==================== mem_bist
Figure 1. Clock wiring as the flow saved it (mem_bist).
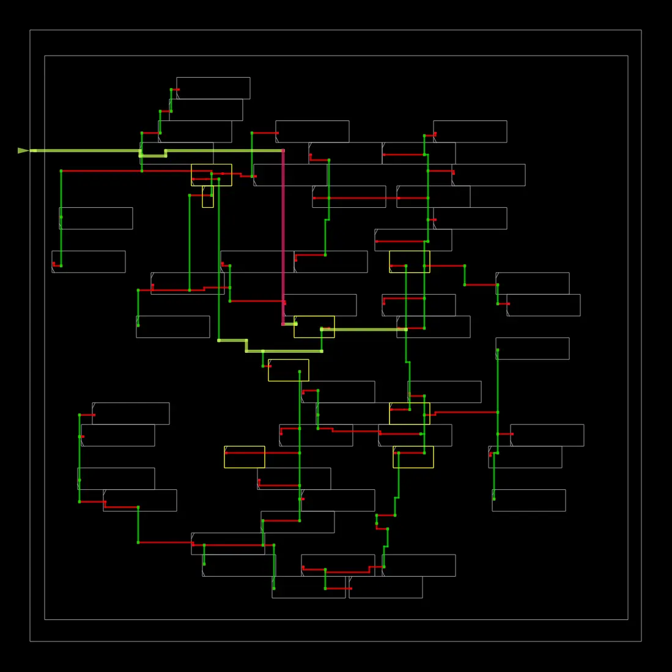

[config.mk]
export PLATFORM = sky130hd
export DESIGN_NAME = mem_bist
export DESIGN_NICKNAME = d
export VERILOG_FILES = /design/src/rtl/typedefs.sv /design/src/rtl/mem_bist_cmp.sv /design/src/rtl/mem_bist.sv
export SDC_FILE = /design/constraint.sdc
export NUM_CORES = 1
export LEC_CHECK = 0
export CAP_MARGIN = 10
export CORE_MARGIN = 1.5
export CORE_UTILIZATION = 46
export CTS_CLUSTER_DIAMETER = 120
export DETAILED_ROUTE_END_ITERATION = 8
export MAX_ROUTING_LAYER = met4
export PLACE_DENSITY = 0.87
export SLEW_MARGIN = 20
export SYNTH_ARGS = -nofsm -noshare
export SYNTH_HDL_FRONTEND = slang
export SYNTH_SLANG_ARGS = --single-unit
[constraint.sdc]
create_clock -name clk -period 1.9 [get_ports clk]
set_clock_uncertainty 0.1 [all_clocks]
set_input_delay 0.19 -clock clk [delete_from_list [all_inputs] [get_ports clk]]
set_output_delay 0.19 -clock clk [all_outputs]
set_load 0.02 [all_outputs]
[src/rtl/typedefs.sv]
// typedefs: shared types and defaults for the memory subsystem
package typedefs;
  localparam int DEFAULT_WORD_W = 8;
  typedef enum logic [2:0] {IDLE, WRITE, READ, DRAIN, DONE} bist_state_e;
endpackage

[src/rtl/mem_bist_cmp.sv]
// mem_bist_cmp: read-compare pipeline stage and mismatch accumulator for mem_bist
module mem_bist_cmp #(
  parameter int ADDR_WIDTH = 5,
  parameter int DATA_WIDTH = 8
) (
  input  logic                  clk,
  input  logic                  rst_n,
  input  logic                  clear,
  input  logic                  cmp_vld,
  input  logic [ADDR_WIDTH-1:0] addr,
  input  logic [DATA_WIDTH-1:0] rdata,
  input  logic [DATA_WIDTH-1:0] want,
  output logic [ADDR_WIDTH-1:0] cmp_addr,
  output logic [ADDR_WIDTH-1:0] fail_addr,
  output logic [ADDR_WIDTH+1:0] fail_cnt
);
  logic vld_q;
  logic miss;
  assign miss = vld_q && rdata != want;
  always_ff @(posedge clk or negedge rst_n) begin
    if (!rst_n) begin
      vld_q     <= 1'b0;
      cmp_addr  <= '0;
      fail_addr <= '0;
      fail_cnt  <= '0;
    end else if (clear) begin
      vld_q     <= 1'b0;
      cmp_addr  <= '0;
      fail_addr <= '0;
      fail_cnt  <= '0;
    end else begin
      vld_q    <= cmp_vld;
      cmp_addr <= addr;
      if (miss) begin
        fail_cnt <= fail_cnt + (ADDR_WIDTH+2)'(1);
        // a zero count means this is the first mismatch of the run
        if (fail_cnt == '0) fail_addr <= cmp_addr;
      end
    end
  end
endmodule

[src/rtl/mem_bist.sv]
// mem_bist: two-pass write/read-back self-test initiator for a single-port synchronous memory
module mem_bist
  import typedefs::*;
#(
  parameter int ADDR_WIDTH = 5,
  parameter int DATA_WIDTH = DEFAULT_WORD_W
) (
  input  logic                  clk,
  input  logic                  rst_n,
  input  logic                  start,
  input  logic [DATA_WIDTH-1:0] seed,
  output logic                  mem_read,
  output logic                  mem_write,
  output logic [ADDR_WIDTH:0]   mem_addr,
  output logic [DATA_WIDTH-1:0] mem_wdata,
  input  logic [DATA_WIDTH-1:0] mem_rdata,
  output logic                  busy,
  output logic                  done,
  output logic                  pass,
  output logic [ADDR_WIDTH-1:0] fail_addr,
  output logic [ADDR_WIDTH+1:0] fail_cnt
);
  localparam logic [ADDR_WIDTH-1:0] LAST = '1;
  bist_state_e           state;
  logic [ADDR_WIDTH-1:0] addr, nxt, cmp_addr;
  logic [DATA_WIDTH-1:0] seed_q, want;
  logic                  p, start_ok;
  function automatic logic [DATA_WIDTH-1:0] pattern(logic [ADDR_WIDTH-1:0] a, logic inv);
    return seed_q ^ DATA_WIDTH'(a) ^ {DATA_WIDTH{inv}};
  endfunction
  assign nxt      = addr + ADDR_WIDTH'(1);
  assign start_ok = start && (state == IDLE || state == DONE);
  assign want     = pattern(cmp_addr, p);
  assign pass     = done && fail_cnt == '0;
  always_ff @(posedge clk or negedge rst_n) begin
    if (!rst_n) begin
      state     <= IDLE;
      addr      <= '0;
      p         <= 1'b0;
      seed_q    <= '0;
      mem_read  <= 1'b0;
      mem_write <= 1'b0;
      mem_addr  <= '0;
      mem_wdata <= '0;
      busy      <= 1'b0;
      done      <= 1'b0;
    end else if (start_ok) begin
      state     <= WRITE;
      seed_q    <= seed;
      p         <= 1'b0;
      addr      <= '0;
      mem_read  <= 1'b0;
      mem_write <= 1'b1;
      mem_addr  <= '0;
      mem_wdata <= seed;
      busy      <= 1'b1;
      done      <= 1'b0;
    end else begin
      case (state)
        WRITE: begin
          addr      <= nxt;
          mem_addr  <= {1'b0, nxt};
          mem_wdata <= pattern(nxt, p);
          if (addr == LAST) begin
            state     <= READ;
            mem_write <= 1'b0;
            mem_read  <= 1'b1;
          end
        end
        READ: begin
          addr     <= nxt;
          mem_addr <= {1'b0, nxt};
          if (addr == LAST) begin
            state    <= DRAIN;
            mem_read <= 1'b0;
          end
        end
        DRAIN: begin
          // addr has already wrapped to 0, ready for the inverted pass
          if (!p) begin
            p         <= 1'b1;
            state     <= WRITE;
            mem_write <= 1'b1;
            mem_wdata <= pattern(ADDR_WIDTH'(0), 1'b1);
          end else begin
            state <= DONE;
            busy  <= 1'b0;
            done  <= 1'b1;
          end
        end
        default: ;
      endcase
    end
  end
  mem_bist_cmp #(.ADDR_WIDTH(ADDR_WIDTH), .DATA_WIDTH(DATA_WIDTH)) cmp (
    .clk      (clk),
    .rst_n    (rst_n),
    .clear    (start_ok),
    .cmp_vld  (mem_read),
    .addr     (mem_addr[ADDR_WIDTH-1:0]),
    .rdata    (mem_rdata),
    .want     (want),
    .cmp_addr (cmp_addr),
    .fail_addr(fail_addr),
    .fail_cnt (fail_cnt)
  );
endmodule

==================== fifo_wr_arbiter_flat
## config.mk

```make
export PLATFORM = sky130hd
export DESIGN_NAME = fifo_wr_arbiter_flat
export DESIGN_NICKNAME = d
export VERILOG_FILES = /design/src/rtl/fifo_wr_arbiter_if.sv /design/src/rtl/fifo_wr_arbiter.sv /design/src/flat_wrapper.sv
export SDC_FILE = /design/constraint.sdc
export NUM_CORES = 1
export LEC_CHECK = 0
export ABC_CLOCK_PERIOD_IN_PS = 2400
export CAP_MARGIN = 15
export CORE_AREA = 5 5 71 73
export CTS_CLUSTER_DIAMETER = 40
export DETAILED_ROUTE_END_ITERATION = 6
export DIE_AREA = 0 0 76 78
export PLACE_DENSITY_LB_ADDON = 0.3
export SETUP_SLACK_MARGIN = 0.5
export SKIP_CTS_REPAIR_TIMING = 1
export SYNTH_ARGS = -nofsm -noshare
export SYNTH_HDL_FRONTEND = slang
export SYNTH_SLANG_ARGS = --single-unit
```

## constraint.sdc

```tcl
create_clock -name wclk -period 2.4 [get_ports wclk]
set_input_delay 0.48 -clock wclk [delete_from_list [all_inputs] [get_ports wclk]]
set_output_delay 0.48 -clock wclk [all_outputs]
set_load 0.02 [all_outputs]
```

## src/rtl/fifo_wr_arbiter_if.sv

```systemverilog
// fifo_wr_arbiter_if
// Bundles the signals between the FIFO write-port arbiter and its surroundings.
//   master : the arbiter. It receives req/req_data/wfull/half_full and drives
//            gnt/winc/wdata/owner/busy/wr_total.
//   slave  : producers plus the write-pointer logic (or a testbench). Each
//            signal has the opposite direction from the master side.
// Signals:
//   req       [NUM_REQ]             per-requester level request
//   req_data  [NUM_REQ*DATA_WIDTH]  requester i data at [i*DATA_WIDTH +: DATA_WIDTH]
//   wfull                           FIFO full (write domain, registered)
//   half_full                       FIFO half-full (write domain)
//   gnt       [NUM_REQ]             one-hot, data of requester consumed this cycle
//   winc                            FIFO write enable
//   wdata     [DATA_WIDTH]          FIFO write data
//   owner     [clog2(NUM_REQ)]      current burst owner
//   busy                            arbiter is in a burst
//   wr_total  [16]                  saturating count of accepted writes
interface fifo_wr_arbiter_if #(
    parameter int NUM_REQ    = 4,
    parameter int DATA_WIDTH = 8
);
    localparam int OWNER_W = $clog2(NUM_REQ);

    logic [NUM_REQ-1:0]            req;
    logic [NUM_REQ*DATA_WIDTH-1:0] req_data;
    logic                          wfull;
    logic                          half_full;
    logic [NUM_REQ-1:0]            gnt;
    logic                          winc;
    logic [DATA_WIDTH-1:0]         wdata;
    logic [OWNER_W-1:0]            owner;
    logic                          busy;
    logic [15:0]                   wr_total;

    modport master (
        input  req, req_data, wfull, half_full,
        output gnt, winc, wdata, owner, busy, wr_total
    );

    modport slave (
        output req, req_data, wfull, half_full,
        input  gnt, winc, wdata, owner, busy, wr_total
    );
endinterface

```

## src/rtl/fifo_wr_arbiter.sv

```systemverilog
// fifo_wr_arbiter
// This module is a round-robin arbiter for the single write port of the
// asynchronous FIFO. It gives one producer at a time a bounded burst of
// writes. Writes stall while wfull is high. Between two bursts there is
// always exactly one IDLE cycle, and the arbiter uses that cycle to pick the
// next owner.
//
// Ports:
//   wclk  : write-domain clock. All logic runs on its rising edge.
//   wrst  : synchronous, active-high reset. While wrst is high, winc, gnt and
//           wdata are also held at 0.
//   bus   : fifo_wr_arbiter_if.master. It carries the requests and data, the
//           wfull/half_full flags, and the grant/write/status outputs.
//
// Optional feature: when FIFO_WR_ARB_THROTTLE_EN is defined, half_full limits
// every burst to a single write. The default build ignores half_full.
//
// States:
//   S_IDLE  | no owner; arbitrate when any req is high
//   S_BURST | owner fixed; one write per cycle while req[owner] & ~wfull
module fifo_wr_arbiter #(
    parameter int NUM_REQ    = 4,
    parameter int DATA_WIDTH = 8,
    parameter int BURST_MAX  = 4
) (
    input  logic                wclk,
    input  logic                wrst,
    fifo_wr_arbiter_if.master   bus
);
    localparam int OWNER_W = $clog2(NUM_REQ);

    typedef enum logic {
        S_IDLE  = 1'b0,
        S_BURST = 1'b1
    } state_t;

    state_t               state_q, state_d;
    logic [OWNER_W-1:0]   rr_ptr, rr_ptr_d;
    logic [OWNER_W-1:0]   owner_q, owner_d;
    logic [OWNER_W-1:0]   pick;
    logic [OWNER_W-1:0]   owner_inc;
    logic [7:0]           burst_cnt, burst_cnt_d;
    logic [15:0]          wr_total_q, wr_total_d;
    logic [7:0]           limit_m1;
    logic                 any_req;
    logic                 write_ok;
    logic [NUM_REQ-1:0]   gnt_vec;
    logic [DATA_WIDTH-1:0] wdata_sel;

`ifdef FIFO_WR_ARB_THROTTLE_EN
    // half_full is re-evaluated on every write. The burst-end compare below
    // uses >=, so a burst that is already past its first write also ends on
    // its next write.
    assign limit_m1 = bus.half_full ? 8'd0 : 8'(BURST_MAX - 1);
`else
    logic unused_half_full;
    assign unused_half_full = bus.half_full;
    assign limit_m1 = 8'(BURST_MAX - 1);
`endif

    assign any_req   = |bus.req;
    assign owner_inc = (owner_q == OWNER_W'(NUM_REQ - 1)) ? '0 : owner_q + 1'b1;

    // Find the first requester at or above rr_ptr, wrapping around. The loop
    // runs from the farthest offset to the nearest, so the nearest request
    // found is the one that sticks.
    always_comb begin
        int idx;
        idx  = 0;
        pick = rr_ptr;
        for (int k = NUM_REQ - 1; k >= 0; k--) begin
            idx = int'(rr_ptr) + k;
            if (idx >= NUM_REQ) begin
                idx = idx - NUM_REQ;
            end
            if (bus.req[idx]) begin
                pick = OWNER_W'(idx);
            end
        end
    end

    // wrst also gates the write path, so nothing is written during the reset
    // cycle even though state is only cleared at the next edge.
    assign write_ok = (state_q == S_BURST) && bus.req[owner_q] && !bus.wfull && !wrst;

    always_comb begin
        gnt_vec   = '0;
        wdata_sel = '0;
        if (write_ok) begin
            gnt_vec[owner_q] = 1'b1;
            wdata_sel        = bus.req_data[owner_q*DATA_WIDTH +: DATA_WIDTH];
        end
    end

    always_comb begin
        state_d     = state_q;
        rr_ptr_d    = rr_ptr;
        owner_d     = owner_q;
        burst_cnt_d = burst_cnt;
        wr_total_d  = wr_total_q;
        case (state_q)
            S_IDLE: begin
                if (any_req) begin
                    owner_d     = pick;
                    burst_cnt_d = '0;
                    state_d     = S_BURST;
                end
            end
            S_BURST: begin
                if (write_ok) begin
                    burst_cnt_d = burst_cnt + 8'd1;
                    if (wr_total_q != 16'hFFFF) begin
                        wr_total_d = wr_total_q + 16'd1;
                    end
                    if (burst_cnt >= limit_m1) begin
                        state_d  = S_IDLE;
                        rr_ptr_d = owner_inc;
                    end
                end else if (!bus.req[owner_q]) begin
                    // The owner has dropped out. A stall on wfull with req
                    // still held keeps the burst open.
                    state_d  = S_IDLE;
                    rr_ptr_d = owner_inc;
                end
            end
            default: begin
                state_d = S_IDLE;
            end
        endcase
    end

    always_ff @(posedge wclk) begin
        if (wrst) begin
            state_q    <= S_IDLE;
            rr_ptr     <= '0;
            owner_q    <= '0;
            burst_cnt  <= '0;
            wr_total_q <= '0;
        end else begin
            state_q    <= state_d;
            rr_ptr     <= rr_ptr_d;
            owner_q    <= owner_d;
            burst_cnt  <= burst_cnt_d;
            wr_total_q <= wr_total_d;
        end
    end

    assign bus.gnt      = gnt_vec;
    assign bus.winc     = write_ok;
    assign bus.wdata    = wdata_sel;
    assign bus.owner    = owner_q;
    assign bus.busy     = (state_q == S_BURST);
    assign bus.wr_total = wr_total_q;
endmodule

```

## src/flat_wrapper.sv

```systemverilog
// flat-port wrapper written by rule: the top's interface ports become plain ports
module fifo_wr_arbiter_flat 
#(
    parameter int NUM_REQ    = 4,
    parameter int DATA_WIDTH = 8,
    parameter int BURST_MAX  = 4
)
  (wclk, wrst, bus_req, bus_req_data, bus_wfull, bus_half_full, bus_gnt, bus_winc, bus_wdata, bus_owner, bus_busy, bus_wr_total);
  fifo_wr_arbiter_if #(.NUM_REQ(NUM_REQ), .DATA_WIDTH(DATA_WIDTH)) bus_i ();
  input  logic wclk;
  input  logic wrst;
  input wire logic [$bits(bus_i.req)-1:0] bus_req;
  input wire logic [$bits(bus_i.req_data)-1:0] bus_req_data;
  input wire logic [$bits(bus_i.wfull)-1:0] bus_wfull;
  input wire logic [$bits(bus_i.half_full)-1:0] bus_half_full;
  output wire logic [$bits(bus_i.gnt)-1:0] bus_gnt;
  output wire logic [$bits(bus_i.winc)-1:0] bus_winc;
  output wire logic [$bits(bus_i.wdata)-1:0] bus_wdata;
  output wire logic [$bits(bus_i.owner)-1:0] bus_owner;
  output wire logic [$bits(bus_i.busy)-1:0] bus_busy;
  output wire logic [$bits(bus_i.wr_total)-1:0] bus_wr_total;
  assign bus_i.req = bus_req;
  assign bus_i.req_data = bus_req_data;
  assign bus_i.wfull = bus_wfull;
  assign bus_i.half_full = bus_half_full;
  assign bus_gnt = bus_i.gnt;
  assign bus_winc = bus_i.winc;
  assign bus_wdata = bus_i.wdata;
  assign bus_owner = bus_i.owner;
  assign bus_busy = bus_i.busy;
  assign bus_wr_total = bus_i.wr_total;
  fifo_wr_arbiter #(.NUM_REQ(NUM_REQ), .DATA_WIDTH(DATA_WIDTH), .BURST_MAX(BURST_MAX)) u_core (.wclk(wclk), .wrst(wrst), .bus(bus_i));
endmodule
```

==================== dac_serializer
**src/rtl/dac_serializer.sv**
```systemverilog
// rtl/dac_serializer.sv - one-sample buffered I2S-style serializer driving an external audio DAC
//
// Ports:
//   clk          system clock, all state on the rising edge
//   rst_n        asynchronous active-low reset
//   sample_in    unsigned mixed sample from the channel mixer
//   sample_valid sample_in valid
//   sample_ready holding buffer empty; a transfer happens on valid & ready
//   bclk         serial bit clock (2*CLK_DIV clk cycles per period)
//   lrclk        word select, 0 = left slot, 1 = right slot
//   sdata        serial data, MSB first, launched on the bclk falling edge
//   underrun     one-clk pulse when a frame starts with the buffer empty
module dac_serializer #(
    parameter int SAMPLE_WIDTH = 8,
    parameter int SLOT_BITS    = 16,
    parameter int CLK_DIV      = 4,
    parameter int SIGNED_OUT   = 1
) (
    input  logic                    clk,
    input  logic                    rst_n,
    input  logic [SAMPLE_WIDTH-1:0] sample_in,
    input  logic                    sample_valid,
    output logic                    sample_ready,
    output logic                    bclk,
    output logic                    lrclk,
    output logic                    sdata,
    output logic                    underrun
);

    localparam int FRAME_BITS = 2 * SLOT_BITS;
    localparam int DIV_W      = (CLK_DIV > 1) ? $clog2(CLK_DIV) : 1;
    localparam int BIT_W      = $clog2(FRAME_BITS);

    localparam logic [DIV_W-1:0] DIV_LAST  = DIV_W'(CLK_DIV - 1);
    localparam logic [BIT_W-1:0] BIT_LAST  = BIT_W'(FRAME_BITS - 1);
    localparam logic [BIT_W-1:0] SLOT_SIZE = BIT_W'(SLOT_BITS);

    localparam logic [SAMPLE_WIDTH-1:0] MIDSCALE = {1'b1, {(SAMPLE_WIDTH-1){1'b0}}};
    localparam logic [SAMPLE_WIDTH-1:0] MSB_FLIP = (SIGNED_OUT != 0) ? MIDSCALE : '0;

    logic [DIV_W-1:0]        div_cnt;
    logic                    bclk_q;
    logic [BIT_W-1:0]        bit_cnt;
    logic                    lrclk_q;
    logic                    sdata_q;
    logic [SAMPLE_WIDTH-1:0] buf_data;
    logic                    buf_full;
    logic                    ready_q;
    logic [SAMPLE_WIDTH-1:0] frame_word;
    logic                    underrun_q;

    logic                    div_tc;
    logic                    bclk_fall;
    logic [BIT_W-1:0]        bit_next;
    logic                    frame_start;
    logic                    transfer;
    logic [BIT_W-1:0]        slot_idx;
    logic [SAMPLE_WIDTH-1:0] slot_shift;
    logic                    serial_bit;

    assign div_tc      = (div_cnt == DIV_LAST);
    assign bclk_fall   = div_tc & bclk_q;
    assign bit_next    = (bit_cnt == BIT_LAST) ? '0 : bit_cnt + 1'b1;
    assign frame_start = bclk_fall & (bit_cnt == BIT_LAST);
    assign transfer    = sample_valid & ready_q;

    // The 1-bit I2S delay means the bit launched for the new period b is
    // slot bit (b-1) mod SLOT_BITS, which is simply the old bit_cnt folded
    // into one slot.
    assign slot_idx = (bit_cnt >= SLOT_SIZE) ? bit_cnt - SLOT_SIZE : bit_cnt;

    // Shifting left by the slot index brings sample bit SAMPLE_WIDTH-1-k to
    // the MSB; indices past the sample width shift everything out, which
    // yields the zero padding bits for free.
    assign slot_shift = frame_word << slot_idx;
    assign serial_bit = slot_shift[SAMPLE_WIDTH-1];

    // Bit clock divider and frame position.
    always_ff @(posedge clk or negedge rst_n) begin
        if (!rst_n) begin
            div_cnt <= '0;
            bclk_q  <= 1'b0;
            bit_cnt <= BIT_LAST;
            lrclk_q <= 1'b1;
            sdata_q <= 1'b0;
        end else begin
            div_cnt <= div_tc ? '0 : div_cnt + 1'b1;
            if (div_tc) begin
                bclk_q <= ~bclk_q;
            end
            if (bclk_fall) begin
                bit_cnt <= bit_next;
                lrclk_q <= (bit_next >= SLOT_SIZE);
                sdata_q <= serial_bit;
            end
        end
    end

    // Holding buffer, frame load and underrun reporting. The frame load
    // looks at buf_full from before this edge, so a sample arriving on the
    // frame-start edge of an empty buffer waits for the next frame.
    always_ff @(posedge clk or negedge rst_n) begin
        if (!rst_n) begin
            buf_data   <= '0;
            buf_full   <= 1'b0;
            ready_q    <= 1'b1;
            frame_word <= MIDSCALE ^ MSB_FLIP;
            underrun_q <= 1'b0;
        end else begin
            if (transfer) begin
                buf_data <= sample_in;
            end
            buf_full <= transfer | (buf_full & ~frame_start);

            // Ready follows the buffer state one cycle late when it empties,
            // but drops on the transfer edge itself so a full buffer is
            // never offered again.
            ready_q <= ~buf_full & ~transfer;

            if (frame_start && buf_full) begin
                frame_word <= buf_data ^ MSB_FLIP;
            end
            underrun_q <= frame_start & ~buf_full;
        end
    end

    assign sample_ready = ready_q;
    assign bclk         = bclk_q;
    assign lrclk        = lrclk_q;
    assign sdata        = sdata_q;
    assign underrun     = underrun_q;

endmodule

```
**config.mk**
```make
export PLATFORM = sky130hd
export DESIGN_NAME = dac_serializer
export DESIGN_NICKNAME = d
export VERILOG_FILES = /design/src/rtl/dac_serializer.sv
export SDC_FILE = /design/constraint.sdc
export NUM_CORES = 1
export LEC_CHECK = 0
export CAP_MARGIN = 20
export CORE_UTILIZATION = 40
export DETAILED_ROUTE_END_ITERATION = 10
export SLEW_MARGIN = 40
export SYNTH_ARGS = -nofsm -noshare
export SYNTH_HDL_FRONTEND = slang
export SYNTH_SLANG_ARGS = --single-unit
```
**constraint.sdc**
```tcl
create_clock -name clk -period 3.1 [get_ports clk]
set_input_delay 0.775 -clock clk [delete_from_list [all_inputs] [get_ports clk]]
set_output_delay 0.775 -clock clk [all_outputs]
set_load 0.01 [all_outputs]
```
==================== fir_filter_mac
**src/rtl/fir_pkg.sv**
```systemverilog
// Shared types and arithmetic helpers for the time-multiplexed FIR filter:
// controller states, accumulator sizing and the round/saturate output stage.
package fir_pkg;

   typedef enum logic [1:0] {IDLE, MAC, OUT} state_t;

   localparam int RS_W = 64;
   localparam logic signed [RS_W-1:0] RS_ONE = 1;

   typedef struct packed {
      logic                   sat;
      logic signed [RS_W-1:0] value;
   } rs_t;

   function automatic int acc_width(input int data_w, input int coef_w, input int taps);
      return data_w + coef_w + $clog2(taps);
   endfunction

   // Round half up, arithmetic shift, then clamp to the signed out_w range.
   function automatic rs_t round_sat(input logic signed [RS_W-1:0] acc,
                                     input int shift, input int out_w);
      logic signed [RS_W-1:0] rounded;
      logic signed [RS_W-1:0] hi;
      logic signed [RS_W-1:0] lo;
      rs_t r;
      rounded = acc;
      if (shift > 0) begin
         rounded = (acc + (RS_ONE <<< (shift - 1))) >>> shift;
      end
      hi = (RS_ONE <<< (out_w - 1)) - RS_ONE;
      lo = -(RS_ONE <<< (out_w - 1));
      r.sat   = 1'b0;
      r.value = rounded;
      if (rounded > hi) begin
         r.sat   = 1'b1;
         r.value = hi;
      end else if (rounded < lo) begin
         r.sat   = 1'b1;
         r.value = lo;
      end
      return r;
   endfunction

endpackage

```
**src/rtl/fir_filter_mac_mac.sv**
```systemverilog
// Registered multiply-accumulate with synchronous clear and enable; also exposes
// the sum the accumulator would take this edge so the caller can act on it early.
module fir_mac
   import fir_pkg::*;
#(
   parameter int A_W   = 8,
   parameter int B_W   = 8,
   parameter int ACC_W = 18
) (
   input  logic                    clk,
   input  logic                    rst,
   input  logic                    clr,
   input  logic                    en,
   input  logic signed [A_W-1:0]   a,
   input  logic signed [B_W-1:0]   b,
   output logic signed [ACC_W-1:0] acc_next
);

   localparam int P_W = A_W + B_W;

   logic signed [P_W-1:0]   prod;
   logic signed [ACC_W-1:0] acc_q;
   logic signed [ACC_W-1:0] acc_d;

   always_comb begin
      prod     = a * b;
      acc_next = acc_q + {{(ACC_W - P_W){prod[P_W-1]}}, prod};
      acc_d    = acc_q;
      if (clr) begin
         acc_d = '0;
      end else if (en) begin
         acc_d = acc_next;
      end
   end

   always_ff @(posedge clk) begin
      if (rst) begin
         acc_q <= '0;
      end else begin
         acc_q <= acc_d;
      end
   end

endmodule

```
**src/rtl/fir_filter_mac.sv**
```systemverilog
// Time-multiplexed FIR: one MAC walks all taps per accepted sample, then the
// rounded/saturated result is held until the downstream stage takes it.
module fir_filter_mac
   import fir_pkg::*;
#(
   parameter int DATA_W = 8,
   parameter int COEF_W = 8,
   parameter int TAPS   = 4,
   parameter int OUT_W  = 16,
   parameter int SHIFT  = 0
) (
   input  logic                      clk,
   input  logic                      rst,
   input  logic signed [DATA_W-1:0]  x,
   input  logic                      in_valid,
   output logic                      in_ready,
   output logic signed [OUT_W-1:0]   y,
   output logic                      out_valid,
   input  logic                      out_ready,
   input  logic                      coef_we,
   input  logic [$clog2(TAPS)-1:0]   coef_addr,
   input  logic signed [COEF_W-1:0]  coef_data,
   output logic                      coef_err,
   output logic                      sat
);

   localparam int ACC_W = acc_width(DATA_W, COEF_W, TAPS);
   localparam int K_W   = $clog2(TAPS);
   localparam logic [K_W-1:0] K_LAST = K_W'(TAPS - 1);

   state_t                   state_q, state_d;
   logic [K_W-1:0]           k_q, k_d;
   logic signed [DATA_W-1:0] taps_q [TAPS];
   logic signed [DATA_W-1:0] taps_d [TAPS];
   logic signed [COEF_W-1:0] coef_q [TAPS];
   logic signed [COEF_W-1:0] coef_d [TAPS];
   logic signed [OUT_W-1:0]  y_q, y_d;
   logic                     sat_q, sat_d;
   logic                     out_valid_q, out_valid_d;
   logic                     coef_err_q, coef_err_d;

   logic                     accept;
   logic                     mac_en;
   logic                     coef_ok;
   logic signed [ACC_W-1:0]  acc_next;
   rs_t                      rs;

   fir_mac #(
      .A_W   (DATA_W),
      .B_W   (COEF_W),
      .ACC_W (ACC_W)
   ) u_mac (
      .clk      (clk),
      .rst      (rst),
      .clr      (accept),
      .en       (mac_en),
      .a        (taps_q[k_q]),
      .b        (coef_q[k_q]),
      .acc_next (acc_next)
   );

   // Writes land only in an idle cycle that is not also taking a sample.
   always_comb begin
      accept  = (state_q == IDLE) && in_valid;
      mac_en  = (state_q == MAC);
      coef_ok = coef_we && (state_q == IDLE) && !in_valid && (int'(coef_addr) < TAPS);
      rs      = round_sat({{(RS_W - ACC_W){acc_next[ACC_W-1]}}, acc_next}, SHIFT, OUT_W);
   end

   always_comb begin
      state_d     = state_q;
      k_d         = k_q;
      taps_d      = taps_q;
      coef_d      = coef_q;
      y_d         = y_q;
      sat_d       = sat_q;
      out_valid_d = out_valid_q;
      coef_err_d  = coef_we && !coef_ok;

      if (coef_ok) begin
         coef_d[coef_addr] = coef_data;
      end

      unique case (state_q)
         IDLE: begin
            if (in_valid) begin
               state_d   = MAC;
               k_d       = '0;
               taps_d[0] = x;
               for (int i = 1; i < TAPS; i++) begin
                  taps_d[i] = taps_q[i-1];
               end
            end
         end
         MAC: begin
            k_d = k_q + K_W'(1);
            if (k_q == K_LAST) begin
               k_d         = '0;
               state_d     = OUT;
               y_d         = rs.value[OUT_W-1:0];
               sat_d       = rs.sat;
               out_valid_d = 1'b1;
            end
         end
         OUT: begin
            if (out_ready) begin
               out_valid_d = 1'b0;
               state_d     = IDLE;
            end
         end
         default: begin
            state_d = IDLE;
         end
      endcase
   end

   always_ff @(posedge clk) begin
      if (rst) begin
         state_q     <= IDLE;
         k_q         <= '0;
         taps_q      <= '{default: '0};
         coef_q      <= '{default: '0};
         y_q         <= '0;
         sat_q       <= 1'b0;
         out_valid_q <= 1'b0;
         coef_err_q  <= 1'b0;
      end else begin
         state_q     <= state_d;
         k_q         <= k_d;
         taps_q      <= taps_d;
         coef_q      <= coef_d;
         y_q         <= y_d;
         sat_q       <= sat_d;
         out_valid_q <= out_valid_d;
         coef_err_q  <= coef_err_d;
      end
   end

   assign in_ready  = (state_q == IDLE);
   assign y         = y_q;
   assign sat       = sat_q;
   assign out_valid = out_valid_q;
   assign coef_err  = coef_err_q;

endmodule

```
**config.mk**
```make
export PLATFORM = sky130hd
export DESIGN_NAME = fir_filter_mac
export DESIGN_NICKNAME = d
export VERILOG_FILES = /design/src/rtl/fir_pkg.sv /design/src/rtl/fir_filter_mac_mac.sv /design/src/rtl/fir_filter_mac.sv
export SDC_FILE = /design/constraint.sdc
export NUM_CORES = 1
export LEC_CHECK = 0
export CORE_ASPECT_RATIO = 1.25
export CORE_MARGIN = 5
export CORE_UTILIZATION = 45
export DETAILED_ROUTE_END_ITERATION = 10
export MAX_ROUTING_LAYER = met4
export PLACE_DENSITY = 0.66
export SYNTH_ARGS = -nofsm -noshare
export SYNTH_HDL_FRONTEND = slang
export SYNTH_SLANG_ARGS = --single-unit
```
**constraint.sdc**
```tcl
create_clock -name clk -period 7.6 [get_ports clk]
set_clock_uncertainty 0.05 [all_clocks]
set_input_delay 1.52 -clock clk [delete_from_list [all_inputs] [get_ports clk]]
set_output_delay 1.52 -clock clk [all_outputs]
set_load 0.01 [all_outputs]
```
Figure 2. Cell classes on the final placement (fir_filter_mac).
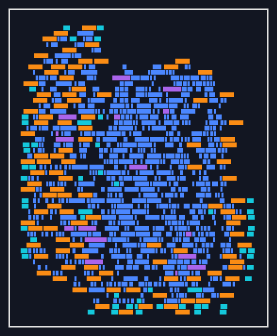
Key: orange = flip-flops [cells 105, share of their area 26%]; cyan = other buffers and delay cells [cells 55, share of their area 6.7%]; blue = all other logic [cells 720, share of their area 64%]; purple = clock drivers and dummy loads [cells 16, share of their area 3.7%]
Core Area: 16270 sq um
FP Rows: 52
flop share of the area: 24.75%

==> impl_metrics.csv, fir_filter_mac <==
group,metric,value,unit
yosys,ys_sh_simple,17.55,%
pwr,switching_share,26.53,%
pwr,power.internal,0.8919,mW
clock_network,root_buffer,"clkbuf_16",
cells_and_area,fill_cells,1516,
final_timing,hold_ws,0.4015,ns
cells_and_area,clock_area_share,3.571,%
setup_path,crit_slowest_cell,"mux4_2",
floorplan,tap_cells,216,
pwr,combPwrFrac,13.0,%
setup_path,criticalPathCategory,"register to register",
yosys,yosys.area_share.aoi,11.86,%
cells_and_area,flop_area,2107,sq um
yosys,ys_cells,857,
detailed_routing,num_vias,5644,
global_route,gr-usage-met2,27.84,%
setup_path,regToRegEndpoint,"y[12]",
cells_and_area,fin_area,8514,sq um
status,status,"completed",
place,gp_congestion,0.8699,
floorplan,die_x,125.4,microns
yosys,fa_ha_area_share,22.83,%
cells_and_area,comb_share,57.59,%
detailed_routing,routed-wl-met2,7629,microns
setup_path,crit_family,"adder cells",
## fir_filter_mac: power by group through the flow
| stage | registers [mW] | logic [mW] | clock network [mW] |
|---|---|---|---|
| floorplan | 0.578 | 0.111 | 0 |
| global placement | 0.582 | 0.156 | 0 |
| detailed placement | 0.582 | 0.157 | 0 |
| CTS | 0.569 | 0.158 | 0.505 |
| global route | 0.571 | 0.177 | 0.522 |
| finish | 0.569 | 0.158 | 0.487 |
Figure 3. Clock wires, drivers and flops (dac_serializer).
Scale bar: 20 microns.
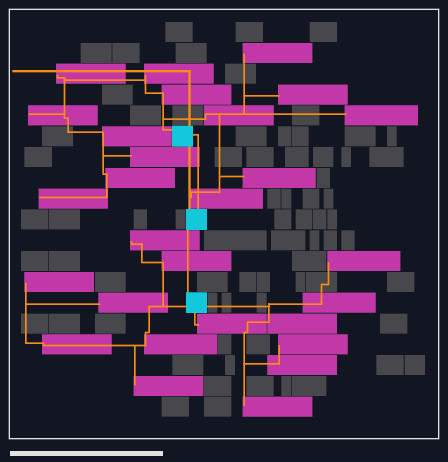
Key: magenta = flip-flops [count 28]; orange = clock wires [length 297 microns]; cyan = cells driving clock nets [count 3]
There are 4 routed clock nets.
power in the clock group: 0.140 mW
Worst Skew: 0.004620 ns
Clock Power Share: 26.0%
Late-Pin Clk Latency: 0.31 ns

==> impl_metrics.csv, dac_serializer <==
group,metric,value,unit
yosys,yosysUniqueCellTypes,22,
run,cap_violations,0,
yosys,topCellsByArea,"dfrtp_1 47%, mux2_2 16%, dfstp_2 14%",
status,status,"completed",
setup_path,crit_fanout,9,
setup_path,regToRegEndpoint,"frame_word[3]",
detailed_routing,first_pass_iters,4,
cells_and_area,diodes,0,
yosys,yosys.area_share.aoi,5.376,%
setup_path,critPathCaptureType,"register",
final_timing,fin_crit,2.226,ns
pwr,largestPowerGroup,"registers",
yosys,netlist_instances,84,
detailed_routing,wl_per_cell,12.98,microns
clock_network,cts_setup_buffers,0,
global_route,grt_util_met3,2.326,%
cells_and_area,clock_area_share,1.642,%
final_timing,relSlewSlack,68.42,%
clock_network,cts.sinks,28,
cells_and_area,signal_buffers,16,
setup_path,required,3.31,ns
place,place_hpwl,1226,microns
cells_and_area,final_cell_mix,"22 x dfrtp_1, 17 x mux2_2, 15 x clkdlybuf4s50_1",
pwr,p_total,0.5375,mW
cells_and_area,reg_top3,"buf_data x8, frame_word x8, bit_cnt x5",
cells_and_area,buffer_area_share,11.50,%
cells_and_area,lay_top_count,"dfrtp_1",
pwr,p_seq,0.373,mW
setup_path,worst_r2r_path_depth,5,
pwr,switching_share,19.67,%
yosys,numSynthFlops,28,
global_route,gr-usage-met2,20.65,%
floorplan,die_x,55.94,microns
global_route,grt_overflow,0,
cells_and_area,logic_gate_count,52,
yosys,fa_ha_area_share,4.301,%
cells_and_area,comb_share,31.57,%
worst_hold_path,hold_class,"register to register",
detailed_routing,dr.max_layer_used,"met4",
-- dac_serializer: stage by stage --
step | utilization [%] | hold WS (ns) | setup slack [ns] | area, sq um
2_1_floorplan | - | 0.4031 | 1.255 | 1164
3_3_place_gp | 48.91 | 0.4140 | 1.013 | 1349
3_5_place_dp | 48.91 | 0.4199 | 0.9078 | 1349
4_1_cts | 49.73 | 0.4393 | 0.8935 | 1371
5_1_grt | 49.73 | 0.4641 | 0.7348 | 1371
6_report | 49.73 | 0.4344 | 0.8745 | 1371
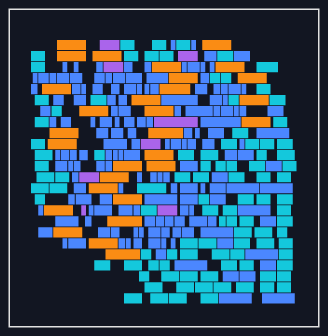
Figure 4: fifo_wr_arbiter_flat, cell classes on the final placement.
Key: blue = all other logic [cells 160, share of their area 43%]; orange = flip-flops [cells 29, share of their area 19%]; cyan = other buffers and delay cells [cells 99, share of their area 34%]; purple = clock drivers and dummy loads [cells 8, share of their area 3.8%]
flop share of the area: 18.88%
Core Area: 4294 sq um

==> impl_metrics.csv, fifo_wr_arbiter_flat <==
group,metric,value,unit
detailed_routing,dr.max_layer_used,"met4",
run,cap_violations,0,
detailed_routing,wl,6000,microns
cells_and_area,final_cell_mix,"31 x clkdlybuf4s50_1, 26 x dlymetal6s2s_1, 25 x dfxtp_1",
yosys,yosysUniqueCellTypes,45,
cells_and_area,inv_count,7,
clock_network,clock_latency,0.28,ns
final_timing,hold_ws,0.4922,ns
cells_and_area,signal_buffers,99,
pwr,p_seq_share,38.0,%
detailed_routing,m1WireLength,2577,microns
cells_and_area,logic_gate_count,153,
cells_and_area,nNetsFinal,341,
clock_network,numCtsBuffers,5,
global_route,busiest_layer,"met2",
place,place.port_buffers,70,
setup_path,required,1.92,ns
detailed_routing,drt-initial-drc-count,83,
global_route,gr-usage-met2,29.45,%
place,place_area,2656,sq um
status,status,"completed",
detailed_routing,num_vias,1923,
clock_network,cts.sinks,29,
final_timing,finalCritPeriodShare,90.50,%
pwr,clock_power,0.528,mW
detailed_routing,routed-wl-met2,3055,microns
-- fifo_wr_arbiter_flat: critical path: stages --
cell and delay, ns:
clkdlybuf4s50_1 0.40, mux4_2 0.47, and3_4 0.19, buf_4 0.15
-- fifo_wr_arbiter_flat: cell families (layout without fill, tap and decap cells) --
family | after synthesis | count (layout) | synth area share [%]
xor+xnor | 11 | 11 | 5.374
compound gates | 29 | 29 | 10.96
mux | 11 | 12 | 12.42
simple gates | 95 | 95 | 29.87
flops | 29 | 29 | 32.38
fa+ha+maj | 6 | 6 | 4.187
buf+inv | 17 | 114 | 4.815
Figure 5. Cell classes on the final placement (mem_bist).
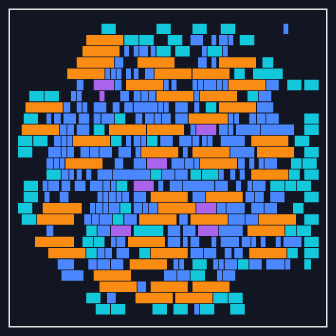
Key: purple = clock drivers and dummy loads [cells 8, share of their area 3.0%]; blue = all other logic [cells 207, share of their area 40%]; orange = flip-flops [cells 47, share of their area 35%]; cyan = other buffers and delay cells [cells 77, share of their area 22%]
Final Util: 66.30%
post-route cell area: 3430 sq um
flop share of the area: 34.40%

Figure 6. Wire density map (mem_bist).
The die is cut into 15 by 15 equal tiles; dark blue is low, red is high, scaled to the fullest tile. Values are wire area over tile area, all layers added.
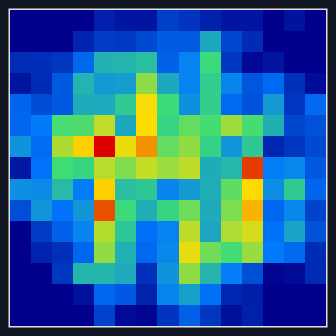
The densest ninth of the die: center. 15% of the tiles are nearly empty. The fullest tile reaches 0.61.
via count: 2244
WL final: 6227 microns
wire per inst: 15.22 microns

## Picture notes: Figure 1
seq_cells: 47
Late-Pin Clk Latency: 0.29 ns
power in the clock group: 0.651 mW
CTS Buf Count: 5
CLK BUF: 8

==> impl_metrics.csv, mem_bist <==
group,metric,value,unit
pwr,p_seq_share,38.2,%
setup_path,crit_fanout,6,
setup_path,worstSetupStartpointType,"register",
status,status,"finished with violations",
yosys,numSynthFlops,47,
place,place_hpwl,4413,microns
pwr,combPwrFrac,43.2,%
setup_path,crit_family,"simple AND/OR/NAND/NOR gates",
clock_network,cts_buffer_depth,2,
final_timing,fin_tns_setup,-0.07242,ns
floorplan,die_x,76.67,microns
final_timing,setup_slack,-0.02395,ns
setup_path,worst-path-buf-inv,1,
final_timing,setup_viol,7,
setup_path,cpPeakStageDelay,0.53,ns
floorplan,fp-utilization,48.26,%
setup_path,crit_slowest_cell,"or4_4",
setup_path,endpoint,"cmp.fail_cnt[5]",
status,violations,"setup timing",
yosys,edf_count,0,
pwr,p_total,3.500,mW
yosys,synth_nets,288,
cells_and_area,logic_gate_count,201,
global_route,use_met1,27.03,%
detailed_routing,dr.max_layer_used,"met4",
setup_path,criticalPathCategory,"register to register",
cells_and_area,buffer_area_share,21.12,%
final_timing,finalHoldViolCount,0,
place,place.port_buffers,48,
floorplan,core,5172,sq um
global_route,grt_pass1_vias,2184,
floorplan,ios,50,
detailed_routing,routed_via_density,5.487,
==> mem_bist: cells in the mapped netlist (4+ instances only) <==
| cell type | n |
|---|---|
| a21oi_1 | 17 |
| a31o_1 | 6 |
| a31oi_1 | 7 |
| and2_1 | 8 |
| and3_1 | 6 |
| clkbuf_1 | 8 |
| dfrtp_1 | 47 |
| ha_1 | 4 |
| inv_1 | 6 |
| nand2_1 | 44 |
| nand4_1 | 5 |
| nor2_1 | 29 |
| o21ai_0 | 12 |
| xnor2_1 | 23 |
| xor2_1 | 11 |

## Gallery

Clock wiring as the flow saved it.
image #1
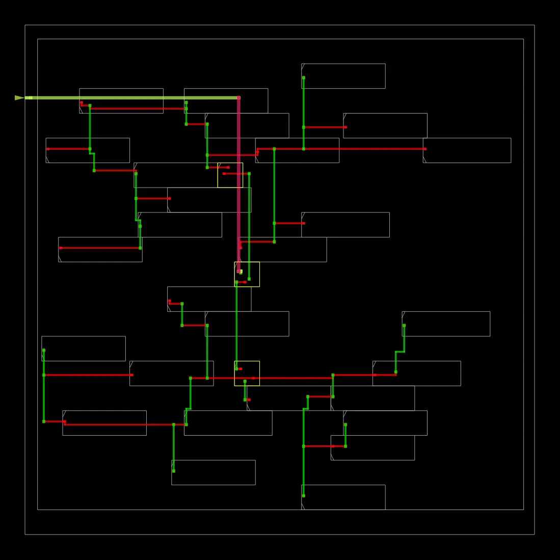
image #2
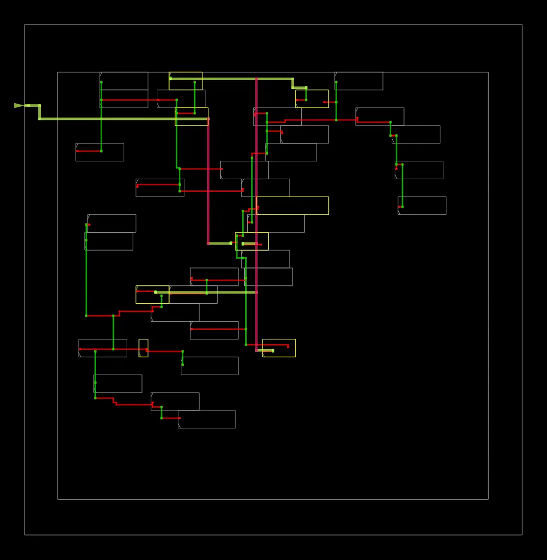
image #3
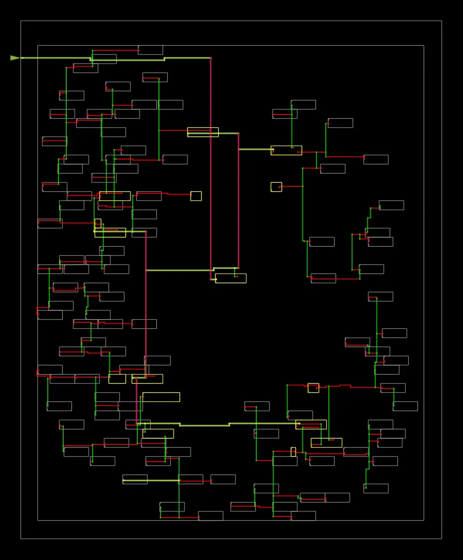
dac_serializer -> image #1
fir_filter_mac -> image #3
fifo_wr_arbiter_flat -> image #2
The one with the most clock buffers is image #3.
The one with the most sequential cells is image #3.


==================== divider
**src/rtl/divider.sv**
```systemverilog
// Unsigned restoring divider: one quotient bit per clock, MSB first; done pulses WIDTH+1 cycles after start (1 for B=0).
// No backpressure: start is taken only in IDLE, and results hold until the next operation completes.
module divider #(
    parameter int WIDTH = 32
) (
    input  logic             clk,
    input  logic             rst,
    input  logic             start,
    input  logic [WIDTH-1:0] A,
    input  logic [WIDTH-1:0] B,
    output logic [WIDTH-1:0] out,
    output logic [WIDTH-1:0] rem,
    output logic             busy,
    output logic             done,
    output logic             div_by_zero
);

    localparam int CW = (WIDTH > 1) ? $clog2(WIDTH) : 1;
    localparam logic [CW-1:0] LAST = CW'(WIDTH - 1);

    typedef enum logic [1:0] {
        IDLE = 2'd0,
        RUN  = 2'd1,
        DONE = 2'd2
    } state_t;

    state_t           state_q, state_d;
    logic [CW-1:0]    cnt_q, cnt_d;
    logic [WIDTH-1:0] aq_q, aq_d;
    logic [WIDTH-1:0] pr_q, pr_d;
    logic [WIDTH-1:0] b_q, b_d;
    logic [WIDTH-1:0] out_q, out_d;
    logic [WIDTH-1:0] rem_q, rem_d;
    logic             dbz_q, dbz_d;

    logic [WIDTH:0]   pr_shift;
    logic [WIDTH-1:0] pr_trial;
    logic [WIDTH-1:0] pr_step;
    logic [WIDTH-1:0] aq_step;
    logic             q_bit;

    // aq_q shifts dividend bits out of the top while quotient bits enter at the bottom.
    // The trial subtraction only needs WIDTH bits: whenever it is taken the true difference is below B.
    always_comb begin
        pr_shift = {pr_q, aq_q[WIDTH-1]};
        q_bit    = (pr_shift >= {1'b0, b_q});
        pr_trial = pr_shift[WIDTH-1:0] - b_q;
        pr_step  = q_bit ? pr_trial : pr_shift[WIDTH-1:0];
        aq_step  = {aq_q[WIDTH-2:0], q_bit};
    end

    always_comb begin
        state_d = state_q;
        cnt_d   = cnt_q;
        aq_d    = aq_q;
        pr_d    = pr_q;
        b_d     = b_q;
        out_d   = out_q;
        rem_d   = rem_q;
        dbz_d   = dbz_q;
        case (state_q)
            IDLE: begin
                if (start) begin
                    aq_d  = A;
                    b_d   = B;
                    pr_d  = '0;
                    cnt_d = '0;
                    if (B == '0) begin
                        state_d = DONE;
                        out_d   = '1;
                        rem_d   = A;
                        dbz_d   = 1'b1;
                    end else begin
                        state_d = RUN;
                    end
                end
            end
            RUN: begin
                pr_d  = pr_step;
                aq_d  = aq_step;
                cnt_d = cnt_q + CW'(1);
                if (cnt_q == LAST) begin
                    state_d = DONE;
                    out_d   = aq_step;
                    rem_d   = pr_step;
                    dbz_d   = 1'b0;
                end
            end
            DONE:    state_d = IDLE;
            default: state_d = IDLE;
        endcase
    end

    always_ff @(posedge clk or posedge rst) begin
        if (rst) begin
            state_q <= IDLE;
            cnt_q   <= '0;
            aq_q    <= '0;
            pr_q    <= '0;
            b_q     <= '0;
            out_q   <= '0;
            rem_q   <= '0;
            dbz_q   <= 1'b0;
        end else begin
            state_q <= state_d;
            cnt_q   <= cnt_d;
            aq_q    <= aq_d;
            pr_q    <= pr_d;
            b_q     <= b_d;
            out_q   <= out_d;
            rem_q   <= rem_d;
            dbz_q   <= dbz_d;
        end
    end

    assign out         = out_q;
    assign rem         = rem_q;
    assign div_by_zero = dbz_q;
    assign busy        = (state_q == RUN) || (state_q == DONE);
    assign done        = (state_q == DONE);

endmodule

```
**config.mk**
```make
export PLATFORM = sky130hd
export DESIGN_NAME = divider
export DESIGN_NICKNAME = d
export VERILOG_FILES = /design/src/rtl/divider.sv
export SDC_FILE = /design/constraint.sdc
export NUM_CORES = 1
export LEC_CHECK = 0
export CELL_PAD_IN_SITES_DETAIL_PLACEMENT = 0
export CELL_PAD_IN_SITES_GLOBAL_PLACEMENT = 1
export CORE_MARGIN = 4
export CORE_UTILIZATION = 26
export CTS_CLUSTER_SIZE = 14
export DETAILED_ROUTE_END_ITERATION = 12
export PLACE_DENSITY = 0.54
export SYNTH_ARGS = -nofsm -noshare
export SYNTH_HDL_FRONTEND = slang
export SYNTH_SLANG_ARGS = --single-unit
```
**constraint.sdc**
```tcl
create_clock -name clk -period 7.26 [get_ports clk]
set_input_delay 0.726 -clock clk [delete_from_list [all_inputs] [get_ports clk]]
set_output_delay 0.726 -clock clk [all_outputs]
set_load 0.02 [all_outputs]
```
==================== branch_issue_queue
--- config.mk ---
export PLATFORM = sky130hd
export DESIGN_NAME = branch_issue_queue
export DESIGN_NICKNAME = d
export VERILOG_FILES = /design/src/rtl/branch_issue_queue_pkg.sv /design/src/rtl/branch_issue_queue_select.sv /design/src/rtl/branch_issue_queue.sv
export SDC_FILE = /design/constraint.sdc
export NUM_CORES = 2
export LEC_CHECK = 0
export ABC_AREA = 0
export CAP_MARGIN = 20
export CORE_UTILIZATION = 45
export DETAILED_ROUTE_END_ITERATION = 8
export PLACE_DENSITY = 0.65
export REMOVE_ABC_BUFFERS = 1
export SETUP_SLACK_MARGIN = 0.02
export SYNTH_ARGS = -nofsm -noshare
export SYNTH_HDL_FRONTEND = slang
export SYNTH_SLANG_ARGS = --single-unit
--- constraint.sdc ---
create_clock -name clk -period 3.7 [get_ports clk]
set_input_delay 0.74 -clock clk [delete_from_list [all_inputs] [get_ports clk]]
set_output_delay 0.74 -clock clk [all_outputs]
set_load 0.01 [all_outputs]
--- src/rtl/branch_issue_queue_pkg.sv ---
// Shared widths, the queue entry layout, the ex-stage bundle
// and the operand wakeup helper for the branch issue queue.
package branch_issue_queue_pkg;

  localparam int ADDR_W = 32;
  localparam int DATA_W = 32;
  localparam int PHY_W  = 6;
  localparam int ROB_W  = 5;

  typedef struct packed {
    logic              valid;
    logic [ADDR_W-1:0] addr;
    logic [6:0]        opcode;
    logic [2:0]        funct3;
    logic [11:0]       imm;
    logic [PHY_W-1:0]  rs1_tag;
    logic              rs1_rdy;
    logic [DATA_W-1:0] rs1_data;
    logic [PHY_W-1:0]  rs2_tag;
    logic              rs2_rdy;
    logic [DATA_W-1:0] rs2_data;
    logic [ROB_W-1:0]  rob_id;
    logic              pred_taken;
    logic [ADDR_W-1:0] pred_target;
  } branch_rs_entry_t;

  typedef struct packed {
    logic              valid;
    logic [ADDR_W-1:0] addr;
    logic [6:0]        opcode;
    logic [2:0]        funct3;
    logic [11:0]       imm;
    logic [DATA_W-1:0] rs1_data;
    logic [DATA_W-1:0] rs2_data;
    logic [ROB_W-1:0]  rob_id;
    logic              pred_taken;
    logic [ADDR_W-1:0] pred_target;
  } branch_ex_t;

  // Already-ready sources are left alone so a stale tag match cannot clobber data.
  function automatic branch_rs_entry_t rs_wake(
    input branch_rs_entry_t  e,
    input logic              v,
    input logic [PHY_W-1:0]  t,
    input logic [DATA_W-1:0] d
  );
    branch_rs_entry_t r;
    r = e;
    if (v && !e.rs1_rdy && e.rs1_tag == t) begin
      r.rs1_rdy  = 1'b1;
      r.rs1_data = d;
    end
    if (v && !e.rs2_rdy && e.rs2_tag == t) begin
      r.rs2_rdy  = 1'b1;
      r.rs2_data = d;
    end
    return r;
  endfunction

endpackage

--- src/rtl/branch_issue_queue_select.sv ---
// Find-first-set over the entry ready vector.
// Lowest index wins, which is the oldest entry in the compacting queue.
module branch_rs_select #(
  parameter int DEPTH = 4,
  parameter int IW    = $clog2(DEPTH)
) (
  input  logic [DEPTH-1:0] req,
  output logic             found,
  output logic [IW-1:0]    idx
);

  always_comb begin
    found = 1'b0;
    idx   = '0;
    for (int i = DEPTH - 1; i >= 0; i--) begin
      if (req[i]) begin
        found = 1'b1;
        idx   = IW'(i);
      end
    end
  end

endmodule

--- src/rtl/branch_issue_queue.sv ---
// Branch reservation station: compacting queue, oldest-ready select,
// ex register feeding the branch unit, registered resolution to the ROB.
module branch_issue_queue
  import branch_issue_queue_pkg::*;
#(
  parameter int ADDR_WIDTH = ADDR_W,
  parameter int DATA_WIDTH = DATA_W,
  parameter int DEPTH      = 4,
  parameter int PHY_WIDTH  = PHY_W,
  parameter int ROB_WIDTH  = ROB_W
) (
  input  logic                  clk,
  input  logic                  rst_n,
  input  logic                  flush,
  input  logic                  dispatch_valid,
  output logic                  dispatch_ready,
  input  logic [ADDR_WIDTH-1:0] dispatch_addr,
  input  logic [6:0]            dispatch_opcode,
  input  logic [2:0]            dispatch_funct3,
  input  logic [11:0]           dispatch_imm,
  input  logic [PHY_WIDTH-1:0]  dispatch_rs1_tag,
  input  logic                  dispatch_rs1_rdy,
  input  logic [DATA_WIDTH-1:0] dispatch_rs1_data,
  input  logic [PHY_WIDTH-1:0]  dispatch_rs2_tag,
  input  logic                  dispatch_rs2_rdy,
  input  logic [DATA_WIDTH-1:0] dispatch_rs2_data,
  input  logic [ROB_WIDTH-1:0]  dispatch_rob_id,
  input  logic                  dispatch_pred_taken,
  input  logic [ADDR_WIDTH-1:0] dispatch_pred_target,
  input  logic                  cdb_valid,
  input  logic [PHY_WIDTH-1:0]  cdb_tag,
  input  logic [DATA_WIDTH-1:0] cdb_data,
  output logic [ADDR_WIDTH-1:0] bu_instruction_addr,
  output logic [DATA_WIDTH-1:0] bu_rs1_data,
  output logic [DATA_WIDTH-1:0] bu_rs2_data,
  output logic [6:0]            bu_opcode,
  output logic [11:0]           bu_immediate,
  output logic [2:0]            bu_funct3,
  input  logic [ADDR_WIDTH-1:0] bu_jump_address,
  input  logic                  bu_isJump,
  output logic                  resolve_valid,
  output logic [ROB_WIDTH-1:0]  resolve_rob_id,
  output logic                  resolve_mispredict,
  output logic [ADDR_WIDTH-1:0] resolve_target,
  output logic [ADDR_WIDTH-1:0] resolve_link
);

  localparam int IW = $clog2(DEPTH);
  localparam int CW = $clog2(DEPTH + 1);

  branch_rs_entry_t ent_q [DEPTH];
  branch_rs_entry_t ent_d [DEPTH];
  branch_rs_entry_t woke  [DEPTH];
  branch_rs_entry_t new_ent;
  branch_ex_t       ex_q, ex_d;

  logic [CW-1:0]         count_q, count_d, cnt_left;
  logic [DEPTH-1:0]      rdy_vec;
  logic                  found, issue, accept;
  logic [IW-1:0]         sel_idx;
  logic                  res_valid_q, res_valid_d;
  logic [ROB_WIDTH-1:0]  res_rob_q, res_rob_d;
  logic                  res_mis_q, res_mis_d;
  logic [ADDR_WIDTH-1:0] res_tgt_q, res_tgt_d;
  logic [ADDR_WIDTH-1:0] res_link_q, res_link_d;
  logic [ADDR_WIDTH-1:0] ex_link;

  always_comb begin
    for (int i = 0; i < DEPTH; i++) begin
      rdy_vec[i] = ent_q[i].valid & ent_q[i].rs1_rdy & ent_q[i].rs2_rdy;
    end
  end

  branch_rs_select #(
    .DEPTH (DEPTH),
    .IW    (IW)
  ) u_select (
    .req   (rdy_vec),
    .found (found),
    .idx   (sel_idx)
  );

  assign dispatch_ready = (count_q < CW'(DEPTH));
  assign accept         = dispatch_valid & dispatch_ready & ~flush;
  assign issue          = found & ~flush;
  assign cnt_left       = count_q - CW'(issue);

  // x0 reads as zero and never waits; the CDB can bypass into the new entry.
  always_comb begin
    new_ent             = '0;
    new_ent.valid       = 1'b1;
    new_ent.addr        = dispatch_addr;
    new_ent.opcode      = dispatch_opcode;
    new_ent.funct3      = dispatch_funct3;
    new_ent.imm         = dispatch_imm;
    new_ent.rs1_tag     = dispatch_rs1_tag;
    new_ent.rs1_rdy     = dispatch_rs1_rdy | (dispatch_rs1_tag == '0);
    new_ent.rs1_data    = dispatch_rs1_rdy ? dispatch_rs1_data : '0;
    new_ent.rs2_tag     = dispatch_rs2_tag;
    new_ent.rs2_rdy     = dispatch_rs2_rdy | (dispatch_rs2_tag == '0);
    new_ent.rs2_data    = dispatch_rs2_rdy ? dispatch_rs2_data : '0;
    new_ent.rob_id      = dispatch_rob_id;
    new_ent.pred_taken  = dispatch_pred_taken;
    new_ent.pred_target = dispatch_pred_target;
    new_ent = rs_wake(new_ent, cdb_valid, cdb_tag, cdb_data);
  end

  always_comb begin
    for (int i = 0; i < DEPTH; i++) begin
      woke[i]  = rs_wake(ent_q[i], cdb_valid, cdb_tag, cdb_data);
      ent_d[i] = woke[i];
    end
    for (int i = 0; i < DEPTH - 1; i++) begin
      if (issue && i >= int'(sel_idx)) ent_d[i] = woke[i+1];
    end
    if (issue) ent_d[DEPTH-1] = '0;
    for (int i = 0; i < DEPTH; i++) begin
      if (accept && cnt_left == CW'(i)) ent_d[i] = new_ent;
    end
    count_d = cnt_left + CW'(accept);
    if (flush) begin
      for (int i = 0; i < DEPTH; i++) ent_d[i] = '0;
      count_d = '0;
    end
  end

  always_comb begin
    ex_d = '0;
    if (issue) begin
      ex_d.valid       = 1'b1;
      ex_d.addr        = ent_q[sel_idx].addr;
      ex_d.opcode      = ent_q[sel_idx].opcode;
      ex_d.funct3      = ent_q[sel_idx].funct3;
      ex_d.imm         = ent_q[sel_idx].imm;
      ex_d.rs1_data    = ent_q[sel_idx].rs1_data;
      ex_d.rs2_data    = ent_q[sel_idx].rs2_data;
      ex_d.rob_id      = ent_q[sel_idx].rob_id;
      ex_d.pred_taken  = ent_q[sel_idx].pred_taken;
      ex_d.pred_target = ent_q[sel_idx].pred_target;
    end
  end

  assign ex_link = ex_q.addr + ADDR_WIDTH'(4);

  always_comb begin
    res_valid_d = ex_q.valid & ~flush;
    res_rob_d   = '0;
    res_mis_d   = 1'b0;
    res_tgt_d   = '0;
    res_link_d  = '0;
    if (res_valid_d) begin
      res_rob_d  = ex_q.rob_id;
      res_mis_d  = (bu_isJump != ex_q.pred_taken) |
                   (bu_isJump & (bu_jump_address != ex_q.pred_target));
      res_tgt_d  = bu_isJump ? bu_jump_address : ex_link;
      res_link_d = ex_link;
    end
  end

  always_ff @(posedge clk or negedge rst_n) begin
    if (!rst_n) begin
      for (int i = 0; i < DEPTH; i++) ent_q[i] <= '0;
      count_q     <= '0;
      ex_q        <= '0;
      res_valid_q <= 1'b0;
      res_rob_q   <= '0;
      res_mis_q   <= 1'b0;
      res_tgt_q   <= '0;
      res_link_q  <= '0;
    end else begin
      for (int i = 0; i < DEPTH; i++) ent_q[i] <= ent_d[i];
      count_q     <= count_d;
      ex_q        <= ex_d;
      res_valid_q <= res_valid_d;
      res_rob_q   <= res_rob_d;
      res_mis_q   <= res_mis_d;
      res_tgt_q   <= res_tgt_d;
      res_link_q  <= res_link_d;
    end
  end

  assign bu_instruction_addr = ex_q.addr;
  assign bu_rs1_data         = ex_q.rs1_data;
  assign bu_rs2_data         = ex_q.rs2_data;
  assign bu_opcode           = ex_q.opcode;
  assign bu_immediate        = ex_q.imm;
  assign bu_funct3           = ex_q.funct3;

  assign resolve_valid      = res_valid_q;
  assign resolve_rob_id     = res_rob_q;
  assign resolve_mispredict = res_mis_q;
  assign resolve_target     = res_tgt_q;
  assign resolve_link       = res_link_q;

endmodule

==================== aes_round_sequencer
<file path="config.mk">
export PLATFORM = sky130hd
export DESIGN_NAME = aes_round_sequencer
export DESIGN_NICKNAME = d
export VERILOG_FILES = /design/src/rtl/aes_round_sequencer.sv
export SDC_FILE = /design/constraint.sdc
export NUM_CORES = 1
export LEC_CHECK = 0
export CORE_AREA = 2 2 303 305
export DETAILED_ROUTE_END_ITERATION = 8
export DIE_AREA = 0 0 305 307
export GPL_TIMING_DRIVEN = 0
export PLACE_DENSITY = 0.51
export SLEW_MARGIN = 20
export SYNTH_ARGS = -nofsm -noshare
export SYNTH_HDL_FRONTEND = slang
export SYNTH_SLANG_ARGS = --single-unit
</file>
<file path="constraint.sdc">
create_clock -name clk -period 2.3 [get_ports clk]
set_clock_uncertainty 0.1 [all_clocks]
set_input_delay 0.345 -clock clk [delete_from_list [all_inputs] [get_ports clk]]
set_output_delay 0.345 -clock clk [all_outputs]
set_load 0.03 [all_outputs]
</file>
<file path="src/rtl/aes_round_sequencer.sv">
// -----------------------------------------------------------------------------
// aes_round_sequencer
//
// Sequences one AES-128 encryption through an external, purely combinational
// AES operations unit. Each non-idle FSM state issues exactly one operation
// (AddRoundKey, key expansion, SubBytes, ShiftRows, MixColumns) and captures
// the returned value on the following rising edge. Lane contents are opaque
// here: the sequencer only routes blocks between its registers and the unit.
//
// Ports
//   clk         : single clock, all state changes on the rising edge
//   rst         : synchronous active-high reset (priority over start)
//   start       : request to encrypt one block, sampled only in IDLE
//   plaintext   : input block, captured on the start-accept edge
//   cipher_key  : AES-128 key, captured on the start-accept edge
//   busy        : high whenever the FSM is not in IDLE
//   done        : one-cycle pulse when ciphertext becomes valid
//   ciphertext  : last completed result, held until the next completion
//   aes_op1     : operand 1 to the AES operations unit
//   aes_op2     : operand 2 to the AES operations unit (0 when unused)
//   aes_sel     : operation select to the AES operations unit
//   aes_result  : combinational result from the AES operations unit
// -----------------------------------------------------------------------------
module aes_round_sequencer #(
   parameter int regSize = 32,
   parameter int vecSize = 4
) (
   input  logic                            clk,
   input  logic                            rst,
   input  logic                            start,
   input  logic [vecSize-1:0][regSize-1:0] plaintext,
   input  logic [vecSize-1:0][regSize-1:0] cipher_key,
   output logic                            busy,
   output logic                            done,
   output logic [vecSize-1:0][regSize-1:0] ciphertext,
   output logic [vecSize-1:0][regSize-1:0] aes_op1,
   output logic [vecSize-1:0][regSize-1:0] aes_op2,
   output logic [2:0]                      aes_sel,
   input  logic [vecSize-1:0][regSize-1:0] aes_result
);

   typedef logic [vecSize-1:0][regSize-1:0] blk_t;

   typedef enum logic [2:0] {
      IDLE,
      INIT_ARK,
      KEXP,
      SUB,
      SHIFT,
      MIX,
      ARK
   } state_t;

   localparam logic [2:0] OP_IDLE  = 3'b000;
   localparam logic [2:0] OP_KEXP  = 3'b001;
   localparam logic [2:0] OP_SUB   = 3'b010;
   localparam logic [2:0] OP_SHIFT = 3'b011;
   localparam logic [2:0] OP_MIX   = 3'b100;
   localparam logic [2:0] OP_ARK   = 3'b101;

   localparam logic [3:0] LAST_ROUND = 4'd10;

   state_t     state;
   state_t     next_state;
   blk_t       state_reg;
   blk_t       key_reg;
   logic [3:0] round;

   assign busy = (state != IDLE);

   // Next-state and operand steering. The unit's result is consumed in the
   // same cycle, so operands depend only on the current state and registers.
   always_comb begin
      // NOTE: every output of this block gets a default first so no path
      // leaves a signal unassigned, which would otherwise infer a latch.
      next_state = state;
      aes_sel    = OP_IDLE;
      aes_op1    = '0;
      aes_op2    = '0;
      case (state)
         IDLE: begin
            if (start) next_state = INIT_ARK;
         end
         INIT_ARK: begin
            aes_sel    = OP_ARK;
            aes_op1    = state_reg;
            aes_op2    = key_reg;
            next_state = KEXP;
         end
         KEXP: begin
            // The round number selects the round constant inside the unit.
            aes_sel    = OP_KEXP;
            aes_op1    = key_reg;
            aes_op2[0] = regSize'(round);
            next_state = SUB;
         end
         SUB: begin
            aes_sel    = OP_SUB;
            aes_op1    = state_reg;
            next_state = SHIFT;
         end
         SHIFT: begin
            // The final round skips MixColumns.
            aes_sel    = OP_SHIFT;
            aes_op1    = state_reg;
            next_state = (round < LAST_ROUND) ? MIX : ARK;
         end
         MIX: begin
            aes_sel    = OP_MIX;
            aes_op1    = state_reg;
            next_state = ARK;
         end
         ARK: begin
            aes_sel    = OP_ARK;
            aes_op1    = state_reg;
            aes_op2    = key_reg;
            next_state = (round < LAST_ROUND) ? KEXP : IDLE;
         end
         default: next_state = IDLE;
      endcase
   end

   // State register and datapath capture.
   always_ff @(posedge clk) begin
      // NOTE: sequential state uses non-blocking assignments so every register
      // samples the pre-edge values, independent of statement order.
      if (rst) begin
         state      <= IDLE;
         round      <= '0;
         done       <= 1'b0;
         ciphertext <= '0;
         // Block and key registers are cleared too, so an aborted encryption
         // leaves no plaintext or key material behind.
         state_reg  <= '0;
         key_reg    <= '0;
      end else begin
         state <= next_state;
         done  <= 1'b0;
         case (state)
            IDLE: begin
               if (start) begin
                  state_reg <= plaintext;
                  key_reg   <= cipher_key;
                  round     <= '0;
               end
            end
            INIT_ARK: begin
               state_reg <= aes_result;
               round     <= 4'd1;
            end
            KEXP: begin
               key_reg <= aes_result;
            end
            SUB, SHIFT, MIX: begin
               state_reg <= aes_result;
            end
            ARK: begin
               if (round < LAST_ROUND) begin
                  state_reg <= aes_result;
                  round     <= round + 4'd1;
               end else begin
                  ciphertext <= aes_result;
                  done       <= 1'b1;
               end
            end
            default: ;
         endcase
      end
   end

endmodule

</file>
==================== apes_dac_mux
===== src/rtl/apes_dac_pkg.sv =====
// Shared definitions for the multi-channel APES DAC serial interface:
// FSM encoding, dac_reg field map and the channel field of register writes.
package apes_dac_pkg;

  typedef enum logic [1:0] {
    ST_IDLE  = 2'd0,
    ST_SHIFT = 2'd1,
    ST_GAP   = 2'd2
  } dac_state_e;

  localparam int REG_BUSY_BIT = 31;
  localparam int REG_CH_LSB   = 24;
  localparam int REG_CH_W     = 4;
  localparam int REG_PEND_LSB = 16;
  localparam int REG_PEND_W   = 8;
  localparam int REG_DATA_LSB = 0;
  localparam int REG_DATA_W   = 16;

  // Channel number carried in Lcld[15:12] of a register write
  localparam int CH_FIELD_LSB = 12;
  localparam int CH_FIELD_W   = 4;

  typedef logic [CH_FIELD_W-1:0] ch_idx_t;

endpackage


===== src/rtl/apes_rr_arb.sv =====
// Combinational round-robin picker: returns the first requesting index after
// 'last', wrapping at N-1; valid is low when nothing requests.
module apes_rr_arb
  import apes_dac_pkg::*;
#(
  parameter int N = 4
) (
  input  logic [N-1:0] req,
  input  ch_idx_t      last,
  output ch_idx_t      grant,
  output logic         valid
);

  int idx;

  always_comb begin
    grant = last;
    valid = 1'b0;
    idx   = 0;
    for (int i = 1; i <= N; i++) begin
      idx = int'(last) + i;
      if (idx >= N) idx = idx - N;
      if (!valid && req[idx]) begin
        valid = 1'b1;
        grant = ch_idx_t'(idx);
      end
    end
  end

endmodule


===== src/rtl/apes_dac_mux.sv =====
// Multi-channel APES DAC serial interface: shared Dac_clk/Dac_dat, one CTRL_ENn per
// channel, round-robin service of pending words. Optional ldac_n under APES_DAC_MUX_LDAC_EN.
module apes_dac_mux
  import apes_dac_pkg::*;
#(
  parameter int         NUM_CH   = 4,
  parameter int         DATA_W   = 12,
  parameter int         FRAME_W  = 16,
  parameter int         DIV_LOG2 = 5,
  parameter logic [8:0] REG_ADDR = 9'h008
) (
  input  logic              clk50,
  input  logic              rst,
  input  logic              dac_rst,
  input  logic              regw_pls,
  input  logic [8:0]        Lcla,
  input  logic [31:0]       Lcld,
  output logic              Dac_clk,
  output logic              Dac_dat,
  output logic [NUM_CH-1:0] CTRL_ENn,
  output logic              busy,
  output logic [31:0]       dac_reg,
`ifdef APES_DAC_MUX_LDAC_EN
  output logic              ldac_n,
`endif
  output dac_state_e        state_dbg
);

  localparam logic [5:0] LAST_BIT = 6'(FRAME_W - 1);

  logic [DIV_LOG2:0]  div;
  logic               tick;
  dac_state_e         state, state_n;
  logic [NUM_CH-1:0]  pend;
  logic [DATA_W-1:0]  pend_data [NUM_CH];
  logic [FRAME_W-1:0] shift;
  logic [5:0]         bitcnt;
  ch_idx_t            last_ch, act_ch, arb_grant, wr_ch;
  logic               arb_valid, wr_acc, load, frame_end;
  logic [DATA_W-1:0]  wr_val, sel_data, act_data, done_data;
  logic               lcld_unused;

  assign Dac_clk     = div[DIV_LOG2];
  assign tick        = (div == {1'b0, {DIV_LOG2{1'b1}}});
  assign wr_ch       = Lcld[CH_FIELD_LSB +: CH_FIELD_W];
  assign wr_val      = Lcld[DATA_W-1:0];
  assign wr_acc      = regw_pls && (Lcla == REG_ADDR) && (32'(wr_ch) < NUM_CH) && !dac_rst;
  assign lcld_unused = ^Lcld;
  assign state_dbg   = state;

  apes_rr_arb #(.N(NUM_CH)) u_arb (
    .req   (pend),
    .last  (last_ch),
    .grant (arb_grant),
    .valid (arb_valid)
  );

  // A write landing on the channel being picked this cycle is what gets shifted out
  always_comb begin
    sel_data = '0;
    for (int i = 0; i < NUM_CH; i++) begin
      if (ch_idx_t'(i) == arb_grant) sel_data = pend_data[i];
    end
    if (wr_acc && (wr_ch == arb_grant)) sel_data = wr_val;
  end

  always_ff @(posedge clk50) begin
    if (rst) state <= ST_IDLE;
    else     state <= state_n;
  end

  // The GAP tick may start the next frame directly, keeping the inter-frame
  // gap at exactly one Dac_clk period; new frames are held off during dac_rst.
  always_comb begin
    state_n   = state;
    load      = 1'b0;
    frame_end = 1'b0;
    if (tick) begin
      case (state)
        ST_IDLE: begin
          if (arb_valid && !dac_rst) begin
            load    = 1'b1;
            state_n = ST_SHIFT;
          end
        end
        ST_SHIFT: begin
          if (bitcnt == LAST_BIT) begin
            frame_end = 1'b1;
            state_n   = ST_GAP;
          end
        end
        ST_GAP: begin
`ifdef APES_DAC_MUX_LDAC_EN
          if (ldac_n && (pend == '0)) state_n = ST_GAP;
          else
`endif
          if (arb_valid && !dac_rst) begin
            load    = 1'b1;
            state_n = ST_SHIFT;
          end else begin
            state_n = ST_IDLE;
          end
        end
        default: state_n = ST_IDLE;
      endcase
    end
  end

  always_ff @(posedge clk50) begin
    if (rst) begin
      pend <= '1;
      for (int i = 0; i < NUM_CH; i++) pend_data[i] <= '0;
    end else if (dac_rst) begin
      pend <= '1;
      for (int i = 0; i < NUM_CH; i++) pend_data[i] <= '0;
    end else begin
      for (int i = 0; i < NUM_CH; i++) begin
        if (load && (ch_idx_t'(i) == arb_grant)) begin
          pend[i] <= 1'b0;
        end else if (wr_acc && (ch_idx_t'(i) == wr_ch)) begin
          pend[i]      <= 1'b1;
          pend_data[i] <= wr_val;
        end
      end
    end
  end

  // last_ch steers arbitration; act_ch is the channel shown in dac_reg
  always_ff @(posedge clk50) begin
    if (rst) begin
      div       <= '0;
      shift     <= '0;
      bitcnt    <= '0;
      CTRL_ENn  <= '1;
      last_ch   <= ch_idx_t'(NUM_CH - 1);
      act_ch    <= '0;
      act_data  <= '0;
      done_data <= '0;
    end else begin
      div <= div + 1'b1;
      if (load) begin
        shift    <= FRAME_W'(sel_data);
        act_data <= sel_data;
        bitcnt   <= '0;
        act_ch   <= arb_grant;
        for (int i = 0; i < NUM_CH; i++) CTRL_ENn[i] <= (ch_idx_t'(i) != arb_grant);
      end else if (frame_end) begin
        CTRL_ENn  <= '1;
        last_ch   <= act_ch;
        done_data <= act_data;
      end else if (tick && (state == ST_SHIFT)) begin
        shift  <= {shift[FRAME_W-2:0], 1'b0};
        bitcnt <= bitcnt + 1'b1;
      end
    end
  end

`ifdef APES_DAC_MUX_LDAC_EN
  // Low for the extra GAP period after a frame that leaves nothing pending
  always_ff @(posedge clk50) begin
    if (rst)                            ldac_n <= 1'b1;
    else if (tick && (state == ST_GAP)) ldac_n <= !(ldac_n && (pend == '0));
  end
`endif

  assign Dac_dat = (state == ST_SHIFT) && shift[FRAME_W-1];
  assign busy    = (state != ST_IDLE) || (|pend);

  always_comb begin
    dac_reg                                = '0;
    dac_reg[REG_BUSY_BIT]                  = busy;
    dac_reg[REG_CH_LSB +: REG_CH_W]        = act_ch;
    dac_reg[REG_PEND_LSB +: REG_PEND_W]    = REG_PEND_W'(pend);
    dac_reg[REG_DATA_LSB +: REG_DATA_W]    = REG_DATA_W'(done_data);
  end

endmodule


===== config.mk =====
export PLATFORM = sky130hd
export DESIGN_NAME = apes_dac_mux
export DESIGN_NICKNAME = d
export VERILOG_FILES = /design/src/rtl/apes_dac_pkg.sv /design/src/rtl/apes_rr_arb.sv /design/src/rtl/apes_dac_mux.sv
export SDC_FILE = /design/constraint.sdc
export NUM_CORES = 1
export LEC_CHECK = 0
export ABC_AREA = 1
export CAP_MARGIN = 5
export CELL_PAD_IN_SITES_DETAIL_PLACEMENT = 0
export CELL_PAD_IN_SITES_GLOBAL_PLACEMENT = 2
export CORE_UTILIZATION = 34
export CTS_CLUSTER_DIAMETER = 60
export DETAILED_ROUTE_END_ITERATION = 8
export PLACE_DENSITY_LB_ADDON = 0.1
export SYNTH_ARGS = -nofsm -noshare
export SYNTH_HDL_FRONTEND = slang
export SYNTH_SLANG_ARGS = --single-unit

===== constraint.sdc =====
create_clock -name clk50 -period 8.2 [get_ports clk50]
set_clock_uncertainty 0.15 [all_clocks]
set_input_delay 2.46 -clock clk50 [delete_from_list [all_inputs] [get_ports clk50]]
set_output_delay 2.46 -clock clk50 [all_outputs]
set_load 0.02 [all_outputs]

Figure 7. Clock wires, drivers and flops (divider).
Scale bar: 50 microns.
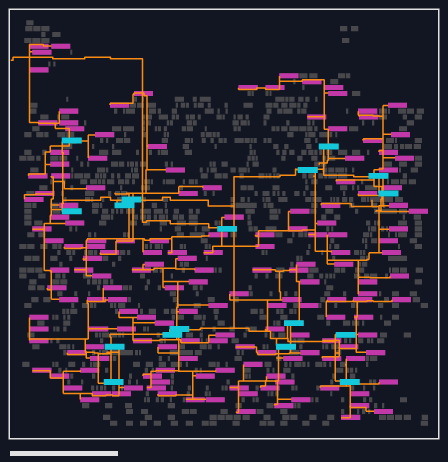
Key: cyan = cells driving clock nets [count 17]; orange = clock wires [length 2750 microns]; magenta = flip-flops [count 168]
Position of the flops: all over the die. There are 18 routed clock nets.
Worst Skew: 0.01351 ns
Late-Pin Clk Latency: 0.45 ns
Clock Power Share: 20.3%
power in the clock group: 1.02 mW

==> impl_metrics.csv, divider <==
group,metric,value,unit
floorplan,rows,69,
pwr,p_switching,2.101,mW
clock_network,cts.sinks,168,
yosys,async_reset_ff_share,100.0,%
place,place_hpwl,21180,microns
setup_path,critical_path.reg2reg.startpoint,"pr_q[7]",
global_route,grt_pass1_vias,7659,
global_route,grt_antenna_before_repair,0,
worst_hold_path,hold_class,"register to register",
setup_path,crit_slowest_cell,"o21ai_2",
setup_path,rrSetupSlack,3.18,ns
cells_and_area,signal_buffers,141,
cells_and_area,comb_share,39.37,%
place,place_area,11100,sq um
floorplan,chip_area,39070,sq um
global_route,grt_max_degree,107,
yosys,synth_nets,1097,
cells_and_area,nClkBuffers,19,
worst_hold_path,worstHoldStart,"rem[19]",
run,cap_violations,0,
yosys,ff_type,"dfrtp_1",
global_route,grt_pass1_wl,46580,microns
final_timing,fin_tns_setup,0,ns
status,status,"completed",
yosys,netlist_instances,992,
final_timing,hold_ws,0.4803,ns
setup_path,worst_r2r_path_depth,11,
setup_path,cp_data_arrival_time,4.41,ns
yosys,synthXorXnorAreaFrac,2.154,%
cells_and_area,nNetsFinal,1196,
final_timing,final_max_slew_viol_count,0,
clock_network,post_cts_resized,0,
run,warnings,32,
setup_path,worst-path-buf-inv,1,
yosys,syn_avg_cell_area,9.427,sq um
[divider: flip-flops by register name, indices dropped and copies added, names as in the netlist]
| name | cells |
|---|---|
| pr_q | 32 |
| rem | 32 |
| cnt_q | 5 |
| out | 32 |
| div_by_zero | 1 |
| aq_q | 32 |
| b_q | 32 |
| state_q | 2 |
[divider: layer usage]
layer / GRT usage (%) / part of all wire [%] / vias to the layer above
met5: 0 / 0 / -
met4: 2.754 / 0.62 / 0
met3: 3.053 / 3.6 / 11
met2: 24.32 / 47 / 127
met1: 22.08 / 49 / 3632
li1: - / - / 3702
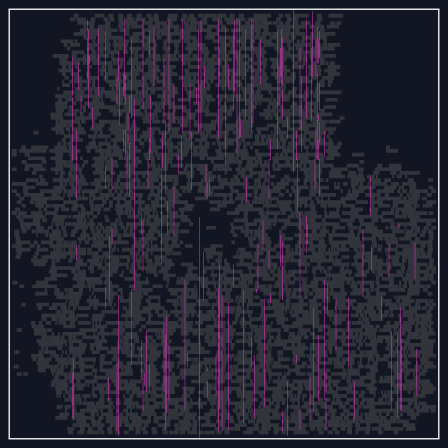
Figure 8: branch_issue_queue, signal wires on met4.
Cells faint in the background.
The layer carries 6880 microns of wire. The longest straight run is 164 microns. 117 nets have wire on it. The layer holds 4.3% of the routed length. The wires run mostly vertical.
via count: 38340
WL final: 159600 microns

==> impl_metrics.csv, branch_issue_queue <==
group,metric,value,unit
final_timing,hold_ws,0.03800,ns
setup_path,regToRegEndpoint,"ent_q[600]",
setup_path,crit_fanout,31,
final_timing,final_max_slew_viol_count,0,
pwr,leakage,25.15,nW
setup_path,worst-path-buf-inv,3,
setup_path,crit_chain,"nand3_1 -> nand3_1 -> o21ai_0 -> inv_1 -> ha_1 -> ha_1 -> nor3_1 -> nand2_1 -> nor2_4 -> buf_6 -> nor4_2 -> buf_4 -> a32o_1 -> a221o_1",
setup_path,cpPeakStageDelay,0.42,ns
pwr,combPwrFrac,9.4,%
floorplan,rows,115,
final_timing,setup_slack,0.2640,ns
cells_and_area,fill_cells,8469,
pwr,largestPowerGroup,"registers",
yosys,yosys.area_share.aoi,20.18,%
setup_path,critical_path.reg2reg.startpoint,"ent_q[412]",
place,gp_congestion,0.8618,
status,status,"completed",
detailed_routing,drt-initial-drc-count,4244,
cells_and_area,regMostFlops,"ent_q",
yosys,synth.comb.largest_family,"AND-OR/OR-AND gates",
yosys,syn-cell-area,45040,sq um
branch_issue_queue: repair_timing:
action	CTS	global route
resized	0	1
buffers inserted	0	2
setup endpoints to repair	0	23
branch_issue_queue: per-layer routing:
metal  global-route usage, %  routed length (microns)
met1                   40.82                    63660
met3                   5.946                    14410
met5                  0.4255                       12
met4                   15.20                     6875
met2                   48.03                    74680
branch_issue_queue: cell type report:
type                       count  area share (%)
clock inverter                36          0.8453
clock buffer                 146           5.545
sequential                   915           42.49
multi-input combinational   2794           36.36
antenna                       17         0.07895
timing repair buffer         603           11.62
inverter                      10         0.06966
tap                         1287           2.989
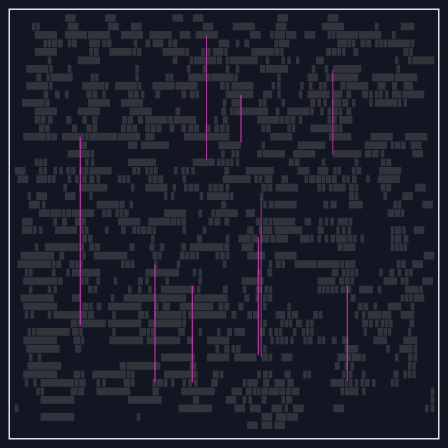
Figure 9: apes_dac_mux, signal wires on met4.
Cells faint in the background.
The longest straight run is 59.8 microns. 7 nets have wire on it.
WL final: 17120 microns
via count: 5604

==> impl_metrics.csv, apes_dac_mux <==
group,metric,value,unit
setup_path,crit_chain,"clkdlybuf4s50_1 -> nor2_1 -> nand3_1 -> nand2_1",
final_timing,worst_pin_slew,0.9719,ns
place,gp_congestion,0.8286,
clock_network,post_cts_resized,0,
setup_path,worstSetupStartpoint,"rst",
setup_path,crit_fanout,21,
yosys,numSynthFlops,118,
global_route,busiest_layer,"met2",
detailed_routing,wl_per_cell,15.14,microns
yosys,most_common_cell,"nand2_1",
final_timing,setup_viol,0,
clock_network,cts.clk_slew.worst_paths,0.06,ns
worst_hold_path,min_to,"div[0]",
status,status,"completed",
worst_hold_path,hold_class,"register to register",
cells_and_area,buffer_area_share,8.005,%
cells_and_area,inv_count,83,
detailed_routing,routed-wl-met2,8679,microns
yosys,netlist_instances,846,
run,cap_violations,0,
floorplan,fp-utilization,34.60,%
pwr,comb-power,0.0648,mW
final_timing,fmaxAchievable,181.8,MHz
detailed_routing,drt-initial-drc-count,242,
setup_path,rrSetupSlack,3.06,ns
setup_path,critical_path.reg2reg.startpoint,"last_ch[0]",
detailed_routing,ant_nets,0,
apes_dac_mux: cells by family after synthesis:
logic type | synth area share, %
AND-OR/OR-AND | 10.37
XOR/XNOR | 0.8456
adder cells (fa/ha/maj) | 3.221
buffers and inverters | 9.362
flip-flops | 43.81
other | 0.06034
AND/OR/NAND/NOR | 32.33
apes_dac_mux: critical path, delay by kind of cell:
kind | cells | cell delay, ns
buffers and inverters | 1 | 0.87
and+or+nand+nor | 3 | 2.05
Figure 10. Wire density map (aes_round_sequencer).
The die is cut into 30 by 31 equal tiles; dark blue is low, red is high, scaled to the fullest tile. Values are wire area over tile area, all layers added.
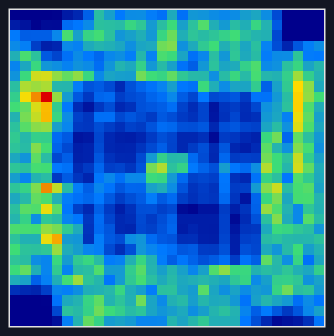
3.4% of the tiles are nearly empty. The mean over all tiles is 0.21. 12% of the tiles are over half the peak. The fullest tile reaches 0.69. The emptiest ninth of the die: center.
wire per inst: 27.91 microns
GRT Total Usage: 24.59%
WL final: 121300 microns
via count: 20760

Figure 11. Clock wiring as the flow saved it (aes_round_sequencer).
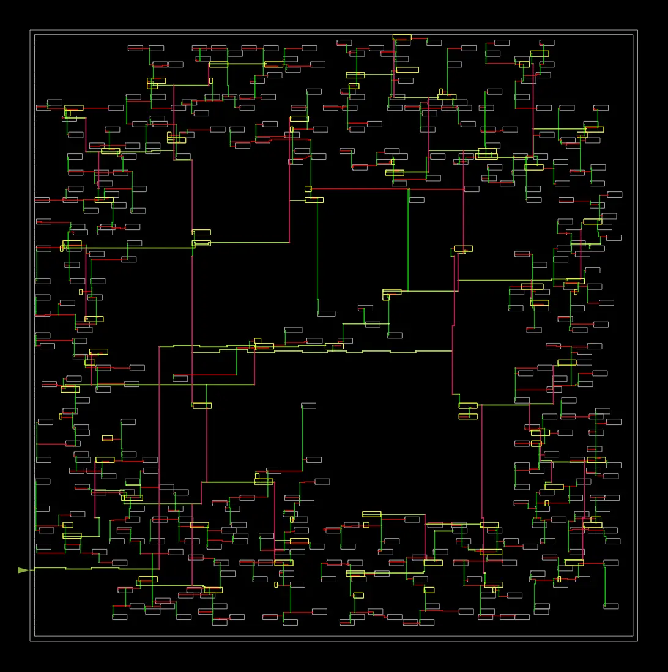
Late-Pin Clk Latency: 0.61 ns
CTS Buf Count: 51
CLK BUF: 76
power in the clock group: 8.41 mW

==> impl_metrics.csv, aes_round_sequencer <==
group,metric,value,unit
worst_hold_path,hold_class,"input pin to register",
final_timing,fin_tns_setup,-100.39,ns
global_route,use_met1,31.09,%
cells_and_area,comb_share,30.63,%
cells_and_area,area_delta_synth_final,77.70,%
global_route,gr-usage-met2,41.59,%
run,warnings,28,
status,status,"finished with violations",
clock_network,cts_setup_buffers,26,
yosys,synthXorXnorAreaFrac,0.09780,%
cells_and_area,buffer_area_share,34.54,%
setup_path,worst_r2r_path_depth,8,
yosys,yosys.area_share.aoi,22.44,%
yosys,fa_ha_area_share,0.06986,%
pwr,power_frac_clock,33.7,%
floorplan,die_x,305,microns
setup_path,critical_path.reg2reg.startpoint,"state[1]",
floorplan,ios,776,
cells_and_area,lay_top_count,"nand2_1",
pwr,p_switching,8.779,mW
floorplan,tap_cells,1186,
cells_and_area,clock_area_share,5.354,%
cells_and_area,flop_area,7856,sq um
clock_network,cts_htree_levels,2,
detailed_routing,ant_nets,0,
setup_path,cp_data_arrival_time,2.34,ns
floorplan,fp-utilization,19.75,%
yosys,numSynthFlops,392,
pwr,comb-power,8.49,mW
floorplan,core,90690,sq um
cells_and_area,signal_buffers,1077,
cells_and_area,drive_above_1_share,20.68,%
final_timing,finalHoldViolCount,0,
clock_network,cts.clk_slew.worst_paths,0.07,ns
final_timing,setup_viol,401,
status,violations,"setup timing",
final_timing,fmaxAchievable,359.3,MHz
final_timing,setup_slack,-0.4831,ns
-- aes_round_sequencer: synth_stat cells (all sizes together) (2+ instances only) --
cell / n
nor2b: 126
nor3: 2
a311oi: 128
nor2: 263
clkbuf: 133
mux2i: 127
a21oi: 136
o21a: 2
a22o: 132
a211oi: 127
nand2: 517
nand2b: 3
inv: 2
or2: 2
o21ai: 5
nand3b: 3
buf: 83
dfxtp: 392

==> layout pictures side by side <==
Cell classes on the final placement.
picture 1
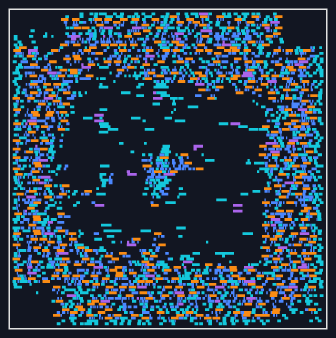
picture 2
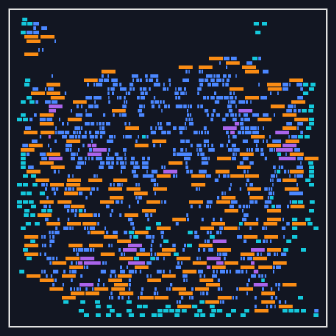
picture 3
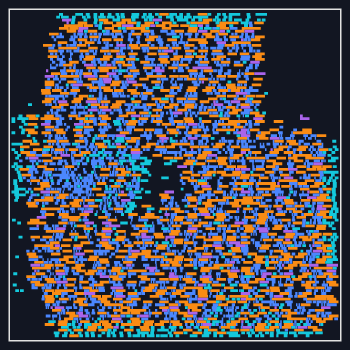
picture 4
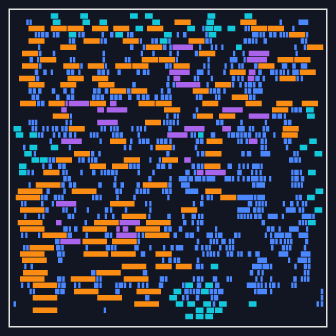
Picture 4 comes from apes_dac_mux.
Picture 3 comes from branch_issue_queue.
Picture 2 comes from divider.
Picture 1 comes from aes_round_sequencer.
Of these, most cells: picture 3



==> gallery <==
Clock wires, drivers and flops.
(a)
Scale bar: 100 microns.
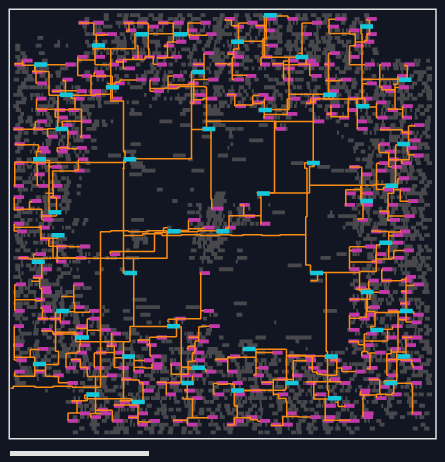
(b)
Scale bar: 100 microns.
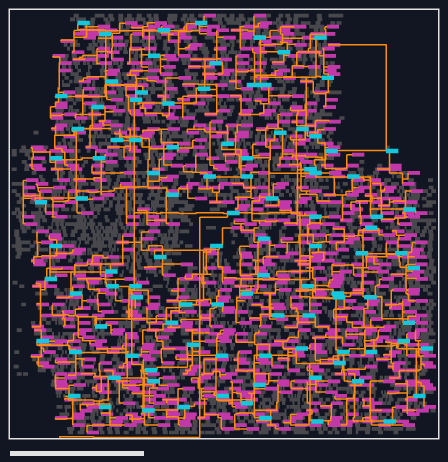
(c)
Scale bar: 20 microns.
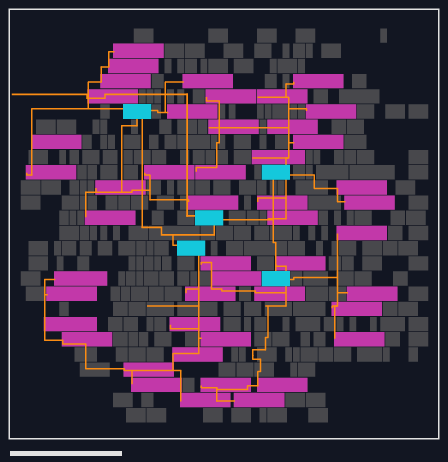
(d)
Scale bar: 50 microns.
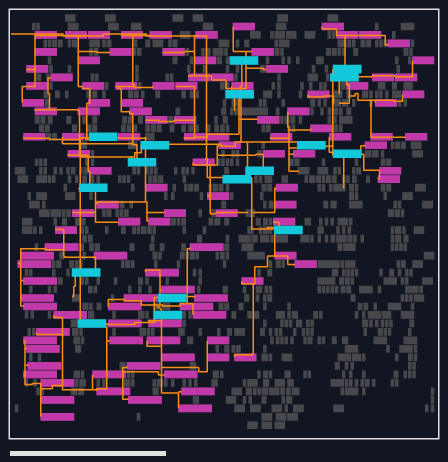
(e)
Scale bar: 50 microns.
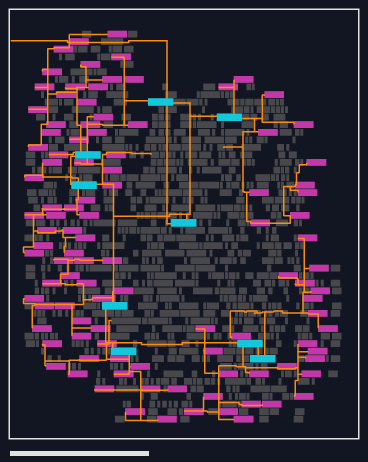
(f)
Scale bar: 20 microns.
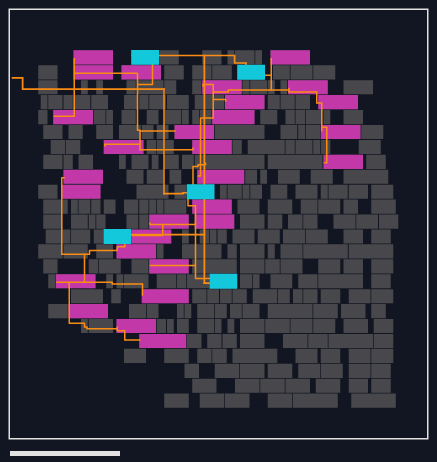
(d): apes_dac_mux
(c): mem_bist
(e): fir_filter_mac
(f): fifo_wr_arbiter_flat
(b): branch_issue_queue
(a): aes_round_sequencer

Key to (a):
Key: magenta = flip-flops [count 392]; cyan = cells driving clock nets [count 51]; orange = clock wires [length 7230 microns]
There are 52 routed clock nets.


==> notes/layouts.md <==
Pictures saved along the way, in no particular order.

Register map, names as in the netlist.
Other sequential cells in the stronger gray, the rest of the logic in the fainter gray.
panel A
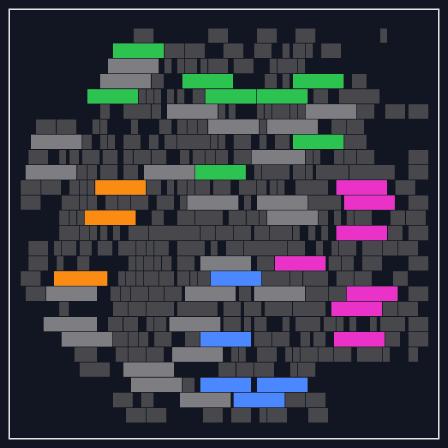
panel B
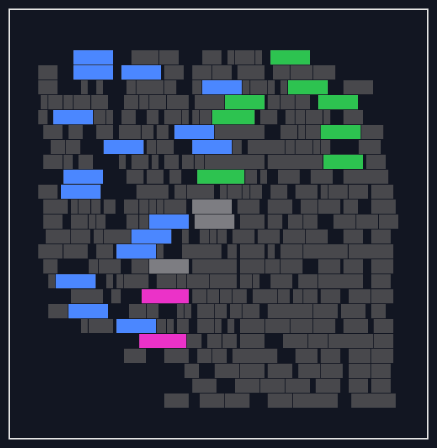
panel C
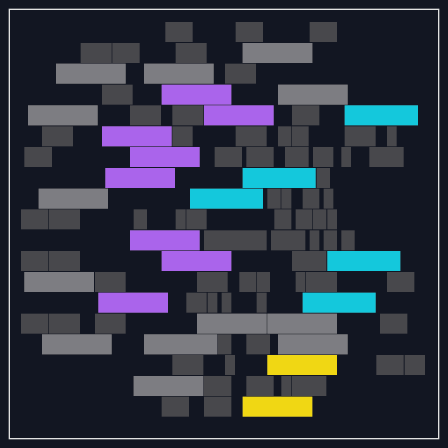
panel B: fifo_wr_arbiter_flat
panel A: mem_bist
panel C: dac_serializer

Key to panel C:
Key: yellow = `div_cnt` [sequential cells 2]; purple = `frame_word` [sequential cells 8]; cyan = `bit_cnt` [sequential cells 5, where east]

Power and IR drop assume default switching activity.
